# pwm_sequencer

**pwm_sequencer: the metal 1 layer**

Scale bar: 20 um. Supply wires on this layer in grey. Cells faint in the background.
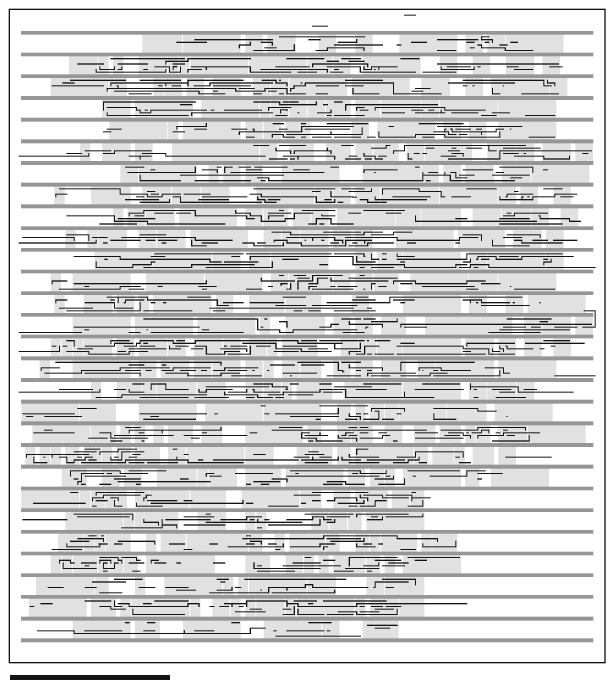

--- config.mk ---
export PLATFORM = sky130hd
export DESIGN_NAME = pwm_sequencer
export DESIGN_NICKNAME = d
export VERILOG_FILES = /design/src/rtl/pwm_sequencer.sv
export SDC_FILE = /design/constraint.sdc
export NUM_CORES = 1
export LEC_CHECK = 0
export CORE_ASPECT_RATIO = 1.1
export CORE_MARGIN = 1
export CORE_UTILIZATION = 63
export DETAILED_ROUTE_END_ITERATION = 7
export DONT_BUFFER_PORTS = 1
export PLACE_DENSITY = 0.87
export SLEW_MARGIN = 0
export SYNTH_ARGS = -nofsm -noshare
export SYNTH_HDL_FRONTEND = slang
export SYNTH_SLANG_ARGS = --single-unit
--- constraint.sdc ---
create_clock -name clk -period 2.54 [get_ports clk]
set_input_delay 0.508 -clock clk [delete_from_list [all_inputs] [get_ports clk]]
set_output_delay 0.508 -clock clk [all_outputs]
set_load 0.02 [all_outputs]
--- src/rtl/pwm_sequencer.sv ---
// Sixteen-channel PWM sequencer with a shared duty cycle. Enables and duty are
// shadowed and only take effect at period boundaries, so outputs never glitch mid-period.
module pwm_sequencer #(
    parameter int unsigned DIV = 3000
) (
    input  logic        clk,
    input  logic        rst,
    input  logic [7:0]  en_reg_out_7_0,
    input  logic [7:0]  en_reg_out_15_8,
    input  logic [7:0]  en_reg_pwm_7_0,
    input  logic [7:0]  en_reg_pwm_15_8,
    input  logic [7:0]  pwm_duty_cycle,
    output logic [15:0] out,
    output logic        period_start,
    output logic        running
);

    typedef enum logic {
        IDLE,
        RUN
    } state_t;

    localparam logic [11:0] DIV_LAST = 12'(DIV - 1);

    state_t      state, state_nxt;
    logic [11:0] div_cnt, div_cnt_nxt;
    logic [7:0]  pwm_cnt, pwm_cnt_nxt;
    logic [15:0] act_out, act_out_nxt;
    logic [15:0] act_pwm, act_pwm_nxt;
    logic [7:0]  act_duty, act_duty_nxt;
    logic [15:0] out_nxt;
    logic        period_start_nxt;
    logic        tick;
    logic        pwm_level;
    logic [15:0] en_out_in;
    logic [15:0] en_pwm_in;

    assign en_out_in = {en_reg_out_15_8, en_reg_out_7_0};
    assign en_pwm_in = {en_reg_pwm_15_8, en_reg_pwm_7_0};
    assign tick      = (div_cnt == DIV_LAST);
    assign running   = (state == RUN);

    always_comb begin
        state_nxt        = state;
        div_cnt_nxt      = div_cnt;
        pwm_cnt_nxt      = pwm_cnt;
        act_out_nxt      = act_out;
        act_pwm_nxt      = act_pwm;
        act_duty_nxt     = act_duty;
        period_start_nxt = 1'b0;

        case (state)
            IDLE: begin
                div_cnt_nxt  = '0;
                pwm_cnt_nxt  = '0;
                act_out_nxt  = '0;
                act_pwm_nxt  = '0;
                act_duty_nxt = '0;
                if (|en_out_in) begin
                    state_nxt        = RUN;
                    act_out_nxt      = en_out_in;
                    act_pwm_nxt      = en_pwm_in;
                    act_duty_nxt     = pwm_duty_cycle;
                    period_start_nxt = 1'b1;
                end
            end
            RUN: begin
                if (tick) begin
                    div_cnt_nxt = '0;
                    pwm_cnt_nxt = pwm_cnt + 8'd1;
                    if (pwm_cnt == 8'hFF) begin
                        period_start_nxt = 1'b1;
                        if (|en_out_in) begin
                            act_out_nxt  = en_out_in;
                            act_pwm_nxt  = en_pwm_in;
                            act_duty_nxt = pwm_duty_cycle;
                        end else begin
                            state_nxt    = IDLE;
                            act_out_nxt  = '0;
                            act_pwm_nxt  = '0;
                            act_duty_nxt = '0;
                        end
                    end
                end else begin
                    div_cnt_nxt = div_cnt + 12'd1;
                end
            end
            default: state_nxt = IDLE;
        endcase
    end

    // Full duty must hold high through pwm_cnt == 255, which the compare alone cannot reach.
    always_comb begin
        pwm_level = (act_duty == 8'hFF) ? 1'b1 : (pwm_cnt < act_duty);
        out_nxt   = '0;
        for (int unsigned i = 0; i < 16; i++) begin
            out_nxt[i] = act_out[i] & (act_pwm[i] ? pwm_level : 1'b1);
        end
    end

    always_ff @(posedge clk) begin
        if (rst) begin
            state        <= IDLE;
            div_cnt      <= '0;
            pwm_cnt      <= '0;
            act_out      <= '0;
            act_pwm      <= '0;
            act_duty     <= '0;
            out          <= '0;
            period_start <= 1'b0;
        end else begin
            state        <= state_nxt;
            div_cnt      <= div_cnt_nxt;
            pwm_cnt      <= pwm_cnt_nxt;
            act_out      <= act_out_nxt;
            act_pwm      <= act_pwm_nxt;
            act_duty     <= act_duty_nxt;
            out          <= out_nxt;
            period_start <= period_start_nxt;
        end
    end

endmodule

# cdc_toggle_pulse_sender_flat

<file path="config.mk">
export PLATFORM = sky130hd
export DESIGN_NAME = cdc_toggle_pulse_sender_flat
export DESIGN_NICKNAME = d
export VERILOG_FILES = /design/src/rtl/cdc_toggle_pulse_sender_pkg.sv /design/src/rtl/cdc_toggle_pulse_sender_if.sv /design/src/rtl/cdc_toggle_pulse_sender_sync.sv /design/src/rtl/cdc_toggle_pulse_sender.sv /design/src/flat_wrapper.sv
export SDC_FILE = /design/constraint.sdc
export NUM_CORES = 1
export LEC_CHECK = 0
export CAP_MARGIN = 20
export CORE_MARGIN = 2
export CORE_UTILIZATION = 43
export DETAILED_ROUTE_END_ITERATION = 12
export GPL_TIMING_DRIVEN = 0
export PLACE_DENSITY = 0.71
export SLEW_MARGIN = 25
export SYNTH_ARGS = -nofsm -noshare
export SYNTH_HDL_FRONTEND = slang
export SYNTH_SLANG_ARGS = --single-unit
</file>
<file path="constraint.sdc">
create_clock -name CLK -period 1.91 [get_ports CLK]
set_clock_uncertainty 0.1 [all_clocks]
set_input_delay 0.573 -clock CLK [delete_from_list [all_inputs] [get_ports CLK]]
set_output_delay 0.573 -clock CLK [all_outputs]
set_load 0.005 [all_outputs]
</file>
<file path="src/rtl/cdc_toggle_pulse_sender_pkg.sv">
// ---------------------------------------------------------------------------
// cdc_toggle_pulse_sender_pkg
// Shared types for the source-domain half of the toggle-handshake crossing.
//   state_e : handshake FSM encoding (IDLE = no request outstanding,
//             WAIT = request toggled, waiting for the acknowledge toggle).
// ---------------------------------------------------------------------------
package cdc_toggle_pulse_sender_pkg;

    typedef enum logic [0:0] {
        ST_IDLE = 1'b0,
        ST_WAIT = 1'b1
    } state_e;

endpackage : cdc_toggle_pulse_sender_pkg

</file>
<file path="src/rtl/cdc_toggle_pulse_sender_if.sv">
// ---------------------------------------------------------------------------
// cdc_toggle_pulse_sender_if
// Groups the event, handshake and status signals of the pulse sender.
//   PULSE_IN    : one event per high cycle (source domain)
//   CLEAR       : single-cycle clear of the sticky flags
//   ACK_IN      : acknowledge toggle from the foreign clock domain
//   REQ_OUT     : request toggle to the foreign clock domain
//   BUSY        : request outstanding or events queued
//   PENDING     : queued events not yet sent
//   OVERFLOW    : sticky, an event was dropped at saturation
//   TIMEOUT_ERR : sticky, acknowledge wait exceeded the limit
// modport master : the sender block itself
// modport slave  : the environment feeding events and the receiver ack
// ---------------------------------------------------------------------------
interface cdc_toggle_pulse_sender_if #(
    parameter int PENDING_WIDTH = 4
);
    logic                     PULSE_IN;
    logic                     CLEAR;
    logic                     ACK_IN;
    logic                     REQ_OUT;
    logic                     BUSY;
    logic [PENDING_WIDTH-1:0] PENDING;
    logic                     OVERFLOW;
    logic                     TIMEOUT_ERR;

    modport master (
        input  PULSE_IN,
        input  CLEAR,
        input  ACK_IN,
        output REQ_OUT,
        output BUSY,
        output PENDING,
        output OVERFLOW,
        output TIMEOUT_ERR
    );

    modport slave (
        output PULSE_IN,
        output CLEAR,
        output ACK_IN,
        input  REQ_OUT,
        input  BUSY,
        input  PENDING,
        input  OVERFLOW,
        input  TIMEOUT_ERR
    );

endinterface : cdc_toggle_pulse_sender_if

</file>
<file path="src/rtl/cdc_toggle_pulse_sender_sync.sv">
// ---------------------------------------------------------------------------
// three_stage_synchronizer
// Brings an asynchronous signal into the CLK domain through three flops.
// A change on async_in before edge e0 appears on sync_out after edge e2.
//   CLK      : destination clock
//   RESET    : synchronous active-high reset, clears all stages
//   async_in : signal from a foreign clock domain
//   sync_out : synchronized copy
// ---------------------------------------------------------------------------
module three_stage_synchronizer #(
    parameter int WIDTH = 1
) (
    input  logic             CLK,
    input  logic             RESET,
    input  logic [WIDTH-1:0] async_in,
    output logic [WIDTH-1:0] sync_out
);

    logic [WIDTH-1:0] meta_r;
    logic [WIDTH-1:0] mid_r;
    logic [WIDTH-1:0] out_r;

    // Three-flop shift chain; the first stage may go metastable
    always_ff @(posedge CLK) begin
        if (RESET) begin
            meta_r <= {WIDTH{1'b0}};
            mid_r  <= {WIDTH{1'b0}};
            out_r  <= {WIDTH{1'b0}};
        end else begin
            meta_r <= async_in;
            mid_r  <= meta_r;
            out_r  <= mid_r;
        end
    end

    assign sync_out = out_r;

endmodule : three_stage_synchronizer

</file>
<file path="src/rtl/cdc_toggle_pulse_sender.sv">
// ---------------------------------------------------------------------------
// cdc_toggle_pulse_sender
// Source-domain half of a toggle-handshake crossing. Event pulses are queued
// in a saturating counter; one request toggle is sent per event, and the
// next toggle waits until the receiver's acknowledge toggle has come back
// through the synchronizer (ack == req means "in sync").
//   CLK   : source-domain clock, rising edge
//   RESET : synchronous active-high reset
//   bus   : cdc_toggle_pulse_sender_if.master (events, handshake, status)
// Parameters:
//   PENDING_WIDTH : pending counter width (max queued = 2^W-1)
//   TIMEOUT_WIDTH : acknowledge-wait counter width
//   TIMEOUT       : WAIT cycles before TIMEOUT_ERR; 0 disables it
// ---------------------------------------------------------------------------
module cdc_toggle_pulse_sender
    import cdc_toggle_pulse_sender_pkg::*;
#(
    parameter int PENDING_WIDTH = 4,
    parameter int TIMEOUT_WIDTH = 16,
    parameter int TIMEOUT       = 0
) (
    input  logic                      CLK,
    input  logic                      RESET,
    cdc_toggle_pulse_sender_if.master bus
);

    localparam logic [PENDING_WIDTH-1:0] PENDING_MAX  = {PENDING_WIDTH{1'b1}};
    localparam logic [PENDING_WIDTH-1:0] PENDING_ZERO = {PENDING_WIDTH{1'b0}};
    localparam logic [PENDING_WIDTH-1:0] PENDING_ONE  = PENDING_WIDTH'(1);
    localparam logic [TIMEOUT_WIDTH-1:0] WAIT_MAX     = {TIMEOUT_WIDTH{1'b1}};
    localparam logic [TIMEOUT_WIDTH-1:0] WAIT_ZERO    = {TIMEOUT_WIDTH{1'b0}};
    localparam logic [TIMEOUT_WIDTH-1:0] WAIT_ONE     = TIMEOUT_WIDTH'(1);
    localparam logic [TIMEOUT_WIDTH-1:0] TIMEOUT_VAL  = TIMEOUT_WIDTH'(TIMEOUT);
    localparam logic                     TIMEOUT_EN   = (TIMEOUT != 0);

    state_e                   state_r;
    state_e                   state_nx_s;
    logic                     req_r;
    logic                     req_nx_s;
    logic [PENDING_WIDTH-1:0] pending_r;
    logic [PENDING_WIDTH-1:0] pending_nx_s;
    logic [TIMEOUT_WIDTH-1:0] wait_cnt_r;
    logic [TIMEOUT_WIDTH-1:0] wait_cnt_nx_s;
    logic [TIMEOUT_WIDTH-1:0] wait_inc_s;
    logic                     overflow_r;
    logic                     overflow_nx_s;
    logic                     timeout_err_r;
    logic                     timeout_err_nx_s;
    logic                     busy_r;
    logic                     busy_nx_s;
    logic                     ack_s;
    logic                     in_sync_s;
    logic                     has_pending_s;
    logic                     issue_s;
    logic                     ovf_set_s;
    logic                     timeout_hit_s;

    // ACK_IN is only ever consumed through this synchronizer
    three_stage_synchronizer #(
        .WIDTH (1)
    ) u_ack_sync (
        .CLK      (CLK),
        .RESET    (RESET),
        .async_in (bus.ACK_IN),
        .sync_out (ack_s)
    );

    assign in_sync_s     = (ack_s == req_r);
    assign has_pending_s = (pending_r != PENDING_ZERO);
    assign wait_inc_s    = (wait_cnt_r == WAIT_MAX) ? wait_cnt_r : (wait_cnt_r + WAIT_ONE);

    // Handshake FSM: decides when to issue a toggle and runs the wait counter
    always_comb begin
        state_nx_s    = state_r;
        wait_cnt_nx_s = wait_cnt_r;
        issue_s       = 1'b0;
        timeout_hit_s = 1'b0;
        case (state_r)
            ST_IDLE: begin
                wait_cnt_nx_s = WAIT_ZERO;
                if (has_pending_s && in_sync_s) begin
                    issue_s    = 1'b1;
                    state_nx_s = ST_WAIT;
                end else begin
                    state_nx_s = ST_IDLE;
                end
            end
            ST_WAIT: begin
                if (in_sync_s && has_pending_s) begin
                    // back-to-back issue, no IDLE cycle in between
                    issue_s       = 1'b1;
                    wait_cnt_nx_s = WAIT_ZERO;
                    state_nx_s    = ST_WAIT;
                end else if (in_sync_s) begin
                    wait_cnt_nx_s = WAIT_ZERO;
                    state_nx_s    = ST_IDLE;
                end else begin
                    // flag on the cycle the counter lands on TIMEOUT, keep waiting
                    wait_cnt_nx_s = wait_inc_s;
                    timeout_hit_s = TIMEOUT_EN && (wait_inc_s == TIMEOUT_VAL);
                    state_nx_s    = ST_WAIT;
                end
            end
            default: begin
                wait_cnt_nx_s = WAIT_ZERO;
                state_nx_s    = ST_IDLE;
            end
        endcase
    end

    // Request toggle, saturating pending counter, sticky flags and busy
    always_comb begin
        pending_nx_s = pending_r;
        ovf_set_s    = 1'b0;
        if (issue_s) begin
            req_nx_s = ~req_r;
        end else begin
            req_nx_s = req_r;
        end
        if (bus.PULSE_IN && !issue_s) begin
            if (pending_r == PENDING_MAX) begin
                pending_nx_s = pending_r;
                ovf_set_s    = 1'b1;
            end else begin
                pending_nx_s = pending_r + PENDING_ONE;
            end
        end else if (!bus.PULSE_IN && issue_s) begin
            pending_nx_s = pending_r - PENDING_ONE;
        end else begin
            // both or neither: count unchanged, even at saturation
            pending_nx_s = pending_r;
        end
        // a set in the same cycle as CLEAR keeps the flag high
        overflow_nx_s    = ovf_set_s | (overflow_r & ~bus.CLEAR);
        timeout_err_nx_s = timeout_hit_s | (timeout_err_r & ~bus.CLEAR);
        busy_nx_s        = (state_nx_s == ST_WAIT) || (pending_nx_s != PENDING_ZERO);
    end

    // State and output registers
    always_ff @(posedge CLK) begin
        if (RESET) begin
            state_r       <= ST_IDLE;
            req_r         <= 1'b0;
            pending_r     <= PENDING_ZERO;
            wait_cnt_r    <= WAIT_ZERO;
            overflow_r    <= 1'b0;
            timeout_err_r <= 1'b0;
            busy_r        <= 1'b0;
        end else begin
            state_r       <= state_nx_s;
            req_r         <= req_nx_s;
            pending_r     <= pending_nx_s;
            wait_cnt_r    <= wait_cnt_nx_s;
            overflow_r    <= overflow_nx_s;
            timeout_err_r <= timeout_err_nx_s;
            busy_r        <= busy_nx_s;
        end
    end

    assign bus.REQ_OUT     = req_r;
    assign bus.PENDING     = pending_r;
    assign bus.OVERFLOW    = overflow_r;
    assign bus.TIMEOUT_ERR = timeout_err_r;
    assign bus.BUSY        = busy_r;

endmodule : cdc_toggle_pulse_sender

</file>
<file path="src/flat_wrapper.sv">
// flat-port wrapper written by rule: the top's interface ports become plain ports
module cdc_toggle_pulse_sender_flat import cdc_toggle_pulse_sender_pkg::*;
#(
    parameter int PENDING_WIDTH = 4,
    parameter int TIMEOUT_WIDTH = 16,
    parameter int TIMEOUT       = 0
)
  (CLK, RESET, bus_PULSE_IN, bus_CLEAR, bus_ACK_IN, bus_REQ_OUT, bus_BUSY, bus_PENDING, bus_OVERFLOW, bus_TIMEOUT_ERR);
  cdc_toggle_pulse_sender_if #(.PENDING_WIDTH(PENDING_WIDTH)) bus_i ();
  input  logic CLK;
  input  logic RESET;
  input wire logic [$bits(bus_i.PULSE_IN)-1:0] bus_PULSE_IN;
  input wire logic [$bits(bus_i.CLEAR)-1:0] bus_CLEAR;
  input wire logic [$bits(bus_i.ACK_IN)-1:0] bus_ACK_IN;
  output wire logic [$bits(bus_i.REQ_OUT)-1:0] bus_REQ_OUT;
  output wire logic [$bits(bus_i.BUSY)-1:0] bus_BUSY;
  output wire logic [$bits(bus_i.PENDING)-1:0] bus_PENDING;
  output wire logic [$bits(bus_i.OVERFLOW)-1:0] bus_OVERFLOW;
  output wire logic [$bits(bus_i.TIMEOUT_ERR)-1:0] bus_TIMEOUT_ERR;
  assign bus_i.PULSE_IN = bus_PULSE_IN;
  assign bus_i.CLEAR = bus_CLEAR;
  assign bus_i.ACK_IN = bus_ACK_IN;
  assign bus_REQ_OUT = bus_i.REQ_OUT;
  assign bus_BUSY = bus_i.BUSY;
  assign bus_PENDING = bus_i.PENDING;
  assign bus_OVERFLOW = bus_i.OVERFLOW;
  assign bus_TIMEOUT_ERR = bus_i.TIMEOUT_ERR;
  cdc_toggle_pulse_sender #(.PENDING_WIDTH(PENDING_WIDTH), .TIMEOUT_WIDTH(TIMEOUT_WIDTH), .TIMEOUT(TIMEOUT)) u_core (.CLK(CLK), .RESET(RESET), .bus(bus_i));
endmodule
</file>
# ifetch_queue

===== src/rtl/ifetch_pkg.sv =====
// Shared types and constants for the instruction-fetch queue slice.
package ifetch_pkg;

   localparam logic [31:0] RESET_VECTOR = 32'hBFC0_0000;
   localparam logic [4:0]  EXC_ADEL     = 5'h04;

   typedef struct packed {
      logic [31:0] pc;
      logic [31:0] inst;
      logic        adel;
   } q_entry_t;

endpackage


===== src/rtl/sync_fifo.sv =====
// First-word-fall-through synchronous FIFO with clear; push to a full FIFO
// is accepted only together with a pop.
module sync_fifo #(
   parameter int WIDTH = 32,
   parameter int DEPTH = 4
) (
   input  logic                       clk,
   input  logic                       rst,
   input  logic                       push,
   input  logic                       pop,
   input  logic                       clear,
   input  logic [WIDTH-1:0]           din,
   output logic [WIDTH-1:0]           dout,
   output logic                       full,
   output logic                       empty,
   output logic [$clog2(DEPTH+1)-1:0] count
);
   localparam int AW = $clog2(DEPTH);
   localparam int CW = $clog2(DEPTH+1);

   logic [WIDTH-1:0] mem [DEPTH];
   logic [AW-1:0]    rd_ptr;
   logic [AW-1:0]    wr_ptr;
   logic             do_push;
   logic             do_pop;

   assign empty   = (count == '0);
   assign full    = (count == CW'(DEPTH));
   assign do_pop  = pop && !empty;
   assign do_push = push && (!full || do_pop);
   assign dout    = mem[rd_ptr];

   always_ff @(posedge clk) begin
      if (do_push) mem[wr_ptr] <= din;
   end

   always_ff @(posedge clk) begin
      if (rst || clear) begin
         rd_ptr <= '0;
         wr_ptr <= '0;
         count  <= '0;
      end else begin
         if (do_push) wr_ptr <= wr_ptr + 1'b1;
         if (do_pop)  rd_ptr <= rd_ptr + 1'b1;
         count <= count + CW'(do_push) - CW'(do_pop);
      end
   end

endmodule


===== src/rtl/ifetch_queue.sv =====
// Fetch-request issue and instruction buffer between the PC stage and decode;
// pairs in-order imem responses with their PCs and drops stale ones after a flush.
module ifetch_queue
   import ifetch_pkg::*;
#(
   parameter int DEPTH   = 4,
   parameter int MAX_OUT = 2
) (
   input  logic        clk,
   input  logic        rst,
   input  logic [31:0] pc_in,
   input  logic        flush,
   output logic        fetch_stall,
   output logic        imem_req,
   output logic [31:0] imem_addr,
   input  logic        imem_gnt,
   input  logic        imem_rvalid,
   input  logic [31:0] imem_rdata,
   output logic        id_valid,
   output logic [31:0] id_pc,
   output logic [31:0] id_inst,
   output logic        id_adel,
   input  logic        id_ready
);
   localparam int QCW = $clog2(DEPTH+1);
   localparam int OCW = $clog2(MAX_OUT+1);

   logic [QCW-1:0] q_cnt;
   logic [OCW-1:0] out_cnt;
   logic [OCW-1:0] drop_cnt;
   logic           q_full, q_empty, q_push, q_pop;
   logic           pend_full, pend_empty;
   logic [31:0]    pend_pc;
   q_entry_t       q_din, q_dout;
   logic           can_issue, aligned, issue_mem, issue_adel, resp_keep;
   int unsigned    occ, inflight;

   always_comb begin
      occ        = 32'(q_cnt) + 32'(out_cnt);
      inflight   = 32'(out_cnt) + 32'(drop_cnt);
      aligned    = (pc_in[1:0] == 2'b00);
      can_issue  = !rst && !flush && !q_full && !pend_full &&
                   (occ < 32'(DEPTH)) && (inflight < 32'(MAX_OUT));
      imem_req   = can_issue && aligned;
      issue_mem  = imem_req && imem_gnt;
      // A misaligned PC must not overtake fetches still in flight.
      issue_adel = can_issue && !aligned && pend_empty;
      fetch_stall = !(issue_mem || issue_adel);
      resp_keep  = imem_rvalid && !flush && (drop_cnt == '0) && !pend_empty;
      q_push     = resp_keep || issue_adel;
      q_din      = '{pc: pend_pc, inst: imem_rdata, adel: 1'b0};
      if (issue_adel) q_din = '{pc: pc_in, inst: 32'h0, adel: 1'b1};
   end

   assign imem_addr = pc_in;
   assign id_valid  = !rst && !q_empty;
   assign q_pop     = id_valid && id_ready && !flush;
   assign id_pc     = q_dout.pc;
   assign id_inst   = q_dout.inst;
   assign id_adel   = q_dout.adel;

   // out_cnt is the pending-PC occupancy: one entry per granted, unanswered request.
   sync_fifo #(.WIDTH(32), .DEPTH(MAX_OUT)) u_pend (
      .clk(clk), .rst(rst), .push(issue_mem), .pop(resp_keep), .clear(flush),
      .din(pc_in), .dout(pend_pc), .full(pend_full), .empty(pend_empty),
      .count(out_cnt)
   );

   sync_fifo #(.WIDTH($bits(q_entry_t)), .DEPTH(DEPTH)) u_queue (
      .clk(clk), .rst(rst), .push(q_push), .pop(q_pop), .clear(flush),
      .din(q_din), .dout(q_dout), .full(q_full), .empty(q_empty),
      .count(q_cnt)
   );

   always_ff @(posedge clk) begin
      if (rst) begin
         drop_cnt <= '0;
      end else if (flush) begin
         drop_cnt <= drop_cnt + out_cnt -
                     OCW'(imem_rvalid && ((drop_cnt != '0) || (out_cnt != '0)));
      end else if (imem_rvalid && (drop_cnt != '0)) begin
         drop_cnt <= drop_cnt - 1'b1;
      end
   end

endmodule


===== config.mk =====
export PLATFORM = sky130hd
export DESIGN_NAME = ifetch_queue
export DESIGN_NICKNAME = d
export VERILOG_FILES = /design/src/rtl/ifetch_pkg.sv /design/src/rtl/sync_fifo.sv /design/src/rtl/ifetch_queue.sv
export SDC_FILE = /design/constraint.sdc
export NUM_CORES = 1
export LEC_CHECK = 0
export CAP_MARGIN = 20
export CORE_ASPECT_RATIO = 0.75
export CORE_MARGIN = 2
export CORE_UTILIZATION = 45
export CTS_CLUSTER_SIZE = 25
export DETAILED_ROUTE_END_ITERATION = 10
export PLACE_DENSITY = 0.7
export RECOVER_POWER = 100
export SLEW_MARGIN = 20
export SYNTH_ARGS = -nofsm -noshare
export SYNTH_HDL_FRONTEND = slang
export SYNTH_SLANG_ARGS = --single-unit

===== constraint.sdc =====
create_clock -name clk -period 5.7 [get_ports clk]
set_clock_uncertainty 0.1 [all_clocks]
set_input_delay 1.14 -clock clk [delete_from_list [all_inputs] [get_ports clk]]
set_output_delay 1.14 -clock clk [all_outputs]
set_load 0.1 [all_outputs]

# bridge_arbiter_flat

### src/rtl/bridge_arbiter_if.sv
// Bundle of the two master ports and the shared bridge port seen by bridge_arbiter.
// Handshake: a master raises mN_req with stable addr/wd/be/we and holds them until the
// one-cycle mN_ack pulse; mN_rd is valid during that pulse and held afterwards.
interface bridge_arbiter_if;
  logic        m0_req;
  logic [29:0] m0_addr;
  logic [31:0] m0_wd;
  logic [3:0]  m0_be;
  logic        m0_we;
  logic        m0_ack;
  logic [31:0] m0_rd;

  logic        m1_req;
  logic [29:0] m1_addr;
  logic [31:0] m1_wd;
  logic [3:0]  m1_be;
  logic        m1_we;
  logic        m1_ack;
  logic [31:0] m1_rd;

  logic [29:0] PrAddr;
  logic [31:0] PrWD;
  logic [3:0]  PrBE;
  logic        PrWE;
  logic [31:0] PrRD;
  logic        busy;

  modport slave (
    input  m0_req, m0_addr, m0_wd, m0_be, m0_we,
    output m0_ack, m0_rd,
    input  m1_req, m1_addr, m1_wd, m1_be, m1_we,
    output m1_ack, m1_rd,
    output PrAddr, PrWD, PrBE, PrWE, busy,
    input  PrRD
  );

  modport master (
    output m0_req, m0_addr, m0_wd, m0_be, m0_we,
    input  m0_ack, m0_rd,
    output m1_req, m1_addr, m1_wd, m1_be, m1_we,
    input  m1_ack, m1_rd,
    input  PrAddr, PrWD, PrBE, PrWE, busy,
    output PrRD
  );
endinterface

### src/rtl/bridge_arbiter.sv
// Round-robin two-master arbiter sharing one bridge port: IDLE -> XFER (bus cycle)
// -> RESP (ack cycle), with registered read data and a one-cycle ack per master.
module bridge_arbiter #(
  parameter bit RESET_LAST = 1'b1
) (
  input  logic             clk,
  input  logic             reset,
  bridge_arbiter_if.slave  bus,
  output logic [1:0]       dbg_state,
  output logic             dbg_owner
);

  localparam logic [1:0] S_IDLE = 2'd0;
  localparam logic [1:0] S_XFER = 2'd1;
  localparam logic [1:0] S_RESP = 2'd2;

  logic [1:0]  state_q, state_d;
  logic        owner_q, owner_d;
  logic        last_q, last_d;
  logic        m0_ack_q, m0_ack_d;
  logic        m1_ack_q, m1_ack_d;
  logic [31:0] m0_rd_q, m0_rd_d;
  logic [31:0] m1_rd_q, m1_rd_d;

  logic        el0, el1, pick;

  always_comb begin
    state_d  = state_q;
    owner_d  = owner_q;
    last_d   = last_q;
    m0_ack_d = 1'b0;
    m1_ack_d = 1'b0;
    m0_rd_d  = m0_rd_q;
    m1_rd_d  = m1_rd_q;

    // In RESP the owner's req still belongs to the transfer being acked, so only
    // the other master may compete.
    el0 = bus.m0_req;
    el1 = bus.m1_req;
    if (state_q == S_RESP) begin
      el0 = bus.m0_req & owner_q;
      el1 = bus.m1_req & ~owner_q;
    end
    pick = (el0 & el1) ? ~last_q : el1;

    case (state_q)
      S_IDLE: begin
        if (el0 | el1) begin
          state_d = S_XFER;
          owner_d = pick;
        end
      end
      S_XFER: begin
        state_d = S_RESP;
        last_d  = owner_q;
        if (owner_q) begin
          m1_ack_d = 1'b1;
          m1_rd_d  = bus.PrRD;
        end else begin
          m0_ack_d = 1'b1;
          m0_rd_d  = bus.PrRD;
        end
      end
      S_RESP: begin
        if (el0 | el1) begin
          state_d = S_XFER;
          owner_d = pick;
        end else begin
          state_d = S_IDLE;
        end
      end
      default: state_d = S_IDLE;
    endcase
  end

  always_comb begin
    bus.PrAddr = 30'd0;
    bus.PrWD   = 32'd0;
    bus.PrBE   = 4'd0;
    bus.PrWE   = 1'b0;
    if (state_q == S_XFER) begin
      if (owner_q) begin
        bus.PrAddr = bus.m1_addr;
        bus.PrWD   = bus.m1_wd;
        bus.PrBE   = bus.m1_be;
        bus.PrWE   = bus.m1_we;
      end else begin
        bus.PrAddr = bus.m0_addr;
        bus.PrWD   = bus.m0_wd;
        bus.PrBE   = bus.m0_be;
        bus.PrWE   = bus.m0_we;
      end
    end
  end

  always_ff @(posedge clk or posedge reset) begin
    if (reset) begin
      state_q  <= S_IDLE;
      owner_q  <= 1'b0;
      last_q   <= RESET_LAST;
      m0_ack_q <= 1'b0;
      m1_ack_q <= 1'b0;
      m0_rd_q  <= 32'd0;
      m1_rd_q  <= 32'd0;
    end else begin
      state_q  <= state_d;
      owner_q  <= owner_d;
      last_q   <= last_d;
      m0_ack_q <= m0_ack_d;
      m1_ack_q <= m1_ack_d;
      m0_rd_q  <= m0_rd_d;
      m1_rd_q  <= m1_rd_d;
    end
  end

  assign bus.m0_ack = m0_ack_q;
  assign bus.m1_ack = m1_ack_q;
  assign bus.m0_rd  = m0_rd_q;
  assign bus.m1_rd  = m1_rd_q;
  assign bus.busy   = (state_q != S_IDLE);
  assign dbg_state  = state_q;
  assign dbg_owner  = owner_q;

endmodule

### src/flat_wrapper.sv
// flat-port wrapper written by rule: the top's interface ports become plain ports
module bridge_arbiter_flat 
#(
  parameter bit RESET_LAST = 1'b1
)
  (clk, reset, dbg_state, dbg_owner, bus_m0_req, bus_m0_addr, bus_m0_wd, bus_m0_be, bus_m0_we, bus_m0_ack, bus_m0_rd, bus_m1_req, bus_m1_addr, bus_m1_wd, bus_m1_be, bus_m1_we, bus_m1_ack, bus_m1_rd, bus_PrAddr, bus_PrWD, bus_PrBE, bus_PrWE, bus_busy, bus_PrRD);
  bridge_arbiter_if bus_i ();
  input  logic clk;
  input  logic reset;
  output logic [1:0] dbg_state;
  output logic dbg_owner;
  input wire logic [$bits(bus_i.m0_req)-1:0] bus_m0_req;
  input wire logic [$bits(bus_i.m0_addr)-1:0] bus_m0_addr;
  input wire logic [$bits(bus_i.m0_wd)-1:0] bus_m0_wd;
  input wire logic [$bits(bus_i.m0_be)-1:0] bus_m0_be;
  input wire logic [$bits(bus_i.m0_we)-1:0] bus_m0_we;
  output wire logic [$bits(bus_i.m0_ack)-1:0] bus_m0_ack;
  output wire logic [$bits(bus_i.m0_rd)-1:0] bus_m0_rd;
  input wire logic [$bits(bus_i.m1_req)-1:0] bus_m1_req;
  input wire logic [$bits(bus_i.m1_addr)-1:0] bus_m1_addr;
  input wire logic [$bits(bus_i.m1_wd)-1:0] bus_m1_wd;
  input wire logic [$bits(bus_i.m1_be)-1:0] bus_m1_be;
  input wire logic [$bits(bus_i.m1_we)-1:0] bus_m1_we;
  output wire logic [$bits(bus_i.m1_ack)-1:0] bus_m1_ack;
  output wire logic [$bits(bus_i.m1_rd)-1:0] bus_m1_rd;
  output wire logic [$bits(bus_i.PrAddr)-1:0] bus_PrAddr;
  output wire logic [$bits(bus_i.PrWD)-1:0] bus_PrWD;
  output wire logic [$bits(bus_i.PrBE)-1:0] bus_PrBE;
  output wire logic [$bits(bus_i.PrWE)-1:0] bus_PrWE;
  output wire logic [$bits(bus_i.busy)-1:0] bus_busy;
  input wire logic [$bits(bus_i.PrRD)-1:0] bus_PrRD;
  assign bus_i.m0_req = bus_m0_req;
  assign bus_i.m0_addr = bus_m0_addr;
  assign bus_i.m0_wd = bus_m0_wd;
  assign bus_i.m0_be = bus_m0_be;
  assign bus_i.m0_we = bus_m0_we;
  assign bus_m0_ack = bus_i.m0_ack;
  assign bus_m0_rd = bus_i.m0_rd;
  assign bus_i.m1_req = bus_m1_req;
  assign bus_i.m1_addr = bus_m1_addr;
  assign bus_i.m1_wd = bus_m1_wd;
  assign bus_i.m1_be = bus_m1_be;
  assign bus_i.m1_we = bus_m1_we;
  assign bus_m1_ack = bus_i.m1_ack;
  assign bus_m1_rd = bus_i.m1_rd;
  assign bus_PrAddr = bus_i.PrAddr;
  assign bus_PrWD = bus_i.PrWD;
  assign bus_PrBE = bus_i.PrBE;
  assign bus_PrWE = bus_i.PrWE;
  assign bus_busy = bus_i.busy;
  assign bus_i.PrRD = bus_PrRD;
  bridge_arbiter #(.RESET_LAST(RESET_LAST)) u_core (.clk(clk), .reset(reset), .bus(bus_i), .dbg_state(dbg_state), .dbg_owner(dbg_owner));
endmodule
### config.mk
export PLATFORM = sky130hd
export DESIGN_NAME = bridge_arbiter_flat
export DESIGN_NICKNAME = d
export VERILOG_FILES = /design/src/rtl/bridge_arbiter_if.sv /design/src/rtl/bridge_arbiter.sv /design/src/flat_wrapper.sv
export SDC_FILE = /design/constraint.sdc
export NUM_CORES = 1
export LEC_CHECK = 0
export ABC_AREA = 1
export CAP_MARGIN = 10
export CORE_AREA = 2 2 118 120
export CTS_CLUSTER_SIZE = 16
export DETAILED_ROUTE_END_ITERATION = 16
export DIE_AREA = 0 0 120 122
export PLACE_DENSITY_LB_ADDON = 0.1
export SYNTH_ARGS = -nofsm -noshare
export SYNTH_HDL_FRONTEND = slang
export SYNTH_SLANG_ARGS = --single-unit
### constraint.sdc
create_clock -name clk -period 2.7 [get_ports clk]
set_input_delay 0.27 -clock clk [delete_from_list [all_inputs] [get_ports clk]]
set_output_delay 0.27 -clock clk [all_outputs]
set_load 0.02 [all_outputs]
**cdc_toggle_pulse_sender_flat: floorplan with the power grid**

Pins as bars on the die edge. Tap cells in grey.
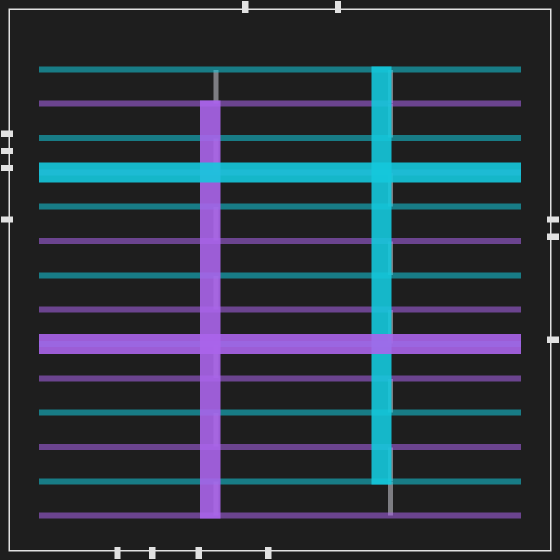
VSS -> purple
VDD -> cyan
tap cells = 15
signal pins = 13
rows = 13
met5 straps = 2
met4 straps = 2
Die W: 42.8 um
Max VDD drop: 0.00101 V
Die Ht: 42.8 um

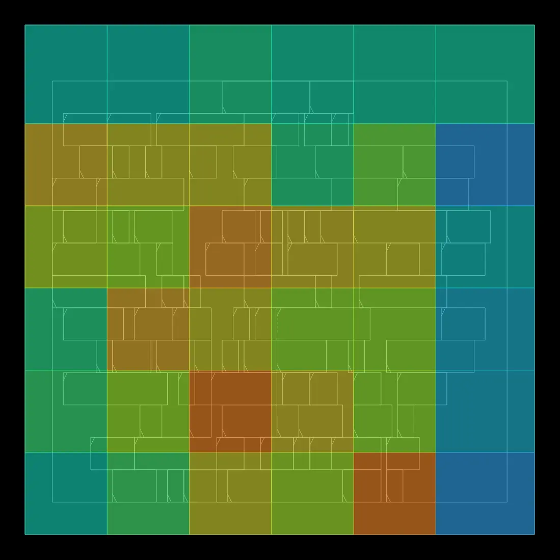
**Above:** cdc_toggle_pulse_sender_flat (routing congestion).
wire length per cell: 12.1 um
GR Util met2: 22.1%
gr usage total: 15.4%
GR peak layer: met2

==> reports/qor.csv, cdc_toggle_pulse_sender_flat <==
stage,metric,value,unit
synth,Mux area share,0,%
setup_path,CP Cell Sequence,clkdlybuf4s50_1,
final_layout,Final #Nets,95,
clocking,CTS tree,built,
outcome,status,"complete, no violations",
sta,Final Hold Fails,0,
grt,initial antenna violation count,0,
power_and_ir_drop,internal power,0.000866,W
sta,RSZ-0062 raised after global routing,no,
detailed_routing,Via density,5.33,
synth,comb area leader,simple AND/OR/NAND/NOR gates,
power_and_ir_drop,seq pwr,0.000417,W
sta,Slew @ Worst Pin,0.467,ns
power_and_ir_drop,Top power group,combinational logic,
clocking,clk slew on worst S/H paths,0.07,ns
## cdc_toggle_pulse_sender_flat: cell type report
type                            count  area [sq um]  area share [%]
Sequential cell                    12           248            30.0
Multi-Input combinational cell     52           380            46.0
Timing Repair Buffer               11           110            13.3
Clock buffer                        4          36.3            4.39
Buffer                              3          18.8            2.27
Inverter                            4          15.0            1.82
Tap cell                           15          18.8            2.27
## cdc_toggle_pulse_sender_flat: timing repair
action	4_1_cts	5_1_grt
endpoints found under the setup margin	4	2
hold endpoints to repair	0	0
cloned	0	0
resized	4	4
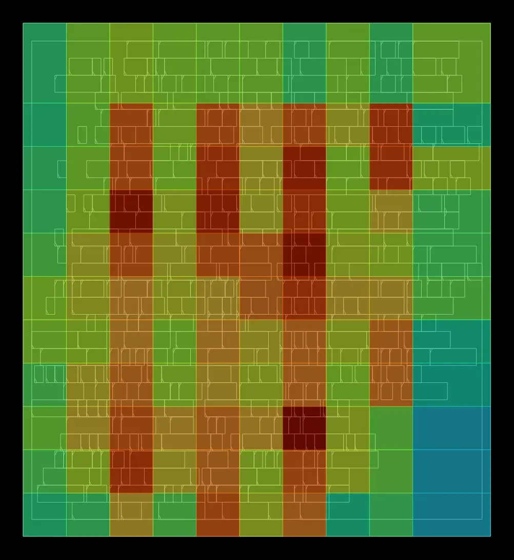
**Above:** pwm_sequencer (routing congestion).
GR peak layer: met2
wire length per cell: 16.3 um
GR Util met2: 37.5%

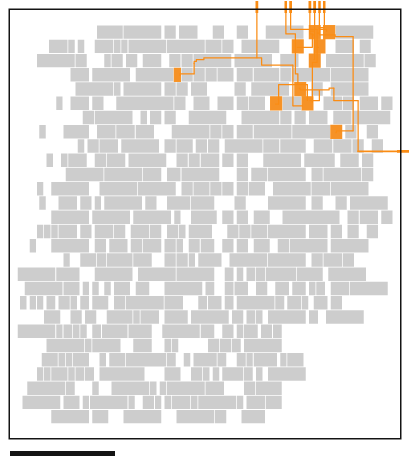
**Above:** pwm_sequencer (nets reached from selected ports).
Scale bar: 20 um.
en_reg_out_15_8 -> orange  # bits 8, direction input, end cells 10, wire 192 um
port buffer count: 0
IO Count: 60

About 'the metal 1 layer' of pwm_sequencer:
share of all routed wire = 47%
nets with wire on the layer = 395
longest straight run = 23.9 um
wire length on this layer = 3520 um
main direction = horizontal
met1 Usage GRT: 36.0%
Routed WL: 7500 um
via count: 2690

==> reports/qor.csv, pwm_sequencer <==
stage,metric,value,unit
outcome,status,"complete, no violations",
final_layout,Layout fillers,413,
synth,ao+oa area frac,7.49,%
floorplan,tap cells,75,
synth,top post-synthesis cells by count,"dfxtp_1, nand2b_1, mux2i_1",
synth,synthesized cell area,3640,sq um
run,maxcap violations,0,
floorplan,FP Core Util,66.6,%
power_and_ir_drop,Reg power frac,51.9,%
power_and_ir_drop,Net Sw Power,0.000608,W
power_and_ir_drop,clock group power,0.00104,W
final_layout,NonClk Buf Share,0.581,%
final_layout,design area,3870,sq um
synth,xor/xnor share,2.89,%
setup_path,Worst Path Arrival,2.42,ns
detailed_routing,met2 routed WL,3460,um
synth,"Top FF cell, synth",dfxtp_1,
worst_hold_path,min-delay worst type,in -> reg,
sta,setup ws final,0.368,ns
==> pwm_sequencer: registers in the layout (all words and copies together) (netlist names) <==
signal,count
div_cnt,12
act_out,16
act_duty,8
running,1
period_start,1
pwm_cnt,8
act_pwm,16
out,16
==> pwm_sequencer: path summary, 6_finish.rpt <==
check             slack [ns]              start    endpoint  cells after the start
setup reg to reg        0.37        act_duty[7]      out[1]                      6
setup / recovery        0.37        act_duty[7]      out[1]                      6
hold reg to reg         0.47         div_cnt[0]  div_cnt[0]                      1
hold / removal          0.29  en_reg_pwm_7_0[6]  act_pwm[6]                      2
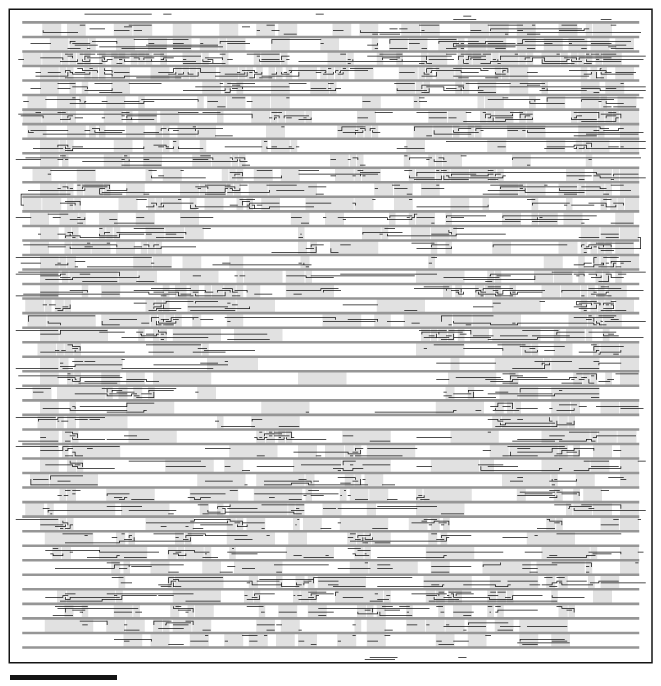
**Above:** bridge_arbiter_flat (the metal 1 layer).
Scale bar: 20 um. Supply wires on this layer in grey. Cells faint in the background.
share of all routed wire = 40%
wire length on this layer = 5880 um
main direction = horizontal
nets with wire on the layer = 828
longest straight run = 52.4 um
via count: 4020
met1 Usage GRT: 22.1%
Routed WL: 14600 um

==> reports/qor.csv, bridge_arbiter_flat <==
stage,metric,value,unit
synth,Mux area share,0,%
grt,largest net degree at the start of global routing,69,
synth,Area leader share,49.4,%
setup_path,Worst Path Arrival,2.21,ns
outcome,status,"complete, no violations",
synth,"FA/HA/MAJ Cells, Area Fraction",0,%
sta,Fmax,0.403,GHz
sta,setup violators final,0,
final_layout,Seq area share,25.1,%
final_layout,inverters,39,
grt,GRT Residual Overflow,0,
power_and_ir_drop,clock share of power,16.0,%
sta,Layout Skew,0.00598,ns
setup_path,Critical Path Start Type,register,
synth,Synth area leader,dfrtp_1,
final_layout,comb. cell area,1400,sq um
setup_path,CP Cell Sequence,nor2_8 > nand2_2 > inv_2 > buf_12 > nand2_1 > nand2_1 > clkdlybuf4s50_1,
detailed_routing,ANT nets after route,0,
power_and_ir_drop,seq pwr,0.00186,W
placement,DP Worst Slack,0.582,ns
setup_path,reg2reg end,u_core.bus.m1_rd[31],
final_layout,dominant class by area,non-clock buffers,
final_layout,area delta synth->final,99.9,%
grt,initial antenna violation count,0,
bridge_arbiter_flat: metrics by stage:
step	hold slack, ns	instance area (sq um)
final	0.340	6980
after global placement	0.472	6670
after detailed placement	0.478	6670
after CTS	0.341	6980
after floorplan	0.418	3490
after global routing	0.382	6980
bridge_arbiter_flat: synthesized netlist by cell type (all sizes together):
| master | n |
|---|---|
| nand2 | 273 |
| nand3 | 2 |
| o21ai | 66 |
| buf | 28 |
| nor2 | 2 |
| inv | 39 |
| dfstp | 1 |
| or2 | 1 |
| dfrtp | 69 |
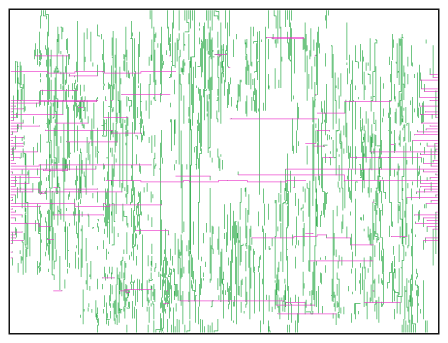
**Above:** ifetch_queue (wiring by layer).
Two of the layers only.
metal 3 -> magenta  # wire length 1860 um
metal 2 -> green  # wire length 11900 um
via count: 6578
gr usage total: 17.3%
Routed WL: 26100 um
wire length per cell: 20.8 um

==> reports/qor.csv, ifetch_queue <==
stage,metric,value,unit
synth,top-count cell post-synth,edfxtp_1,
placement,routability cong.,0.763,
detailed_routing,M1 WL,11900,um
final_layout,most instantiated logic cell after routing,edfxtp_1,
sta,fin. max-slew vios,96,
setup_path,reg2reg end,u_queue.mem[3][8],
setup_path,R2R Path Start,u_pend.count[0],
detailed_routing,TritonRoute pass-1 iters,5,
outcome,failing checks,"max-capacitance violations, max-slew violations",
run,maxcap violations,3,
outcome,status,"finished, violations left",
setup_path,CP Capture Point,fetch_stall,
setup_path,Worst Path Arrival,3.75,ns
detailed_routing,Via density,5.23,
sta,Final period util,87.5,%
worst_hold_path,hold depth,2,
worst_hold_path,min-delay worst type,reg -> reg,
-- ifetch_queue: worst max-delay path, delay by kind of cell --
kind,cells,cell delay (ns)
buffers and inverters,4,1.35
AND/OR/NAND/NOR,3,1.02
AND-OR/OR-AND,1,0.22
-- ifetch_queue: registers in the layout (all words and copies together), names as in the netlist, named ones only --
name            flops
drop_cnt            2
u_pend.count        2
u_pend.mem         64
u_pend.rd_ptr       1
u_pend.wr_ptr       1
u_queue.count       3
u_queue.mem       260
u_queue.rd_ptr      2
u_queue.wr_ptr      2

# vga_sync_gen

**vga_sync_gen: wiring by layer**

Two of the layers only.
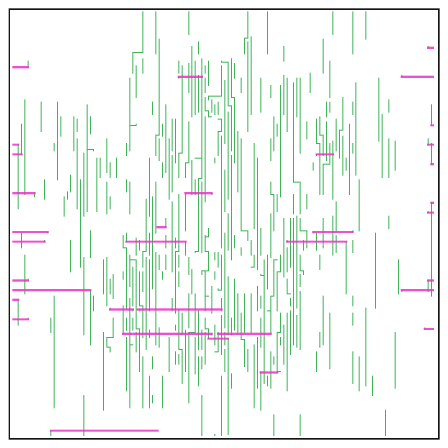

File: config.mk
export PLATFORM = sky130hd
export DESIGN_NAME = vga_sync_gen
export DESIGN_NICKNAME = d
export VERILOG_FILES = /design/src/rtl/vga_sync_gen.sv
export SDC_FILE = /design/constraint.sdc
export NUM_CORES = 1
export LEC_CHECK = 0
export CORE_MARGIN = 1
export CORE_UTILIZATION = 51
export CTS_BUF_LIST = sky130_fd_sc_hd__clkbuf_8 sky130_fd_sc_hd__clkbuf_16
export CTS_CLUSTER_SIZE = 20
export DETAILED_ROUTE_END_ITERATION = 10
export PLACE_DENSITY = 0.8
export SLEW_MARGIN = 10
export SYNTH_ARGS = -nofsm -noshare
export SYNTH_HDL_FRONTEND = slang
export SYNTH_SLANG_ARGS = --single-unit
File: constraint.sdc
create_clock -name clk -period 2.7 [get_ports clk]
set_input_delay 0.54 -clock clk [delete_from_list [all_inputs] [get_ports clk]]
set_output_delay 0.54 -clock clk [all_outputs]
set_load 0.05 [all_outputs]
File: src/rtl/vga_sync_gen.sv
// VGA timing generator: pixel-rate enable, x/y counters and registered syncs.
// Define VGA_SYNC_GEN_FRAME_CNT_EN to enable the 8-bit frame counter.
module vga_sync_gen #(
  parameter int H_ACTIVE = 640,
  parameter int H_FP     = 16,
  parameter int H_SYNC   = 96,
  parameter int H_BP     = 48,
  parameter int V_ACTIVE = 480,
  parameter int V_FP     = 10,
  parameter int V_SYNC   = 2,
  parameter int V_BP     = 33
) (
  input  logic       clk,
  input  logic       rst,
  output logic       pix_tick,
  output logic [9:0] x_pos,
  output logic [9:0] y_pos,
  output logic       hsync,
  output logic       vsync,
  output logic       blank_n,
  output logic       sync_n,
  output logic       frame_start,
  output logic [7:0] frame_cnt
);

  localparam int H_TOTAL = H_ACTIVE + H_FP + H_SYNC + H_BP;
  localparam int V_TOTAL = V_ACTIVE + V_FP + V_SYNC + V_BP;

  localparam logic [9:0] H_LAST     = 10'(H_TOTAL - 1);
  localparam logic [9:0] V_LAST     = 10'(V_TOTAL - 1);
  localparam logic [9:0] H_VIS_END  = 10'(H_ACTIVE);
  localparam logic [9:0] V_VIS_END  = 10'(V_ACTIVE);
  localparam logic [9:0] HS_START   = 10'(H_ACTIVE + H_FP);
  localparam logic [9:0] HS_END     = 10'(H_ACTIVE + H_FP + H_SYNC);
  localparam logic [9:0] VS_START   = 10'(V_ACTIVE + V_FP);
  localparam logic [9:0] VS_END     = 10'(V_ACTIVE + V_FP + V_SYNC);

  logic       pix_tick_q;
  logic [9:0] x_q, x_d;
  logic [9:0] y_q, y_d;
  logic       hsync_q, hsync_d;
  logic       vsync_q, vsync_d;
  logic       blank_n_q, blank_n_d;
  logic       frame_start_q, frame_start_d;
  logic       frame_wrap;

  // Syncs and blank are derived from the next counter values so they land
  // on the same edge as the counters they describe.
  always_comb begin
    x_d           = x_q;
    y_d           = y_q;
    hsync_d       = hsync_q;
    vsync_d       = vsync_q;
    blank_n_d     = blank_n_q;
    frame_start_d = 1'b0;
    frame_wrap    = 1'b0;
    if (pix_tick_q) begin
      if (x_q == H_LAST) begin
        x_d = 10'd0;
        if (y_q == V_LAST) begin
          y_d        = 10'd0;
          frame_wrap = 1'b1;
        end else begin
          y_d = y_q + 10'd1;
        end
      end else begin
        x_d = x_q + 10'd1;
      end
      hsync_d       = !((x_d >= HS_START) && (x_d < HS_END));
      vsync_d       = !((y_d >= VS_START) && (y_d < VS_END));
      blank_n_d     = (x_d < H_VIS_END) && (y_d < V_VIS_END);
      frame_start_d = frame_wrap;
    end
  end

  always_ff @(posedge clk or posedge rst) begin
    if (rst) begin
      pix_tick_q    <= 1'b0;
      x_q           <= 10'd0;
      y_q           <= 10'd0;
      hsync_q       <= 1'b1;
      vsync_q       <= 1'b1;
      blank_n_q     <= 1'b0;
      frame_start_q <= 1'b0;
    end else begin
      pix_tick_q    <= ~pix_tick_q;
      x_q           <= x_d;
      y_q           <= y_d;
      hsync_q       <= hsync_d;
      vsync_q       <= vsync_d;
      blank_n_q     <= blank_n_d;
      frame_start_q <= frame_start_d;
    end
  end

`ifdef VGA_SYNC_GEN_FRAME_CNT_EN
  logic [7:0] frame_cnt_q;

  // Steps on the same edge that raises frame_start.
  always_ff @(posedge clk or posedge rst) begin
    if (rst) begin
      frame_cnt_q <= 8'd0;
    end else if (frame_wrap) begin
      frame_cnt_q <= frame_cnt_q + 8'd1;
    end
  end

  assign frame_cnt = frame_cnt_q;
`else
  assign frame_cnt = 8'd0;
`endif

  assign pix_tick    = pix_tick_q;
  assign x_pos       = x_q;
  assign y_pos       = y_q;
  assign hsync       = hsync_q;
  assign vsync       = vsync_q;
  assign blank_n     = blank_n_q;
  assign sync_n      = 1'b0;
  assign frame_start = frame_start_q;

endmodule

# dec_token_parser_flat

`src/rtl/dec_token_parser_if.sv`:
```
// Byte-in / token-out handshake bundle for dec_token_parser.
// master drives bytes and consumes tokens; slave is the parser itself.
interface dec_token_parser_if #(
    parameter int unsigned WIDTH = 32
);
    logic             in_valid;
    logic [7:0]       in_data;
    logic             in_ready;
    logic             out_valid;
    logic             out_ready;
    logic [WIDTH-1:0] out_value;
    logic [7:0]       out_tag;
    logic             out_overflow;
    logic             out_last;
    logic [15:0]      token_count;

    modport master (
        output in_valid,
        output in_data,
        input  in_ready,
        input  out_valid,
        output out_ready,
        input  out_value,
        input  out_tag,
        input  out_overflow,
        input  out_last,
        input  token_count
    );

    modport slave (
        input  in_valid,
        input  in_data,
        output in_ready,
        output out_valid,
        input  out_ready,
        output out_value,
        output out_tag,
        output out_overflow,
        output out_last,
        output token_count
    );
endinterface

```
`src/rtl/dec_token_parser.sv`:
```
// Streaming decimal tokeniser: accumulates digits, captures a one-letter prefix tag
// and emits {tag, value, overflow, last} when a delimiter closes the token.
module dec_token_parser #(
    parameter int unsigned WIDTH     = 32,
    parameter bit          ASCII_IN  = 1'b1,
    parameter logic [7:0]  LAST_CHAR = 8'd10
) (
    input logic               clk,
    input logic               rst,
    dec_token_parser_if.slave bus
);
    localparam int unsigned XW = WIDTH + 4;

    typedef enum logic {
        IDLE,
        ACCUM
    } state_t;

    state_t           state;
    logic [WIDTH-1:0] acc;
    logic [7:0]       tag;
    logic             ovf;

    logic             accept;
    logic             is_digit;
    logic             is_letter;
    logic [3:0]       digit;
    logic [XW-1:0]    mac;

    // A new byte is taken whenever the output slot is free or being drained this edge.
    assign bus.in_ready = !bus.out_valid || bus.out_ready;
    assign accept       = bus.in_valid && bus.in_ready;

    // Byte classification; letters only exist in ASCII mode.
    always_comb begin
        is_digit  = 1'b0;
        is_letter = 1'b0;
        digit     = 4'd0;
        if (ASCII_IN) begin
            is_digit  = (bus.in_data >= 8'h30) && (bus.in_data <= 8'h39);
            is_letter = ((bus.in_data >= 8'h41) && (bus.in_data <= 8'h5A)) ||
                        ((bus.in_data >= 8'h61) && (bus.in_data <= 8'h7A));
            digit     = 4'(bus.in_data - 8'h30);
        end else begin
            is_digit  = bus.in_data < 8'd10;
            digit     = bus.in_data[3:0];
        end
    end

    // Four spare bits hold acc*10+9 exactly, so any set upper bit marks overflow.
    assign mac = XW'(acc) * XW'(10) + XW'(digit);

    always_ff @(posedge clk) begin
        if (rst) begin
            state            <= IDLE;
            acc              <= '0;
            tag              <= 8'h00;
            ovf              <= 1'b0;
            bus.out_valid    <= 1'b0;
            bus.out_value    <= '0;
            bus.out_tag      <= 8'h00;
            bus.out_overflow <= 1'b0;
            bus.out_last     <= 1'b0;
            bus.token_count  <= 16'd0;
        end else begin
            if (bus.out_valid && bus.out_ready) begin
                bus.out_valid <= 1'b0;
            end
            if (accept) begin
                case (state)
                    IDLE: begin
                        if (is_digit) begin
                            acc   <= WIDTH'(digit);
                            ovf   <= 1'b0;
                            state <= ACCUM;
                        end else if (is_letter) begin
                            tag <= bus.in_data;
                        end else begin
                            tag <= 8'h00;
                        end
                    end
                    ACCUM: begin
                        if (is_digit) begin
                            acc <= mac[WIDTH-1:0];
                            ovf <= ovf | (|mac[XW-1:WIDTH]);
                        end else begin
                            // Close the token; a letter also starts the next tag.
                            bus.out_valid    <= 1'b1;
                            bus.out_value    <= acc;
                            bus.out_tag      <= tag;
                            bus.out_overflow <= ovf;
                            bus.out_last     <= (bus.in_data == LAST_CHAR);
                            bus.token_count  <= bus.token_count + 16'd1;
                            acc              <= '0;
                            ovf              <= 1'b0;
                            tag              <= is_letter ? bus.in_data : 8'h00;
                            state            <= IDLE;
                        end
                    end
                    default: begin
                        state <= IDLE;
                    end
                endcase
            end
        end
    end
endmodule

```
`src/flat_wrapper.sv`:
```
// flat-port wrapper written by rule: the top's interface ports become plain ports
module dec_token_parser_flat 
#(
    parameter int unsigned WIDTH     = 32,
    parameter bit          ASCII_IN  = 1'b1,
    parameter logic [7:0]  LAST_CHAR = 8'd10
)
  (clk, rst, bus_in_valid, bus_in_data, bus_in_ready, bus_out_valid, bus_out_ready, bus_out_value, bus_out_tag, bus_out_overflow, bus_out_last, bus_token_count);
  dec_token_parser_if #(.WIDTH(WIDTH)) bus_i ();
  input logic clk;
  input logic rst;
  input wire logic [$bits(bus_i.in_valid)-1:0] bus_in_valid;
  input wire logic [$bits(bus_i.in_data)-1:0] bus_in_data;
  output wire logic [$bits(bus_i.in_ready)-1:0] bus_in_ready;
  output wire logic [$bits(bus_i.out_valid)-1:0] bus_out_valid;
  input wire logic [$bits(bus_i.out_ready)-1:0] bus_out_ready;
  output wire logic [$bits(bus_i.out_value)-1:0] bus_out_value;
  output wire logic [$bits(bus_i.out_tag)-1:0] bus_out_tag;
  output wire logic [$bits(bus_i.out_overflow)-1:0] bus_out_overflow;
  output wire logic [$bits(bus_i.out_last)-1:0] bus_out_last;
  output wire logic [$bits(bus_i.token_count)-1:0] bus_token_count;
  assign bus_i.in_valid = bus_in_valid;
  assign bus_i.in_data = bus_in_data;
  assign bus_in_ready = bus_i.in_ready;
  assign bus_out_valid = bus_i.out_valid;
  assign bus_i.out_ready = bus_out_ready;
  assign bus_out_value = bus_i.out_value;
  assign bus_out_tag = bus_i.out_tag;
  assign bus_out_overflow = bus_i.out_overflow;
  assign bus_out_last = bus_i.out_last;
  assign bus_token_count = bus_i.token_count;
  dec_token_parser #(.WIDTH(WIDTH), .ASCII_IN(ASCII_IN), .LAST_CHAR(LAST_CHAR)) u_core (.clk(clk), .rst(rst), .bus(bus_i));
endmodule
```
`config.mk`:
```
export PLATFORM = sky130hd
export DESIGN_NAME = dec_token_parser_flat
export DESIGN_NICKNAME = d
export VERILOG_FILES = /design/src/rtl/dec_token_parser_if.sv /design/src/rtl/dec_token_parser.sv /design/src/flat_wrapper.sv
export SDC_FILE = /design/constraint.sdc
export NUM_CORES = 1
export LEC_CHECK = 0
export ABC_AREA = 1
export CAP_MARGIN = 10
export CORE_ASPECT_RATIO = 1.25
export CORE_MARGIN = 5
export CORE_UTILIZATION = 23
export CTS_CLUSTER_SIZE = 40
export DETAILED_ROUTE_END_ITERATION = 12
export GPL_TIMING_DRIVEN = 0
export SYNTH_ARGS = -nofsm -noshare
export SYNTH_HDL_FRONTEND = slang
export SYNTH_SLANG_ARGS = --single-unit
```
`constraint.sdc`:
```
create_clock -name clk -period 6.4 [get_ports clk]
set_input_delay 1.28 -clock clk [delete_from_list [all_inputs] [get_ports clk]]
set_output_delay 1.28 -clock clk [all_outputs]
set_load 0.05 [all_outputs]
```
# cpu_sequencer

**src/rtl/cpu_pkg.sv**
```systemverilog
// Shared definitions for the multi-cycle CPU sequencer: FSM state encoding,
// opcode map, ALU operation codes and PC source select codes.
package cpu_pkg;

   // FSM states; the encoding is visible on the sequencer's debug state port
   typedef enum logic [2:0] {
      S_IDLE      = 3'd0,
      S_FETCH     = 3'd1,
      S_DECODE    = 3'd2,
      S_EXECUTE   = 3'd3,
      S_MEM       = 3'd4,
      S_WRITEBACK = 3'd5,
      S_HALT      = 3'd6
   } state_t;

   // Opcode map (instruction[15:12]); 0x2..0x9 are R-type ALU operations,
   // 0xA and 0xE are illegal and retire as NOPs
   localparam logic [3:0] OP_LW       = 4'h0;
   localparam logic [3:0] OP_SW       = 4'h1;
   localparam logic [3:0] OP_RTYPE_LO = 4'h2;
   localparam logic [3:0] OP_RTYPE_HI = 4'h9;
   localparam logic [3:0] OP_BEQ      = 4'hB;
   localparam logic [3:0] OP_BNE      = 4'hC;
   localparam logic [3:0] OP_JMP      = 4'hD;
   localparam logic [3:0] OP_HALT     = 4'hF;

   // ALU operation select
   localparam logic [1:0] ALU_FUNC = 2'b00;  // function taken from opcode
   localparam logic [1:0] ALU_SUB  = 2'b01;  // branch compare
   localparam logic [1:0] ALU_ADD  = 2'b10;  // LW/SW address

   // PC source select
   localparam logic [1:0] PC_INC    = 2'b00;
   localparam logic [1:0] PC_BRANCH = 2'b01;
   localparam logic [1:0] PC_JUMP   = 2'b10;

endpackage

```
**src/rtl/seq_decode.sv**
```systemverilog
// Combinational opcode classifier for the CPU sequencer. Exactly one class
// output is high for any opcode value.
module seq_decode
   import cpu_pkg::*;
(
   input  logic [3:0] opcode,
   output logic       is_lw,
   output logic       is_sw,
   output logic       is_rtype,
   output logic       is_beq,
   output logic       is_bne,
   output logic       is_jmp,
   output logic       is_halt,
   output logic       is_nop
);

   // classify the opcode; anything not explicitly mapped is a NOP
   always_comb begin
      is_lw    = 1'b0;
      is_sw    = 1'b0;
      is_rtype = 1'b0;
      is_beq   = 1'b0;
      is_bne   = 1'b0;
      is_jmp   = 1'b0;
      is_halt  = 1'b0;
      is_nop   = 1'b0;
      if (opcode == OP_LW)
         is_lw = 1'b1;
      else if (opcode == OP_SW)
         is_sw = 1'b1;
      else if (opcode >= OP_RTYPE_LO && opcode <= OP_RTYPE_HI)
         is_rtype = 1'b1;
      else if (opcode == OP_BEQ)
         is_beq = 1'b1;
      else if (opcode == OP_BNE)
         is_bne = 1'b1;
      else if (opcode == OP_JMP)
         is_jmp = 1'b1;
      else if (opcode == OP_HALT)
         is_halt = 1'b1;
      else
         is_nop = 1'b1;
   end

endmodule

```
**src/rtl/cpu_sequencer.sv**
```systemverilog
// Multi-cycle CPU control sequencer (IDLE/FETCH/DECODE/EXECUTE/MEM/WRITEBACK/
// HALT). Outputs are Moore-decoded from the state and the opcode latched in
// DECODE; only the branch pc_write also looks at the ALU zero flag.
// Optional build macro SEQ_PERF_CNT_EN adds instr_retired/cycle_count ports.
//
// Memory handshake: while in MEM the LW/SW strobe (memory_read or
// memory_write_enable) stays high every cycle. A cycle in which mem_ready=1
// completes the access; the FSM leaves MEM on that clock edge, so the strobe
// is low from the following cycle.
module cpu_sequencer
   import cpu_pkg::*;
#(
   parameter int PC_STEP = 2
) (
   input  logic        clk,
   input  logic        rst_n,
   input  logic        run,
   input  logic [3:0]  opcode,
   input  logic        zero,
   input  logic        mem_ready,
   output logic        ir_write,
   output logic        pc_write,
   output logic [1:0]  pc_src,
   output logic [1:0]  alu_op,
   output logic        alu_src,
   output logic        reg_dst,
   output logic        mem_to_reg,
   output logic        reg_write_enable,
   output logic        memory_write_enable,
   output logic        memory_read,
   output logic        halted,
   output logic [2:0]  state
`ifdef SEQ_PERF_CNT_EN
   ,
   output logic [15:0] instr_retired,
   output logic [15:0] cycle_count
`endif
);

   // PC_STEP is applied by the datapath PC adder; it only has to be sane here
   if (PC_STEP < 1) begin : g_bad_pc_step
      $error("cpu_sequencer: PC_STEP must be positive");
   end

   state_t     state_q, state_d;
   logic [3:0] op_q;
   logic [3:0] op_sel;
   state_t     after_retire;
   logic       is_lw, is_sw, is_rtype, is_beq, is_bne, is_jmp, is_halt, is_nop;

   // DECODE classifies the live IR opcode; later states use the latched copy
   assign op_sel = (state_q == S_DECODE) ? opcode : op_q;

   seq_decode u_decode (
      .opcode   (op_sel),
      .is_lw    (is_lw),
      .is_sw    (is_sw),
      .is_rtype (is_rtype),
      .is_beq   (is_beq),
      .is_bne   (is_bne),
      .is_jmp   (is_jmp),
      .is_halt  (is_halt),
      .is_nop   (is_nop)
   );

   // a retiring instruction continues to FETCH only while run is held
   assign after_retire = run ? S_FETCH : S_IDLE;
   assign state        = state_q;

   // state register
   always_ff @(posedge clk or negedge rst_n) begin
      if (!rst_n) state_q <= S_IDLE;
      else        state_q <= state_d;
   end

   // capture the opcode while the IR is being decoded
   always_ff @(posedge clk or negedge rst_n) begin
      if (!rst_n)                  op_q <= 4'h0;
      else if (state_q == S_DECODE) op_q <= opcode;
   end

   // next-state and Moore output decode
   always_comb begin
      state_d             = state_q;
      ir_write            = 1'b0;
      pc_write            = 1'b0;
      pc_src              = PC_INC;
      alu_op              = ALU_FUNC;
      alu_src             = 1'b0;
      reg_dst             = 1'b0;
      mem_to_reg          = 1'b0;
      reg_write_enable    = 1'b0;
      memory_write_enable = 1'b0;
      memory_read         = 1'b0;
      halted              = 1'b0;
      case (state_q)
         S_IDLE: begin
            if (run) state_d = S_FETCH;
         end
         S_FETCH: begin
            ir_write = 1'b1;
            pc_write = 1'b1;
            pc_src   = PC_INC;
            state_d  = S_DECODE;
         end
         S_DECODE: begin
            if (is_halt)     state_d = S_HALT;
            else if (is_nop) state_d = after_retire;
            else             state_d = S_EXECUTE;
         end
         S_EXECUTE: begin
            if (is_rtype) begin
               alu_op  = ALU_FUNC;
               alu_src = 1'b0;
               reg_dst = 1'b1;
               state_d = S_WRITEBACK;
            end else if (is_lw || is_sw) begin
               alu_op  = ALU_ADD;
               alu_src = 1'b1;
               state_d = S_MEM;
            end else if (is_beq || is_bne) begin
               alu_op = ALU_SUB;
               // BEQ takes the branch on zero, BNE on non-zero
               if (is_beq == zero) begin
                  pc_write = 1'b1;
                  pc_src   = PC_BRANCH;
               end
               state_d = after_retire;
            end else begin
               pc_write = is_jmp;
               pc_src   = is_jmp ? PC_JUMP : PC_INC;
               state_d  = after_retire;
            end
         end
         S_MEM: begin
            memory_read         = is_lw;
            memory_write_enable = is_sw;
            if (mem_ready) state_d = is_lw ? S_WRITEBACK : after_retire;
         end
         S_WRITEBACK: begin
            reg_write_enable = 1'b1;
            mem_to_reg       = is_lw;
            reg_dst          = is_rtype;
            state_d          = after_retire;
         end
         S_HALT: begin
            halted = 1'b1;
         end
         default: state_d = S_IDLE;
      endcase
   end

`ifdef SEQ_PERF_CNT_EN
   logic retire;

   // an instruction retires on the edge that ends its final cycle
   assign retire = (state_q == S_DECODE && is_nop) ||
                   (state_q == S_EXECUTE && (is_beq || is_bne || is_jmp)) ||
                   (state_q == S_MEM && is_sw && mem_ready) ||
                   (state_q == S_WRITEBACK);

   // retirement and active-cycle counters, wrapping naturally at 16 bits
   always_ff @(posedge clk or negedge rst_n) begin
      if (!rst_n) begin
         instr_retired <= 16'd0;
         cycle_count   <= 16'd0;
      end else begin
         if (retire) instr_retired <= instr_retired + 16'd1;
         if (state_q != S_IDLE && state_q != S_HALT) cycle_count <= cycle_count + 16'd1;
      end
   end
`endif

endmodule

```
**config.mk**
```make
export PLATFORM = sky130hd
export DESIGN_NAME = cpu_sequencer
export DESIGN_NICKNAME = d
export VERILOG_FILES = /design/src/rtl/cpu_pkg.sv /design/src/rtl/seq_decode.sv /design/src/rtl/cpu_sequencer.sv
export SDC_FILE = /design/constraint.sdc
export NUM_CORES = 1
export LEC_CHECK = 0
export ABC_AREA = 1
export CAP_MARGIN = 25
export CORE_MARGIN = 4
export CORE_UTILIZATION = 38
export DETAILED_ROUTE_END_ITERATION = 8
export MAX_ROUTING_LAYER = met4
export PLACE_DENSITY = 0.75
export SLEW_MARGIN = 5
export SYNTH_ARGS = -nofsm -noshare
export SYNTH_HDL_FRONTEND = slang
export SYNTH_HIERARCHICAL = 1
export SYNTH_SLANG_ARGS = --single-unit
export TNS_END_PERCENT = 10
```
**constraint.sdc**
```tcl
create_clock -name clk -period 2.65 [get_ports clk]
set_input_delay 0.3975 -clock clk [delete_from_list [all_inputs] [get_ports clk]]
set_output_delay 0.3975 -clock clk [all_outputs]
set_load 0.005 [all_outputs]
```
# adder_stim_check

File: src/rtl/adder_chk_pkg.sv
// Shared definitions for the adder stimulus/check engine: FSM encoding and error-counter sizing.
package adder_chk_pkg;

    typedef enum logic [2:0] {
        IDLE  = 3'd0,
        LOAD  = 3'd1,
        WAIT  = 3'd2,
        CHECK = 3'd3,
        DONE  = 3'd4
    } state_t;

    localparam int ERR_W = 8;
    localparam logic [ERR_W-1:0] ERR_MAX = 8'd255;

    function automatic logic [ERR_W-1:0] sat_inc(input logic [ERR_W-1:0] v);
        return (v == ERR_MAX) ? v : v + 8'd1;
    endfunction

endpackage

File: src/rtl/adder_chk_ref.sv
// Golden (N+1)-bit sum of the registered operands; purely combinational, no handshake.
module adder_chk_ref #(
    parameter int N = 8
) (
    input  logic [N-1:0] a,
    input  logic [N-1:0] b,
    input  logic         c,
    output logic [N:0]   sum_exp
);

    assign sum_exp = {1'b0, a} + {1'b0, b} + {{N{1'b0}}, c};

endmodule

File: src/rtl/adder_stim_check.sv
// Exhaustive-style stimulus/check engine for an external adder: SETTLE+2 cycles per vector, start ignored while busy.
// Optional first-failure capture (fail_vec/fail_valid) when ADDER_CHK_FIRSTFAIL_EN is defined.
module adder_stim_check
    import adder_chk_pkg::*;
#(
    parameter int N       = 8,
    parameter int NUM_VEC = 16,
    parameter int SETTLE  = 1,
    parameter int STRIDE  = 1
) (
    input  logic             clk,
    input  logic             rst,
    input  logic             start,
    output logic [N-1:0]     in1,
    output logic [N-1:0]     in2,
    output logic             cin,
    input  logic [N-1:0]     sum,
    input  logic             cout,
    output logic             busy,
    output logic             done,
    output logic             pass,
    output logic [ERR_W-1:0] err_count
`ifdef ADDER_CHK_FIRSTFAIL_EN
    ,
    output logic [2*N:0]     fail_vec,
    output logic             fail_valid
`endif
);

    localparam int IW = 2*N + 1;
    localparam logic [IW-1:0] LAST_VEC = IW'(NUM_VEC - 1);
    localparam logic [IW-1:0] STEP     = IW'(STRIDE);
    localparam logic [3:0]    WAIT_END = 4'(SETTLE - 1);

    state_t           state_q, state_d;
    logic [IW-1:0]    idx_q, idx_d;
    logic [IW-1:0]    vcnt_q, vcnt_d;
    logic [IW-1:0]    ops_q, ops_d;
    logic [3:0]       wcnt_q, wcnt_d;
    logic [ERR_W-1:0] err_q, err_d;
    logic             pass_q, pass_d;
    logic [N:0]       exp_sum;
    logic             mismatch;
`ifdef ADDER_CHK_FIRSTFAIL_EN
    logic [IW-1:0]    fvec_q, fvec_d;
    logic             fval_q, fval_d;
`endif

    adder_chk_ref #(.N(N)) u_ref (
        .a       (ops_q[N-1:0]),
        .b       (ops_q[2*N-1:N]),
        .c       (ops_q[2*N]),
        .sum_exp (exp_sum)
    );

    assign mismatch = ({cout, sum} != exp_sum);

    always_comb begin
        state_d = state_q;
        idx_d   = idx_q;
        vcnt_d  = vcnt_q;
        ops_d   = ops_q;
        wcnt_d  = wcnt_q;
        err_d   = err_q;
        pass_d  = pass_q;
`ifdef ADDER_CHK_FIRSTFAIL_EN
        fvec_d  = fvec_q;
        fval_d  = fval_q;
`endif
        case (state_q)
            IDLE: begin
                if (start) begin
                    state_d = LOAD;
                    idx_d   = '0;
                    vcnt_d  = '0;
                    err_d   = '0;
                    pass_d  = 1'b0;
`ifdef ADDER_CHK_FIRSTFAIL_EN
                    fvec_d  = '0;
                    fval_d  = 1'b0;
`endif
                end
            end
            LOAD: begin
                ops_d   = idx_q;
                wcnt_d  = '0;
                state_d = WAIT;
            end
            WAIT: begin
                if (wcnt_q == WAIT_END) begin
                    state_d = CHECK;
                end else begin
                    wcnt_d = wcnt_q + 4'd1;
                end
            end
            CHECK: begin
                if (mismatch) begin
                    err_d = sat_inc(err_q);
`ifdef ADDER_CHK_FIRSTFAIL_EN
                    if (!fval_q) begin
                        fvec_d = ops_q;
                        fval_d = 1'b1;
                    end
`endif
                end
                // The vector counter, not idx, terminates the run: idx may wrap.
                if (vcnt_q == LAST_VEC) begin
                    state_d = DONE;
                end else begin
                    idx_d   = idx_q + STEP;
                    vcnt_d  = vcnt_q + 1'b1;
                    state_d = LOAD;
                end
            end
            DONE: begin
                pass_d  = (err_q == '0);
                state_d = IDLE;
            end
            default: state_d = IDLE;
        endcase
    end

    always_ff @(posedge clk) begin
        if (rst) begin
            state_q <= IDLE;
            idx_q   <= '0;
            vcnt_q  <= '0;
            ops_q   <= '0;
            wcnt_q  <= '0;
            err_q   <= '0;
            pass_q  <= 1'b0;
`ifdef ADDER_CHK_FIRSTFAIL_EN
            fvec_q  <= '0;
            fval_q  <= 1'b0;
`endif
        end else begin
            state_q <= state_d;
            idx_q   <= idx_d;
            vcnt_q  <= vcnt_d;
            ops_q   <= ops_d;
            wcnt_q  <= wcnt_d;
            err_q   <= err_d;
            pass_q  <= pass_d;
`ifdef ADDER_CHK_FIRSTFAIL_EN
            fvec_q  <= fvec_d;
            fval_q  <= fval_d;
`endif
        end
    end

    assign in1       = ops_q[N-1:0];
    assign in2       = ops_q[2*N-1:N];
    assign cin       = ops_q[2*N];
    assign busy      = (state_q != IDLE);
    assign done      = (state_q == DONE);
    assign pass      = pass_q;
    assign err_count = err_q;
`ifdef ADDER_CHK_FIRSTFAIL_EN
    assign fail_vec   = fvec_q;
    assign fail_valid = fval_q;
`endif

endmodule

File: config.mk
export PLATFORM = sky130hd
export DESIGN_NAME = adder_stim_check
export DESIGN_NICKNAME = d
export VERILOG_FILES = /design/src/rtl/adder_chk_pkg.sv /design/src/rtl/adder_chk_ref.sv /design/src/rtl/adder_stim_check.sv
export SDC_FILE = /design/constraint.sdc
export NUM_CORES = 1
export LEC_CHECK = 0
export ABC_AREA = 1
export CELL_PAD_IN_SITES_DETAIL_PLACEMENT = 1
export CELL_PAD_IN_SITES_GLOBAL_PLACEMENT = 1
export CORE_ASPECT_RATIO = 1.5
export CORE_MARGIN = 2
export CORE_UTILIZATION = 40
export DETAILED_ROUTE_END_ITERATION = 12
export GPL_TIMING_DRIVEN = 1
export PLACE_DENSITY_LB_ADDON = 0.1
export SKIP_CTS_REPAIR_TIMING = 1
export SYNTH_ARGS = -nofsm -noshare
export SYNTH_HDL_FRONTEND = slang
export SYNTH_SLANG_ARGS = --single-unit
File: constraint.sdc
create_clock -name clk -period 4.7 [get_ports clk]
set_input_delay 0.705 -clock clk [delete_from_list [all_inputs] [get_ports clk]]
set_output_delay 0.705 -clock clk [all_outputs]
set_load 0.03 [all_outputs]
**adder_stim_check: wiring by layer**

Two of the layers only.
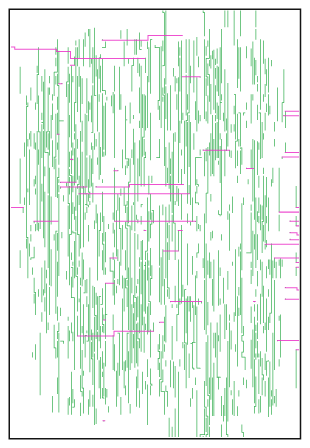
metal 2 -> green  # wire length 6500 um
metal 3 -> magenta  # wire length 304 um
wire length per cell: 15.8 um
via count: 4034
gr usage total: 23.2%
Routed WL: 12000 um

==> reports/qor.csv, adder_stim_check <==
stage,metric,value,unit
detailed_routing,met3 wire len,304,um
final_layout,layout cells sized above 1,8.27,%
sta,Worst slew margin,52.9,%
synth,synthesized cell area,4030,sq um
final_layout,Clock buf/inv share,5.73,%
worst_hold_path,min-delay worst type,reg -> reg,
grt,GR Layer Usage met3,4.10,%
floorplan,chip area,10900,sq um
floorplan,tap cells,115,
final_layout,area delta synth->final,18.8,%
outcome,status,"complete, no violations",
setup_path,Critical Path Start Type,register,
setup_path,reg2reg end,err_count[1],
setup_path,CP Cell Sequence,fa_1 > fa_1 > nand2_2 > nand2_2 > nand3_1 > nand2_1 > nand2_1 > nand2_1 > inv_1 > nand2_1 > nor2_4 > nand4_4 > nand3_4 > nand2_1 > nand2_1 > nor2_1,
setup_path,CP Buf/Inv Count,1,
final_layout,CLK BUF,14,
floorplan,FP Core Util,41.3,%
sta,Final period util,56.1,%
grt,largest net degree at the start of global routing,37,
synth,comb area leader,simple AND/OR/NAND/NOR gates,
final_layout,inverters,81,
clocking,TritonCTS Buffers,9,
synth,"Top FF cell, synth",dfxtp_1,
synth,"Seq share, synth",33.3,%
grt,GRT Residual Overflow,0,
synth,Distinct lib cells used,39,
grt,met1 Usage GRT,24.5,%
final_layout,ANT cells,0,
final_layout,NonClk Buf Share,8.63,%
synth,synthesized area per cell,6.75,sq um
floorplan,core area,9740,sq um
final_layout,"non-filler cells, final",756,
detailed_routing,met2 routed WL,6500,um
final_layout,Layout fillers,1293,
detailed_routing,TritonRoute pass-1 iters,4,
final_layout,most instantiated logic cell after routing,nand2_1,
detailed_routing,top sig layer,met4,
clocking,CTS Buffer Depth,2,
final_layout,design area,4780,sq um
setup_path,Worst Path Required,4.92,ns
grt,GR peak layer,met2,
worst_hold_path,hold depth,1,
synth,Post-Synth Simple-Gate Area,37.1,%
==> adder_stim_check: where the power goes <==
part | leakage (nW) | switching (W) | internal, W
Sequential | 0.544 | 0.0000454 | 0.000613
Clock | 0.137 | 0.000234 | 0.000384
Combinational | 1.27 | 0.000344 | 0.000181
==> adder_stim_check: worst register-to-register path, delay by kind of cell (launching register included) <==
kind,cells,cell delay (ns)
DFF,1,0.33
and+or+nand+nor,13,1.21
buffers and inverters,1,0.05
adders and majority gates,2,0.94
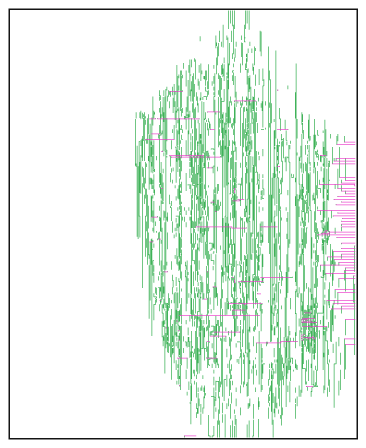
**Above:** dec_token_parser_flat (wiring by layer).
Two of the layers only.
metal 3 -> magenta  # wire length 821 um
metal 2 -> green  # wire length 12100 um
Routed WL: 22900 um
gr usage total: 12.6%
via count: 7729

==> reports/qor.csv, dec_token_parser_flat <==
stage,metric,value,unit
synth,Post-Synth Simple-Gate Area,41.0,%
synth,Yosys chip area,7570,sq um
power_and_ir_drop,seq pwr,0.000636,W
power_and_ir_drop,Total Power,0.00126,W
placement,port buffer count,70,
final_layout,dominant class by area,logic gates,
worst_hold_path,worst hold start,u_core.tag[7],
sta,Slew @ Worst Pin,0.601,ns
final_layout,post-layout util,27.9,%
setup_path,Worst R2R Setup Slack,2.93,ns
final_layout,area delta synth->final,20.1,%
power_and_ir_drop,Top power group,sequential cells,
clocking,CTS Sinks,101,
synth,synthesized cell area,7570,sq um
clocking,Resize count post-CTS,0,
outcome,status,"complete, no violations",
clocking,post-CTS setup buffers,0,
clocking,htree depth,3,
sta,worst hold slack,0.451,ns
detailed_routing,wire length per cell,13.3,um
sta,setup violators final,0,
floorplan,Die Ht,213,um
final_layout,comb. cell area,4790,sq um
final_layout,CLK BUF,11,
detailed_routing,# DRC,0,
grt,vias in the first global route,7572,
setup_path,family with the most delay on the worst path,buffers and inverters,
power_and_ir_drop,Net Sw Power,0.000302,W
clocking,CTS Root Cell,clkbuf_16,
synth,"Seq share, synth",26.7,%
floorplan,core area,32600,sq um
synth,Area leader share,26.7,%
worst_hold_path,hold depth,2,
run,maxcap violations,0,
sta,setup ws final,2.44,ns
synth,synthesized instance count,1221,
sta,RSZ-0062 raised after global routing,no,
detailed_routing,TritonRoute pass-1 iters,5,
final_layout,inverters,174,
run,Log Warnings,26,
placement,placed cell areas,8800,sq um
## dec_token_parser_flat: routing by layer
metal	vias up	track usage, %	wire length (um)
met4	0	5.07	697
li1	4078	-	-
met3	40	1.15	820
met2	154	24.6	12100
met1	3457	13.7	9330
met5	-	0	0
## dec_token_parser_flat: state kept, by name, indices dropped and copies added (netlist names)
register                 cells
u_core.acc                  32
u_core.bus.out_last          1
u_core.bus.out_overflow      1
u_core.bus.out_tag           8
u_core.bus.out_valid         1
u_core.bus.out_value        32
u_core.bus.token_count      16
u_core.ovf                   1
u_core.state                 1
u_core.tag                   8
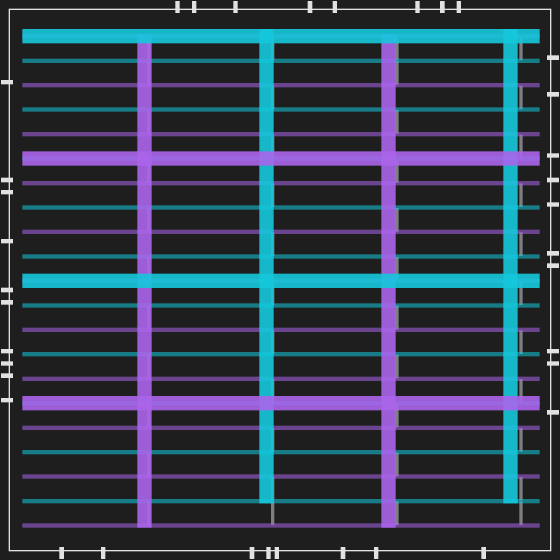
**Above:** vga_sync_gen (floorplan with the power grid).
Pins as bars on the die edge. Tap cells in grey.
VDD -> cyan
VSS -> purple
tap cells = 44
met1 rails = 21
signal pins = 36
Die Ht: 60.0 um
Die W: 60.0 um
core area: 3130 sq um
Max VDD drop: 0.000219 V

## Picture notes: 'wiring by layer' of vga_sync_gen
metal 2 -> green  # wire length 1700 um
metal 3 -> magenta  # wire length 132 um
Routed WL: 3580 um
wire length per cell: 13.9 um
gr usage total: 22.7%

==> reports/qor.csv, vga_sync_gen <==
stage,metric,value,unit
synth,synthesized instance count,196,
final_layout,Final #Nets,221,
setup_path,Worst R2R Setup Slack,0.49,ns
detailed_routing,TritonRoute pass-1 iters,4,
sta,setup TNS,0,ns
clocking,TritonCTS Buffers,3,
outcome,status,"complete, no violations",
final_layout,layout cells sized above 1,8.88,%
synth,xor/xnor share,5.61,%
synth,top post-synthesis cells by count,"nand2_1, dfrtp_1, o21ai_0",
final_layout,Seq area share,31.7,%
setup_path,CP Cell Sequence,clkdlybuf4s50_1,
detailed_routing,top sig layer,met4,
grt,global-route wire length before repair,6250,um
clocking,Clock Latency Late Sink,0.26,ns
final_layout,ANT cells,0,
clocking,Resize count post-CTS,0,
power_and_ir_drop,sw frac,24.3,%
synth,Mux area share,1.89,%
final_layout,CLK BUF,3,
worst_hold_path,worst hold start,vsync,
power_and_ir_drop,internal power,0.000478,W
synth,Post-Synth Simple-Gate Area,27.4,%
grt,vias in the first global route,1401,
setup_path,family with the most delay on the worst path,buffers and inverters,
clocking,htree depth,1,
synth,Synth warnings,0,
final_layout,NonClk Buf Share,14.3,%
grt,GRT Residual Overflow,0,
final_layout,post-layout util,63.4,%
sta,RSZ-0062 raised after global routing,no,
final_layout,Seq. cell area,628,sq um
synth,fraction of registers with async set or reset after synthesis,100,%
synth,Synth area leader,dfrtp_1,
[vga_sync_gen: layout by cell type (no fill, tap or decap), types with 5 or more instances in the layout]
| cell type | synthesis | layout |
|---|---|---|
| nand3_1 | 6 | 6 |
| o21ai_0 | 18 | 18 |
| and3_1 | 8 | 8 |
| xnor2_1 | 8 | 8 |
| nand2_1 | 27 | 27 |
| dfrtp_1 | 23 | 23 |
| nand4_1 | 5 | 5 |
| clkdlybuf4s50_1 | 0 | 26 |
| inv_1 | 7 | 8 |
| conb_1 | 1 | 9 |
| nor2_1 | 14 | 14 |
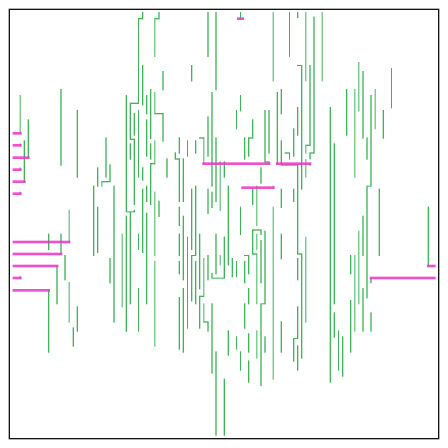
**Above:** cpu_sequencer (wiring by layer).
Two of the layers only.
metal 3 -> magenta  # wire length 49.0 um
metal 2 -> green  # wire length 901 um
gr usage total: 16.5%
Routed WL: 1700 um

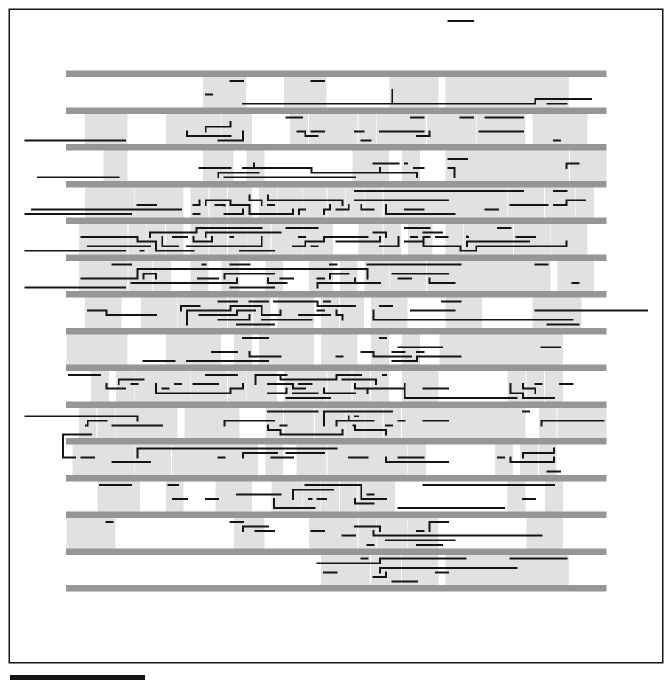
**Above:** cpu_sequencer (the metal 1 layer).
Scale bar: 10 um. Supply wires on this layer in grey. Cells faint in the background.
nets with wire on the layer = 143
share of all routed wire = 43%
via count: 760
met1 Usage GRT: 19.4%

==> reports/qor.csv, cpu_sequencer <==
stage,metric,value,unit
power_and_ir_drop,clock share of power,7.7,%
power_and_ir_drop,sw frac,48.6,%
sta,setup violators final,1,
clocking,post-CTS setup buffers,2,
grt,GR Util met2,28.1,%
setup_path,critical path type,reg -> out,
setup_path,Worst Path Arrival,2.28,ns
sta,crit path time final,2.68,ns
detailed_routing,# DRC,0,
detailed_routing,DRT iter0 DRCs,11,
final_layout,most frequent cells in the layout,"nand2_1, inv_1, clkdlybuf4s50_1, buf_4, nor2_1",
synth,Post-Synth Simple-Gate Area,49.0,%
setup_path,reg2reg end,state[0],
placement,DP Worst Slack,-0.0416,ns
outcome,failing checks,negative setup slack,
sta,setup TNS,-0.0293,ns
sta,setup ws final,-0.0293,ns
floorplan,core area,1520,sq um
final_layout,Non-clock buffers,39,
final_layout,max reg flops,4,
final_layout,layout cells sized above 1,31.0,%
final_layout,post-layout util,69.0,%
power_and_ir_drop,Top power group,combinational logic,
sta,Final period util,101,%
setup_path,critical path peak fanout,4,
floorplan,Die W,48.3,um
setup_path,Worst Path Required,2.25,ns
setup_path,Critical Path Stages,14,
synth,synthesized area per cell,6.09,sq um
synth,largest cells by area after synthesis,"dfrtp_1, nand2_1, inv_1",
sta,Layout Skew,0.000258,ns
setup_path,Critical Path Start Type,register,
synth,ao+oa area frac,5.89,%
detailed_routing,met2 routed WL,900,um
sta,Fmax,0.373,GHz
power_and_ir_drop,Comb power,0.000967,W
synth,synthesized cell area,616,sq um
setup_path,family with the most delay on the worst path,buffers and inverters,
grt,largest net degree at the start of global routing,9,
synth,Area leader share,28.5,%
outcome,status,"finished, violations left",
cpu_sequencer: per-stage QoR:
stage / hold slack (ns) / power [W] / cell area [sq um]
global placement: 0.479 / 0.000982 / 947
detailed placement: 0.512 / 0.00100 / 947
CTS: 0.402 / 0.00120 / 1020
finish: 0.404 / 0.00124 / 1050
floorplan: 0.102 / 0.000642 / 616
global route: 0.418 / 0.00136 / 1050
cpu_sequencer: synth_stat cells (all sizes together):
cell type / n
xnor2: 1
nor2: 18
buf: 2
nand3: 8
a21oi: 4
dfrtp: 7
nand2: 34
o21ai: 1
inv: 20
o211ai: 1
nand4: 2
nor4: 1
nor3: 2

# ram_master

**ram_master: nets reached from selected ports**

Scale bar: 20 um.
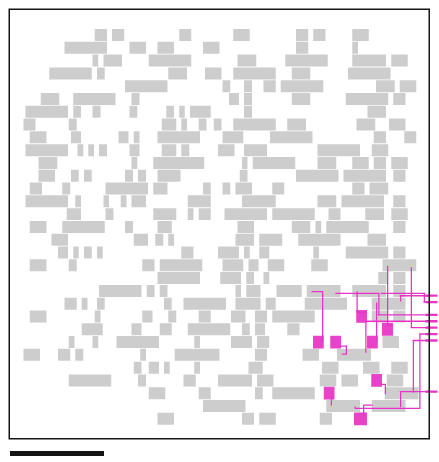

$ cat src/rtl/ram_master.sv
// Burst master for a single-port synchronous RAM: one command becomes
// 1..16 single-cycle write or read strobes on consecutive addresses.
module ram_master #(
  parameter int unsigned ADDR_W = 10,
  parameter int unsigned DATA_W = 8,
  parameter int unsigned RD_LAT = 1
) (
  input  logic              clk,
  input  logic              rst,
  input  logic              cmd_valid,
  output logic              cmd_ready,
  input  logic              cmd_write,
  input  logic [ADDR_W-1:0] cmd_addr,
  input  logic [3:0]        cmd_len,
  input  logic              wdata_valid,
  input  logic [DATA_W-1:0] wdata,
  output logic              wdata_ready,
  output logic              rdata_valid,
  output logic [DATA_W-1:0] rdata,
  output logic              busy,
  output logic              ram_cs,
  output logic              ram_write,
  output logic              ram_read,
  output logic [ADDR_W-1:0] ram_addr,
  output logic [DATA_W-1:0] ram_din,
  input  logic [DATA_W-1:0] ram_dout
);

  localparam int unsigned LEN_W = 4;
  // Every pending stage except the one currently presenting rdata_valid.
  localparam logic [RD_LAT-1:0] EARLY_MASK = RD_LAT'((1 << (RD_LAT - 1)) - 1);

  typedef enum logic [1:0] {IDLE, WR, RD, DRAIN} state_e;

  state_e              state_q, state_d;
  logic [ADDR_W-1:0]   addr_q, addr_d;
  logic [LEN_W-1:0]    cnt_q, cnt_d;
  logic                cmd_ready_q, wdata_ready_q, busy_q;
  logic                ram_write_q, ram_write_d;
  logic                ram_read_q, ram_read_d;
  logic [ADDR_W-1:0]   ram_addr_q, ram_addr_d;
  logic [DATA_W-1:0]   ram_din_q, ram_din_d;
  logic [RD_LAT-1:0]   vld_q, vld_d;

  // Next-state, burst bookkeeping and strobe generation.
  always_comb begin
    state_d     = state_q;
    addr_d      = addr_q;
    cnt_d       = cnt_q;
    ram_write_d = 1'b0;
    ram_read_d  = 1'b0;
    ram_addr_d  = ram_addr_q;
    ram_din_d   = ram_din_q;
    vld_d       = RD_LAT'({vld_q, ram_read_q});
    case (state_q)
      IDLE: begin
        if (cmd_valid) begin
          addr_d  = cmd_addr;
          cnt_d   = cmd_len;
          state_d = cmd_write ? WR : RD;
        end
      end
      WR: begin
        if (wdata_valid) begin
          ram_write_d = 1'b1;
          ram_addr_d  = addr_q;
          ram_din_d   = wdata;
          addr_d      = addr_q + ADDR_W'(1);
          cnt_d       = cnt_q - LEN_W'(1);
          if (cnt_q == '0) state_d = IDLE;
        end
      end
      RD: begin
        ram_read_d = 1'b1;
        ram_addr_d = addr_q;
        addr_d     = addr_q + ADDR_W'(1);
        cnt_d      = cnt_q - LEN_W'(1);
        if (cnt_q == '0) state_d = DRAIN;
      end
      DRAIN: begin
        // Leave once only the final response (if any) is still on rdata_valid.
        if (!(ram_read_q || (|(vld_q & EARLY_MASK)))) state_d = IDLE;
      end
      default: state_d = IDLE;
    endcase
  end

  always_ff @(posedge clk or posedge rst) begin
    if (rst) begin
      state_q       <= IDLE;
      addr_q        <= '0;
      cnt_q         <= '0;
      cmd_ready_q   <= 1'b1;
      wdata_ready_q <= 1'b0;
      busy_q        <= 1'b0;
      ram_write_q   <= 1'b0;
      ram_read_q    <= 1'b0;
      ram_addr_q    <= '0;
      ram_din_q     <= '0;
      vld_q         <= '0;
    end else begin
      state_q       <= state_d;
      addr_q        <= addr_d;
      cnt_q         <= cnt_d;
      cmd_ready_q   <= (state_d == IDLE);
      wdata_ready_q <= (state_d == WR);
      busy_q        <= (state_d != IDLE);
      ram_write_q   <= ram_write_d;
      ram_read_q    <= ram_read_d;
      ram_addr_q    <= ram_addr_d;
      ram_din_q     <= ram_din_d;
      vld_q         <= vld_d;
    end
  end

  assign cmd_ready   = cmd_ready_q;
  assign wdata_ready = wdata_ready_q;
  assign busy        = busy_q;
  assign ram_write   = ram_write_q;
  assign ram_read    = ram_read_q;
  assign ram_cs      = ram_write_q | ram_read_q;
  assign ram_addr    = ram_addr_q;
  assign ram_din     = ram_din_q;
  // Read data is taken straight from the RAM in the cycle the response is due.
  assign rdata_valid = vld_q[RD_LAT-1];
  assign rdata       = vld_q[RD_LAT-1] ? ram_dout : '0;

endmodule

$ cat config.mk
export PLATFORM = sky130hd
export DESIGN_NAME = ram_master
export DESIGN_NICKNAME = d
export VERILOG_FILES = /design/src/rtl/ram_master.sv
export SDC_FILE = /design/constraint.sdc
export NUM_CORES = 1
export LEC_CHECK = 0
export CAP_MARGIN = 0
export CELL_PAD_IN_SITES_DETAIL_PLACEMENT = 1
export CELL_PAD_IN_SITES_GLOBAL_PLACEMENT = 2
export CORE_AREA = 2 2 87 89
export CTS_BUF_LIST = sky130_fd_sc_hd__clkbuf_4 sky130_fd_sc_hd__clkbuf_8
export CTS_CLUSTER_SIZE = 40
export DETAILED_ROUTE_END_ITERATION = 8
export DIE_AREA = 0 0 89 91
export HOLD_SLACK_MARGIN = 0.08
export PLACE_DENSITY_LB_ADDON = 0.1
export SYNTH_ARGS = -nofsm -noshare
export SYNTH_HDL_FRONTEND = slang
export SYNTH_SLANG_ARGS = --single-unit
export TNS_END_PERCENT = 20
$ cat constraint.sdc
create_clock -name clk -period 1.9 [get_ports clk]
set_clock_uncertainty 0.05 [all_clocks]
set_input_delay 0.19 -clock clk [delete_from_list [all_inputs] [get_ports clk]]
set_output_delay 0.19 -clock clk [all_outputs]
set_load 0.1 [all_outputs]
# vcfg_unit

**src/rtl/vcfg_unit.sv**
```systemverilog
// Vector configuration unit: executes VSETVLI/VSETIVLI/VSETVL, holding architectural vl/vtype/vstart.
// Define VCFG_FRAC_LMUL_EN to accept fractional LMUL (mf8/mf4/mf2); otherwise those encodings set vill.
module vcfg_unit #(
    parameter int XLEN    = 32,
    parameter int VLEN    = 512,
    parameter int ELEN    = 32,
    parameter int VL_BITS = $clog2(VLEN) + 1
) (
    input  logic               clk,
    input  logic               rst,
    input  logic               req_valid,
    output logic               req_ready,
    input  logic [1:0]         req_op,
    input  logic               req_rs1_zero,
    input  logic               req_rd_zero,
    input  logic [4:0]         req_uimm,
    input  logic [10:0]        req_zimm,
    input  logic [XLEN-1:0]    req_rs1,
    input  logic [XLEN-1:0]    req_rs2,
    output logic               resp_valid,
    input  logic               resp_ready,
    output logic [XLEN-1:0]    resp_vl,
    output logic [VL_BITS-1:0] vl,
    output logic [XLEN-1:0]    vtype,
    output logic [VL_BITS-1:0] vstart
);

    localparam int              SEW_MAX_LOG = $clog2(ELEN / 8);
    localparam logic [XLEN-1:0] VLEN_X      = XLEN'(VLEN);
    localparam logic [XLEN-1:0] VILL_VTYPE  = {1'b1, {(XLEN-1){1'b0}}};
`ifdef VCFG_FRAC_LMUL_EN
    localparam int              ELEN_LOG    = $clog2(ELEN);
`endif

    typedef enum logic [1:0] {IDLE, CALC, RESP} state_t;

    state_t state, state_next;
    logic   accept;

    logic [1:0]      op_p0;
    logic            rs1_zero_p0;
    logic            rd_zero_p0;
    logic [4:0]      uimm_p0;
    logic [10:0]     zimm_p0;
    logic [XLEN-1:0] rs1_p0;
    logic [XLEN-1:0] rs2_p0;

    logic [XLEN-1:0] vtype_raw_p1;
    logic [2:0]      vsew_p1;
    logic [2:0]      vlmul_p1;
    logic            illegal_p1;
    logic [XLEN-1:0] vlmax_p1;
    logic [XLEN-1:0] avl_p1;
    logic [XLEN-1:0] vl_new_p1;
    logic [XLEN-1:0] vtype_new_p1;
`ifdef VCFG_FRAC_LMUL_EN
    logic [4:0]      frac_shift_p1;
`endif

    function automatic logic [XLEN-1:0] clamp_vl(input logic [XLEN-1:0] avl_in,
                                                 input logic [XLEN-1:0] vlmax_in);
        return (avl_in > vlmax_in) ? vlmax_in : avl_in;
    endfunction

    // Control FSM
    always_ff @(posedge clk) begin
        if (rst) begin
            state <= IDLE;
        end else begin
            state <= state_next;
        end
    end

    always_comb begin
        state_next = state;
        req_ready  = 1'b0;
        resp_valid = 1'b0;
        case (state)
            IDLE: begin
                req_ready = 1'b1;
                if (req_valid) begin
                    state_next = CALC;
                end
            end
            CALC: state_next = RESP;
            RESP: begin
                resp_valid = 1'b1;
                if (resp_ready) begin
                    state_next = IDLE;
                end
            end
            default: state_next = IDLE;
        endcase
    end

    assign accept = req_valid & req_ready;

    // Stage p0: request capture (data only, no reset needed)
    always_ff @(posedge clk) begin
        if (accept) begin
            op_p0       <= req_op;
            rs1_zero_p0 <= req_rs1_zero;
            rd_zero_p0  <= req_rd_zero;
            uimm_p0     <= req_uimm;
            zimm_p0     <= req_zimm;
            rs1_p0      <= req_rs1;
            rs2_p0      <= req_rs2;
        end
    end

    // Stage p1: vtype decode, legality, VLMAX and AVL selection
    always_comb begin
        case (op_p0)
            2'b00:   vtype_raw_p1 = {{(XLEN-11){1'b0}}, zimm_p0};
            2'b01:   vtype_raw_p1 = {{(XLEN-10){1'b0}}, zimm_p0[9:0]};
            default: vtype_raw_p1 = rs2_p0;
        endcase
    end

    assign vsew_p1  = vtype_raw_p1[5:3];
    assign vlmul_p1 = vtype_raw_p1[2:0];

    always_comb begin
        illegal_p1 = 1'b0;
        vlmax_p1   = '0;
`ifdef VCFG_FRAC_LMUL_EN
        frac_shift_p1 = {2'b00, vsew_p1} + 5'd3 + (5'd8 - {2'b00, vlmul_p1});
`endif
        if (vtype_raw_p1[XLEN-1]) illegal_p1 = 1'b1;
        if (|vtype_raw_p1[XLEN-2:8]) illegal_p1 = 1'b1;
        if (int'(vsew_p1) > SEW_MAX_LOG) illegal_p1 = 1'b1;
        if (op_p0 == 2'b11) illegal_p1 = 1'b1;
        if (vlmul_p1 == 3'b100) illegal_p1 = 1'b1;

        if (!vlmul_p1[2]) begin
            vlmax_p1 = (VLEN_X >> ({2'b00, vsew_p1} + 5'd3)) << vlmul_p1;
        end else if (vlmul_p1 != 3'b100) begin
`ifdef VCFG_FRAC_LMUL_EN
            // SEW <= ELEN*LMUL is equivalent to log2(SEW) + log2(1/LMUL) <= log2(ELEN)
            if (int'(frac_shift_p1) > ELEN_LOG) illegal_p1 = 1'b1;
            vlmax_p1 = VLEN_X >> frac_shift_p1;
`else
            illegal_p1 = 1'b1;
`endif
        end
    end

    // rs1=x0 with rd=x0 keeps the current vl, clamped below to the new VLMAX
    always_comb begin
        if (op_p0 == 2'b01) begin
            avl_p1 = {{(XLEN-5){1'b0}}, uimm_p0};
        end else if (!rs1_zero_p0) begin
            avl_p1 = rs1_p0;
        end else if (!rd_zero_p0) begin
            avl_p1 = vlmax_p1;
        end else begin
            avl_p1 = {{(XLEN-VL_BITS){1'b0}}, vl};
        end
    end

    assign vl_new_p1    = illegal_p1 ? '0 : clamp_vl(avl_p1, vlmax_p1);
    assign vtype_new_p1 = illegal_p1 ? VILL_VTYPE : vtype_raw_p1;

    // Stage p2: architectural state commit on the CALC->RESP edge
    always_ff @(posedge clk) begin
        if (rst) begin
            vl      <= '0;
            vtype   <= VILL_VTYPE;
            vstart  <= '0;
            resp_vl <= '0;
        end else if (state == CALC) begin
            vl      <= vl_new_p1[VL_BITS-1:0];
            vtype   <= vtype_new_p1;
            vstart  <= '0;
            resp_vl <= vl_new_p1;
        end
    end

endmodule
```
**config.mk**
```make
export PLATFORM = sky130hd
export DESIGN_NAME = vcfg_unit
export DESIGN_NICKNAME = d
export VERILOG_FILES = /design/src/rtl/vcfg_unit.sv
export SDC_FILE = /design/constraint.sdc
export NUM_CORES = 1
export LEC_CHECK = 0
export ABC_AREA = 0
export CAP_MARGIN = 0
export CELL_PAD_IN_SITES_DETAIL_PLACEMENT = 1
export CELL_PAD_IN_SITES_GLOBAL_PLACEMENT = 1
export CORE_MARGIN = 2
export CORE_UTILIZATION = 35
export CTS_BUF_LIST = sky130_fd_sc_hd__clkbuf_8
export DETAILED_ROUTE_END_ITERATION = 8
export PLACE_DENSITY_LB_ADDON = 0.1
export SLEW_MARGIN = 20
export SYNTH_ARGS = -nofsm -noshare
export SYNTH_HDL_FRONTEND = slang
export SYNTH_SLANG_ARGS = --single-unit
```
**constraint.sdc**
```tcl
create_clock -name clk -period 3.65 [get_ports clk]
set_input_delay 0.73 -clock clk [delete_from_list [all_inputs] [get_ports clk]]
set_output_delay 0.73 -clock clk [all_outputs]
set_load 0.02 [all_outputs]
```
# if_id_latch

## src/rtl/if_id_latch.sv

```systemverilog
// Fetch/decode pipeline register with a one-entry skid buffer for fetches returned during a stall.
// Define IF_ID_PERF_EN to add saturating STALL/FLUSH cycle counters.

package if_id_pkg;
    typedef enum logic [1:0] {
        NORMAL = 2'd0,
        STALL  = 2'd1,
        FLUSH  = 2'd2
    } pipe_state_t;
endpackage

module if_id_latch
    import if_id_pkg::*;
#(
    parameter int          WORD_W   = 32,
    parameter logic [31:0] NOP_WORD = 32'h00000000,
    parameter int          CNT_W    = 16
) (
    input  logic              CLK,
    input  logic              RST,
    input  pipe_state_t       fd_state,
    input  logic              ihit,
    input  logic [WORD_W-1:0] imemload,
    input  logic [WORD_W-1:0] npc_in,
    output logic [WORD_W-1:0] instr_out,
    output logic [WORD_W-1:0] npc_out,
    output logic              valid_out,
    output logic [4:0]        rs,
    output logic [4:0]        rt,
    output logic              skid_full,
    output logic              proto_err,
    output logic [CNT_W-1:0]  stall_count,
    output logic [CNT_W-1:0]  flush_count
);

    typedef enum logic {
        EMPTY = 1'b0,
        HELD  = 1'b1
    } skid_state_t;

    skid_state_t       skid_state;
    logic [WORD_W-1:0] skid_instr;
    logic [WORD_W-1:0] skid_npc;
    logic [WORD_W-1:0] out_instr;
    logic [WORD_W-1:0] out_npc;
    logic              out_valid;
    logic              proto_err_q;
    logic              is_stall;
    logic              skid_load;

    // Anything that is neither NORMAL nor FLUSH behaves as STALL.
    assign is_stall  = (fd_state != NORMAL) && (fd_state != FLUSH);

    // Skid captures the fetch when draining while a new word arrives, or when stalled and empty.
    assign skid_load = ihit && (((fd_state == NORMAL) && (skid_state == HELD)) ||
                                (is_stall && (skid_state == EMPTY)));

    // NOTE: sequential state uses non-blocking assignments so every register samples pre-edge values.
    always_ff @(posedge CLK) begin
        if (RST) begin
            skid_state  <= EMPTY;
            out_instr   <= NOP_WORD[WORD_W-1:0];
            out_npc     <= '0;
            out_valid   <= 1'b0;
            proto_err_q <= 1'b0;
        end else begin
            proto_err_q <= 1'b0;
            case (fd_state)
                NORMAL: begin
                    if (skid_state == HELD) begin
                        out_instr  <= skid_instr;
                        out_npc    <= skid_npc;
                        out_valid  <= 1'b1;
                        skid_state <= ihit ? HELD : EMPTY;
                    end else if (ihit) begin
                        out_instr <= imemload;
                        out_npc   <= npc_in;
                        out_valid <= 1'b1;
                    end else begin
                        out_instr <= NOP_WORD[WORD_W-1:0];
                        out_valid <= 1'b0;
                    end
                end
                FLUSH: begin
                    out_instr  <= NOP_WORD[WORD_W-1:0];
                    out_valid  <= 1'b0;
                    skid_state <= EMPTY;
                end
                default: begin
                    if (ihit) begin
                        if (skid_state == EMPTY) begin
                            skid_state <= HELD;
                        end else begin
                            proto_err_q <= 1'b1;
                        end
                    end
                end
            endcase
        end
    end

    // NOTE: skid payload has no reset; skid_state alone decides whether it is meaningful.
    always_ff @(posedge CLK) begin
        if (skid_load) begin
            skid_instr <= imemload;
            skid_npc   <= npc_in;
        end
    end

    assign instr_out = out_instr;
    assign npc_out   = out_npc;
    assign valid_out = out_valid;
    assign skid_full = (skid_state == HELD);
    assign proto_err = proto_err_q;

    // Bubbles present register 0 so they never alias a real writeback destination.
    assign rs = out_valid ? out_instr[25:21] : 5'd0;
    assign rt = out_valid ? out_instr[20:16] : 5'd0;

`ifdef IF_ID_PERF_EN
    logic [CNT_W-1:0] stall_cnt_q;
    logic [CNT_W-1:0] flush_cnt_q;

    always_ff @(posedge CLK) begin
        if (RST) begin
            stall_cnt_q <= '0;
            flush_cnt_q <= '0;
        end else begin
            if (is_stall && (stall_cnt_q != {CNT_W{1'b1}})) begin
                stall_cnt_q <= stall_cnt_q + 1'b1;
            end
            if ((fd_state == FLUSH) && (flush_cnt_q != {CNT_W{1'b1}})) begin
                flush_cnt_q <= flush_cnt_q + 1'b1;
            end
        end
    end

    assign stall_count = stall_cnt_q;
    assign flush_count = flush_cnt_q;
`else
    assign stall_count = '0;
    assign flush_count = '0;
`endif

endmodule
```

## config.mk

```make
export PLATFORM = sky130hd
export DESIGN_NAME = if_id_latch
export DESIGN_NICKNAME = d
export VERILOG_FILES = /design/src/rtl/if_id_latch.sv
export SDC_FILE = /design/constraint.sdc
export NUM_CORES = 1
export LEC_CHECK = 0
export CAP_MARGIN = 5
export CORE_MARGIN = 3
export CORE_UTILIZATION = 45
export DETAILED_ROUTE_END_ITERATION = 7
export PLACE_DENSITY_LB_ADDON = 0.12
export SYNTH_ARGS = -nofsm -noshare
export SYNTH_HDL_FRONTEND = slang
export SYNTH_SLANG_ARGS = --single-unit
```

## constraint.sdc

```tcl
create_clock -name CLK -period 4.81 [get_ports CLK]
set_input_delay 0.481 -clock CLK [delete_from_list [all_inputs] [get_ports CLK]]
set_output_delay 0.481 -clock CLK [all_outputs]
set_load 0.02 [all_outputs]
```

**if_id_latch: floorplan with the power grid**

Pins as bars on the die edge. Tap cells in grey.
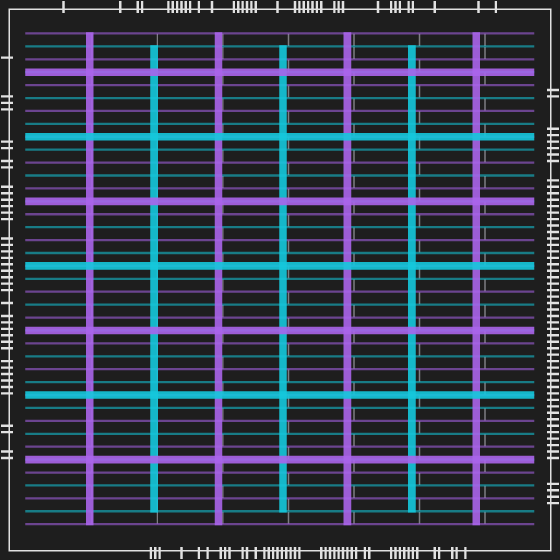
VDD -> cyan
VSS -> purple
rows = 38
met4 straps = 7
met1 rails = 39
Die Ht: 114 um
Die W: 114 um
core area: 11100 sq um

==> reports/qor.csv, if_id_latch <==
stage,metric,value,unit
synth,Area leader share,36.8,%
final_layout,#MultiIn Comb,251,
setup_path,R2R Path Start,skid_full,
clocking,CTS Root Cell,clkbuf_16,
synth,"Top FF cell, synth",dfxtp_1,
final_layout,Layout fillers,887,
setup_path,Worst path max stage delay,0.70,ns
sta,fin. max-slew vios,0,
final_layout,Final #Nets,622,
setup_path,cell mode on critical path,buf_4,
final_layout,area delta synth->final,38.6,%
final_layout,post-layout util,65.4,%
grt,vias in the first global route,3599,
placement,routability cong.,0.761,
final_layout,most frequent cells in the layout,"clkdlybuf4s50_1, dfxtp_1, edfxtp_1",
clocking,CTS Sinks,131,
final_layout,Seq. cell area,3270,sq um
detailed_routing,# DRC,0,
clocking,clk slew on worst S/H paths,0.05,ns
grt,gr usage total,18.5,%
final_layout,flop count,131,
final_layout,NonClk Buf Share,20.8,%
setup_path,CP Buf/Inv Count,3,
final_layout,Seq area share,45.1,%
outcome,status,"complete, no violations",
synth,fraction of registers with async set or reset after synthesis,0,%
final_layout,dominant class by area,sequential cells,
setup_path,CP endpoint kind,register,
worst_hold_path,hold depth,2,
setup_path,Worst Path Arrival,2.80,ns
synth,Yosys chip area,5220,sq um
grt,largest net degree at the start of global routing,72,
run,Log Warnings,26,
clocking,CTS Hold Bufs,0,
clocking,Resize count post-CTS,0,
==> if_id_latch: routing by layer <==
metal | wire, um | global-route usage [%]
met2 | 5770 | 29.2
met4 | 96 | 5.61
met3 | 726 | 4.40
met5 | 0 | 0
met1 | 5310 | 25.4
==> if_id_latch: kinds of logic (layout without fill, tap and decap cells) <==
logic type      Yosys count  in the layout  synth area share (%)
compound gates          131            131                  18.4
flops                   131            131                  62.5
buf+inv                  66            184                  7.74
simple gates             55             55                  4.96
mux                      33             33                  6.32
other cells               1             32                0.0718
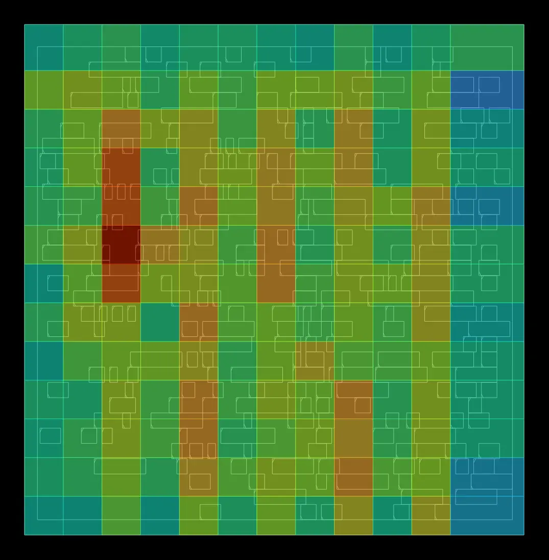
**Above:** ram_master (routing congestion).
gr usage total: 13.0%
GR Layer Usage met3: 3.45%
met1 Usage GRT: 16.7%

Notes on 'nets reached from selected ports' of ram_master above:
rdata -> magenta  # bits 8, direction output, end cells 8, wire 187 um
IO Count: 68
port buffer count: 67

==> reports/qor.csv, ram_master <==
stage,metric,value,unit
setup_path,R2R Path Start,state_q[0],
sta,worst hold slack,0.201,ns
synth,Post-synth EDFFs,0,
run,Log Warnings,31,
synth,Yosys chip area,1950,sq um
detailed_routing,M1 WL,2350,um
synth,Area leader share,50.0,%
final_layout,Seq. cell area,1000,sq um
placement,placed cell areas,2830,sq um
worst_hold_path,min-delay worst type,in -> async,
synth,"Top FF cell, synth",dfrtp_1,
setup_path,CP Capture Point,addr_q[9],
detailed_routing,met3 wire len,300,um
sta,fin. max-slew vios,0,
outcome,status,"complete, no violations",
detailed_routing,TritonRoute pass-1 iters,4,
synth,synthesized cell area,1950,sq um
floorplan,tap cells,99,
setup_path,critical path's slowest cell,dfrtp_1,
detailed_routing,top sig layer,met4,
setup_path,CP Cell Sequence,inv_1 > ha_1 > nor3_1 > or3_4 > a21oi_1 > o22a_1,
sta,setup ws final,0.173,ns
setup_path,CP endpoint kind,register,
grt,GRT Residual Overflow,0,
sta,Final period util,90.9,%
ram_master: flip-flops by register name (all words and copies together), names as in the netlist:
signal and cells:
addr_q 10, ram_addr 10, ram_write 1, cmd_ready 1, rdata_valid 1, state_q 2, ram_din 8, busy 1
cnt_q 4, ram_read 1, wdata_ready 1
ram_master: tightest hold or removal path: stages:
cell and delay, ns:
clkdlybuf4s50_1 0.40, inv_1 0.09, buf_12 0.24
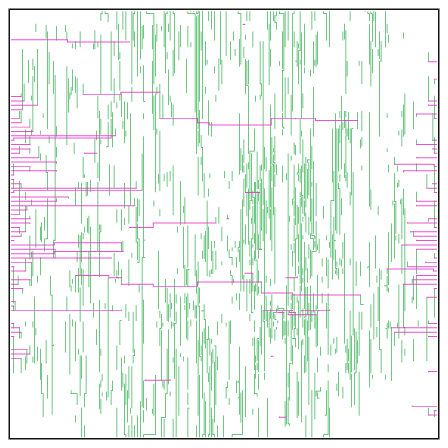
**Above:** vcfg_unit (wiring by layer).
Two of the layers only.
metal 2 -> green  # wire length 7150 um
metal 3 -> magenta  # wire length 1070 um
gr usage total: 17.1%
wire length per cell: 17.0 um
via count: 4135
Routed WL: 14700 um

==> reports/qor.csv, vcfg_unit <==
stage,metric,value,unit
outcome,status,"complete, no violations",
floorplan,Die W,133,um
setup_path,critical path's slowest cell,edfxtp_1,
grt,GR Layer Usage met3,6.43,%
final_layout,dominant class by area,sequential cells,
placement,placed cell areas,7730,sq um
final_layout,most instantiated logic cell after routing,clkdlybuf4s50_1,
clocking,CTS Hold Bufs,0,
final_layout,Non-clock buffers,183,
floorplan,tap cells,220,
grt,initial antenna violation count,0,
detailed_routing,ANT nets after route,0,
floorplan,core area,16500,sq um
sta,setup ws final,0.152,ns
final_layout,ANT cells,0,
-- vcfg_unit: flip-flops by register name, summed over array words and instances (netlist names), 2 cells and up --
signal   count
state        2
rs1_p0      32
uimm_p0      5
vtype       32
zimm_p0     11
rs2_p0      32
op_p0        2
resp_vl     32

# icache_refill_ctrl

**icache_refill_ctrl: sequential cells coloured by netlist name**

Scale bar: 100 um. Other sequential cells in the stronger grey, the rest of the logic in the fainter grey.
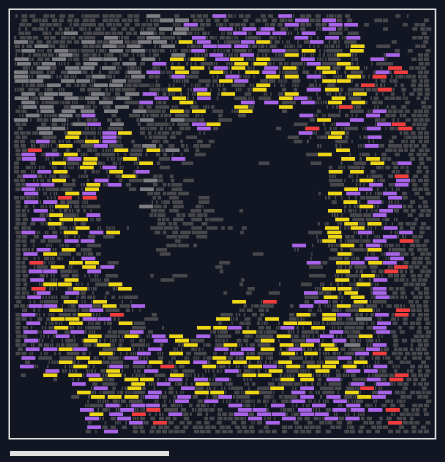
**icache_refill_ctrl: routing congestion**

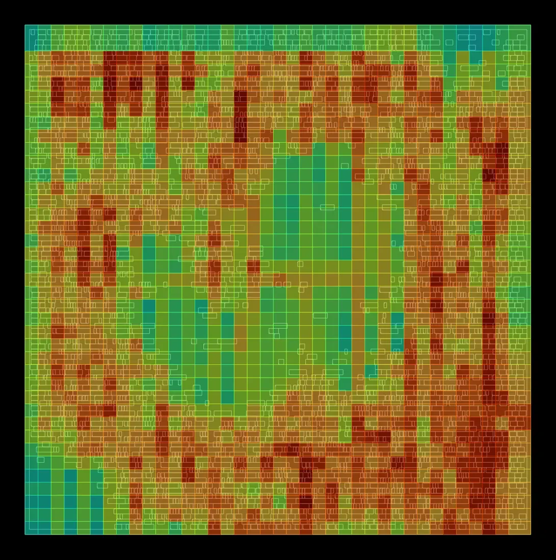
**icache_refill_ctrl: the metal 1 layer**

Scale bar: 100 um. Supply wires on this layer in grey. Cells faint in the background.
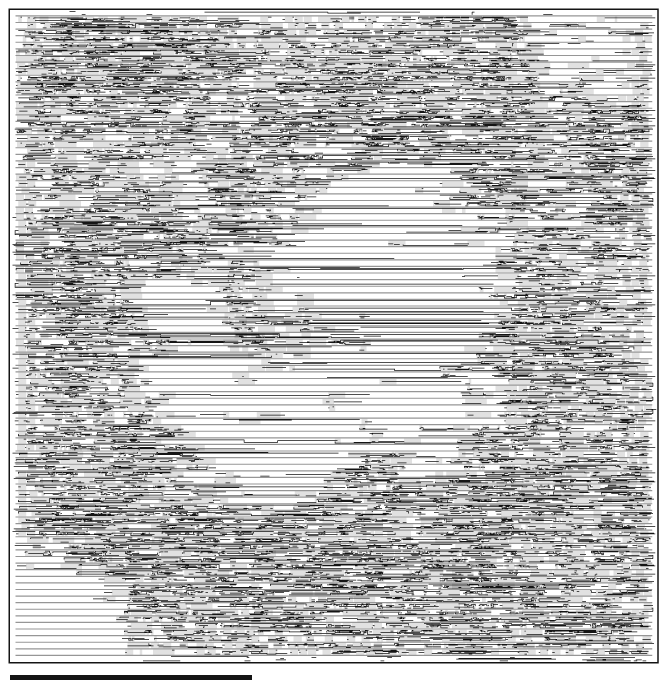
`src/rtl/icache_refill_ctrl.sv`:
```
// rtl/icache_refill_ctrl.sv - icache lookup/refill controller; optional ICACHE_EARLY_RESTART_EN
`ifndef ITAG_SIZE
`define ITAG_SIZE 20
`endif
`ifndef ISET_INDEX_SIZE
`define ISET_INDEX_SIZE 7
`endif
`ifndef IBLOCK_SIZE_BITS
`define IBLOCK_SIZE_BITS 256
`endif

module icache_refill_ctrl #(
  parameter int TAG_W    = `ITAG_SIZE,
  parameter int IDX_W    = `ISET_INDEX_SIZE,
  parameter int BLK_BITS = `IBLOCK_SIZE_BITS,
  parameter int ADDR_W   = 32
) (
  input  logic                    clk,
  input  logic                    rst,
  input  logic                    cpu_req,
  input  logic [ADDR_W-1:0]       cpu_addr,
  output logic                    cpu_ready,
  output logic [31:0]             cpu_data,
  output logic                    en,
  output logic                    memWen,
  output logic [TAG_W+IDX_W-1:0]  blockAddr,
  output logic [BLK_BITS-1:0]     dataIn,
  input  logic                    hit,
  input  logic [BLK_BITS-1:0]     dataOut,
  output logic                    mem_req,
  output logic [ADDR_W-1:0]       mem_addr,
  input  logic                    mem_valid,
  input  logic [31:0]             mem_data
);

  localparam int BA_W   = TAG_W + IDX_W;
  localparam int NBEATS = BLK_BITS / 32;
  localparam int OFF_W  = $clog2(BLK_BITS / 8);
  localparam int WORD_W = OFF_W - 2;
  localparam logic [WORD_W-1:0] LAST_BEAT = WORD_W'(NBEATS - 1);

  typedef enum logic [1:0] {IDLE, LOOKUP, REFILL, FILL} state_t;

  state_t              state;
  logic [WORD_W-1:0]   beat;
  logic [WORD_W-1:0]   req_off;
  logic [BA_W-1:0]     req_blk;
  logic [BLK_BITS-1:0] buffer;
  logic [BLK_BITS-1:0] fill_block;
  logic [31:0]         hit_word;
  logic                ready_q;
  logic [31:0]         data_q;
  logic                en_q;
  logic                memwen_q;
  logic [BA_W-1:0]     blk_q;
  logic                accept;
  logic [BA_W-1:0]     cpu_blk;
  logic [WORD_W-1:0]   cpu_off;
  logic                unused_addr_bits;
`ifdef ICACHE_EARLY_RESTART_EN
  logic                early_hit;
`else
  logic [31:0]         fill_word;
`endif

  assign cpu_blk          = cpu_addr[ADDR_W-1 -: BA_W];
  assign cpu_off          = cpu_addr[OFF_W-1:2];
  assign unused_addr_bits = ^cpu_addr[1:0];

  // Block to be written: buffered beats with the final beat taken straight from the bus
  always_comb begin
    fill_block = buffer;
    fill_block[(NBEATS-1)*32 +: 32] = mem_data;
    hit_word = dataOut[32*int'(req_off) +: 32];
`ifndef ICACHE_EARLY_RESTART_EN
    fill_word = fill_block[32*int'(req_off) +: 32];
`endif
  end

  // Lookup is issued in the request cycle itself so a hit loop takes two cycles per word
  always_comb begin
    accept    = rst && (state == IDLE) && cpu_req;
    en        = en_q | accept;
    memWen    = memwen_q;
    blockAddr = accept ? cpu_blk : blk_q;
`ifdef ICACHE_EARLY_RESTART_EN
    early_hit = (state == REFILL) && mem_valid && (beat == req_off);
    cpu_ready = ready_q | early_hit;
    cpu_data  = early_hit ? mem_data : data_q;
`else
    cpu_ready = ready_q;
    cpu_data  = data_q;
`endif
  end

  // Main FSM: request latch, hit return, beat assembly and the single fill cycle
  always_ff @(posedge clk or negedge rst) begin
    if (!rst) begin
      state    <= IDLE;
      beat     <= '0;
      req_off  <= '0;
      req_blk  <= '0;
      buffer   <= '0;
      ready_q  <= 1'b0;
      data_q   <= '0;
      en_q     <= 1'b0;
      memwen_q <= 1'b0;
      blk_q    <= '0;
      dataIn   <= '0;
      mem_req  <= 1'b0;
      mem_addr <= '0;
    end else begin
      ready_q  <= 1'b0;
      en_q     <= 1'b0;
      memwen_q <= 1'b0;
      case (state)
        IDLE: begin
          if (cpu_req) begin
            req_blk <= cpu_blk;
            req_off <= cpu_off;
            blk_q   <= cpu_blk;
            state   <= LOOKUP;
          end
        end
        LOOKUP: begin
          if (hit) begin
            ready_q <= 1'b1;
            data_q  <= hit_word;
            state   <= IDLE;
          end else begin
            mem_req  <= 1'b1;
            mem_addr <= ADDR_W'({req_blk, {OFF_W{1'b0}}});
            state    <= REFILL;
          end
        end
        REFILL: begin
          if (mem_valid) begin
            buffer[32*int'(beat) +: 32] <= mem_data;
            if (beat == LAST_BEAT) begin
              mem_req  <= 1'b0;
              en_q     <= 1'b1;
              memwen_q <= 1'b1;
              blk_q    <= req_blk;
              dataIn   <= fill_block;
`ifndef ICACHE_EARLY_RESTART_EN
              ready_q  <= 1'b1;
              data_q   <= fill_word;
`endif
              state    <= FILL;
            end else begin
              beat <= beat + WORD_W'(1);
            end
          end
        end
        FILL: begin
          beat  <= '0;
          state <= IDLE;
        end
        default: state <= IDLE;
      endcase
    end
  end

endmodule

```
`config.mk`:
```
export PLATFORM = sky130hd
export DESIGN_NAME = icache_refill_ctrl
export DESIGN_NICKNAME = d
export VERILOG_FILES = /design/src/rtl/icache_refill_ctrl.sv
export SDC_FILE = /design/constraint.sdc
export NUM_CORES = 1
export LEC_CHECK = 0
export CAP_MARGIN = 20
export CORE_AREA = 2 2 265 267
export DETAILED_ROUTE_END_ITERATION = 10
export DIE_AREA = 0 0 267 269
export PLACE_DENSITY = 0.71
export SLEW_MARGIN = 40
export SYNTH_ARGS = -nofsm -noshare
export SYNTH_HDL_FRONTEND = slang
export SYNTH_SLANG_ARGS = --single-unit
```
`constraint.sdc`:
```
create_clock -name clk -period 2.2 [get_ports clk]
set_input_delay 0.33 -clock clk [delete_from_list [all_inputs] [get_ports clk]]
set_output_delay 0.33 -clock clk [all_outputs]
set_load 0.005 [all_outputs]
```
==> reports/qor.csv <==
stage,metric,value,unit
run,maxcap violations,0,
synth,xor/xnor share,0,%
grt,largest net degree at the start of global routing,145,
clocking,htree depth,3,
floorplan,core area,69300,sq um
clocking,TritonCTS Buffers,66,
clocking,CTS Sinks,604,
floorplan,Die W,267,um
power_and_ir_drop,sw frac,34.4,%
outcome,status,"finished, violations left",
final_layout,design area,39300,sq um
grt,gr usage total,29.4,%
clocking,CTS Buffer Depth,3,
final_layout,layout cells sized above 1,14.7,%
power_and_ir_drop,Max VDD drop,0.000887,V
setup_path,Critical Path Start Type,register,
setup_path,Crit. Startpoint,state[0],
grt,GR peak layer,met2,
sta,fin. max-slew vios,0,
synth,"Top FF cell, synth",dfrtp_1,
detailed_routing,TritonRoute pass-1 iters,7,
placement,placed cells,4364,
sta,setup ws final,-0.311,ns
final_layout,area delta synth->final,43.7,%
outcome,failing checks,negative setup slack,
sta,setup violators final,28,
setup_path,CP Cell Sequence,inv_2 > ha_4 > nand3_4 > buf_12 > buf_16 > buf_6 > mux2_4 > buf_6,
setup_path,reg2reg end,dataIn[189],
power_and_ir_drop,Total Power,0.0431,W
synth,top post-synthesis cells by count,"nand2_1, dfrtp_1, o21ai_0",
power_and_ir_drop,power per cell area,1100,nW/um^2
power_and_ir_drop,Reg power frac,35.3,%
grt,vias in the first global route,24000,
synth,synthesized instance count,2791,
synth,Synth warnings,0,
worst_hold_path,min-delay worst type,in -> async,
synth,Yosys chip area,27300,sq um
synth,ao+oa area frac,6.84,%
setup_path,critical path peak fanout,6,
power_and_ir_drop,Top power group,combinational logic,
About 'sequential cells coloured by netlist name' of icache_refill_ctrl:
cpu_data -> red  # flops 32, where spread over the die
dataIn -> purple  # flops 256, where spread over the die
buffer -> yellow  # flops 224, where spread over the die
Seq. cell area: 15100 sq um
seq pwr: 0.0152 W
Seq area share: 38.5%
post-layout util: 56.7%

About 'routing congestion' of icache_refill_ctrl:
wire length per cell: 23.8 um
met1 Usage GRT: 35.8%
GR Util met2: 47.8%

About 'the metal 1 layer' of icache_refill_ctrl:
nets with wire on the layer = 3461
longest straight run = 152 um
wire length on this layer = 41.0 mm
main direction = horizontal
share of all routed wire = 38%
via count: 23900
Routed WL: 108000 um

registers in the layout, indices dropped and copies added (netlist names), named ones only:
name and flops:
cpu_ready 1, mem_addr 27, blk_q 27, req_off 3, mem_req 1, buffer 224, cpu_data 32, state 1
req_blk 27, memWen 1, dataIn 256, beat 3
final cells by class:
cell class              instances  area, sq um  area share (%)
diodes                         21         52.6           0.134
clock inverters                20          254           0.647
well taps                     940         1180            2.99
flip-flops and latches        604        15100            38.5
inverters                       7         33.8          0.0860
repair buffers                853         8950            22.8
multi-input cells            1990        11700            29.9
clock buffers                  95         1950            4.97


==> screenshots <==
Sequential cells coloured by netlist name.
Plate I
Scale bar: 50 um. Other sequential cells in the stronger grey, the rest of the logic in the fainter grey.
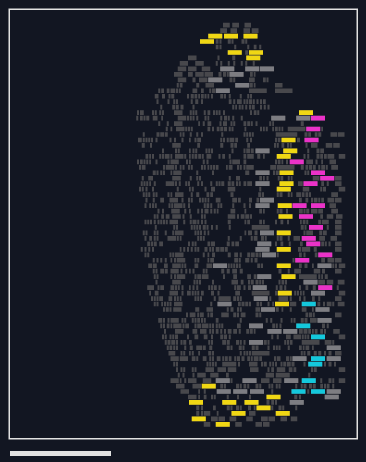
Plate II
Scale bar: 20 um. Other sequential cells in the stronger grey, the rest of the logic in the fainter grey.
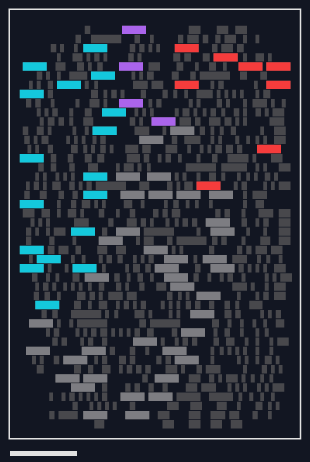
Plate III
Scale bar: 10 um. Other cells in grey.
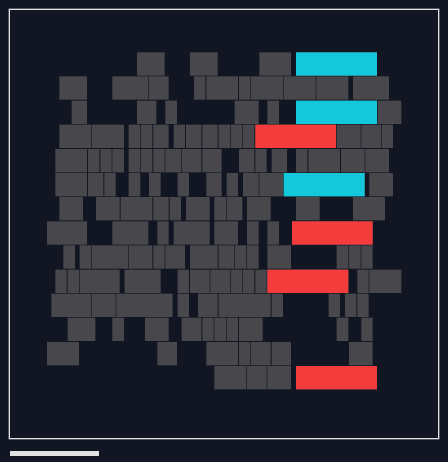
Plate IV
Scale bar: 20 um. Other sequential cells in the stronger grey, the rest of the logic in the fainter grey.
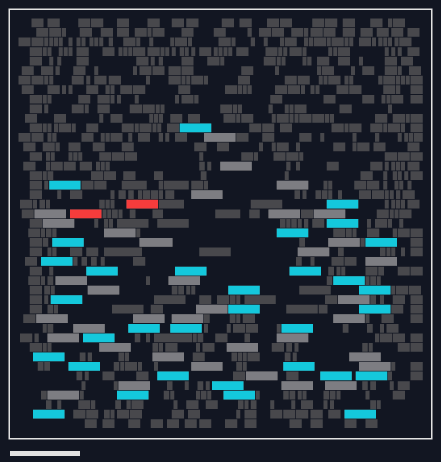
Plate V
Scale bar: 20 um. Other sequential cells in the stronger grey, the rest of the logic in the fainter grey.
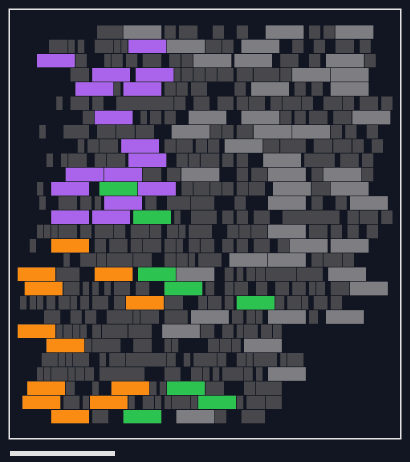
Plate VI
Scale bar: 50 um. Other sequential cells in the stronger grey, the rest of the logic in the fainter grey.
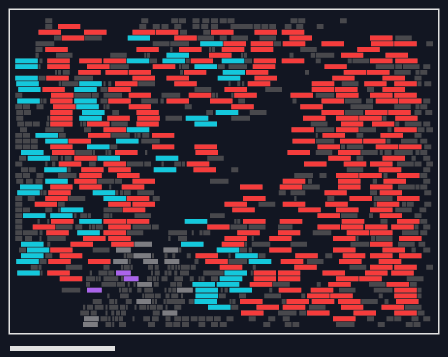
| picture | from |
|---|---|
| Plate III | cpu_sequencer |
| Plate VI | ifetch_queue |
| Plate IV | bridge_arbiter_flat |
| Plate V | pwm_sequencer |
| Plate II | adder_stim_check |
| Plate I | dec_token_parser_flat |
- smallest die: Plate III


==> layout pictures side by side <==
Nets reached from selected ports.
(a)
Scale bar: 50 um.
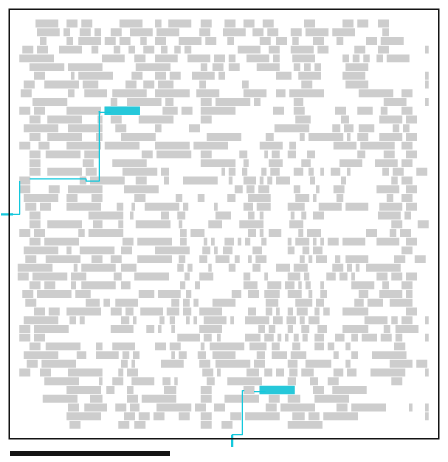
(b)
Scale bar: 10 um.
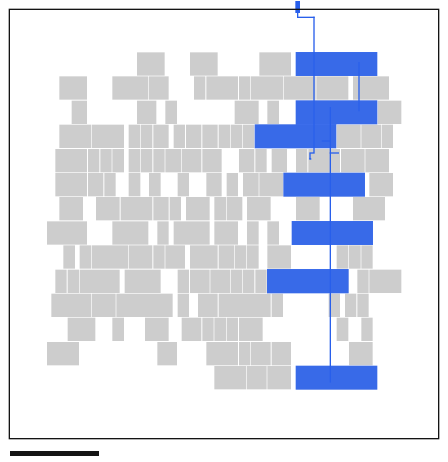
(c)
Scale bar: 100 um.
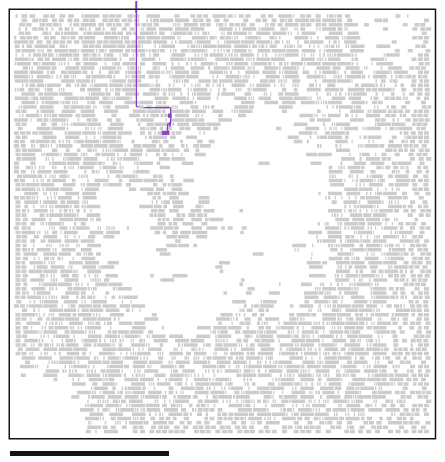
(d)
Scale bar: 20 um.
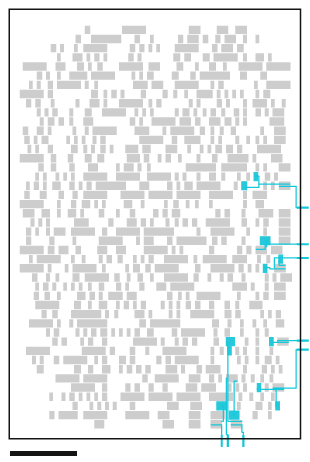
(e)
Scale bar: 10 um.
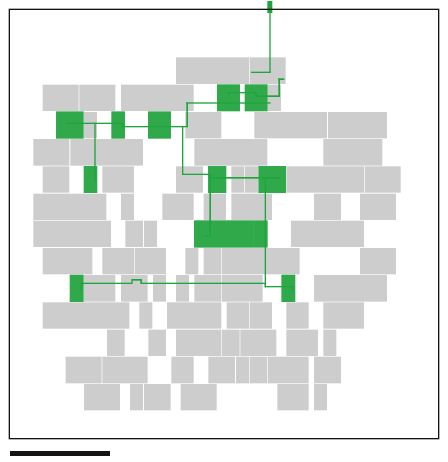
(f)
Scale bar: 50 um.
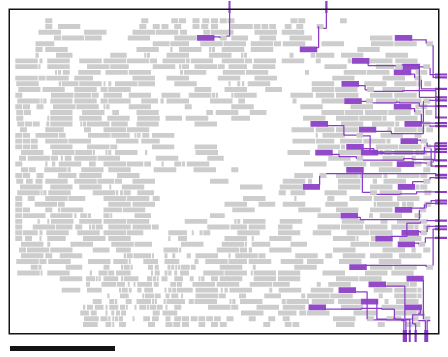
(b) -> cpu_sequencer
(d) -> adder_stim_check
(f) -> ifetch_queue
(a) -> vcfg_unit
(e) -> cdc_toggle_pulse_sender_flat
(c) -> icache_refill_ctrl
The one with the fewest cells is (e).

Power is estimated from default activity; no workload was simulated.
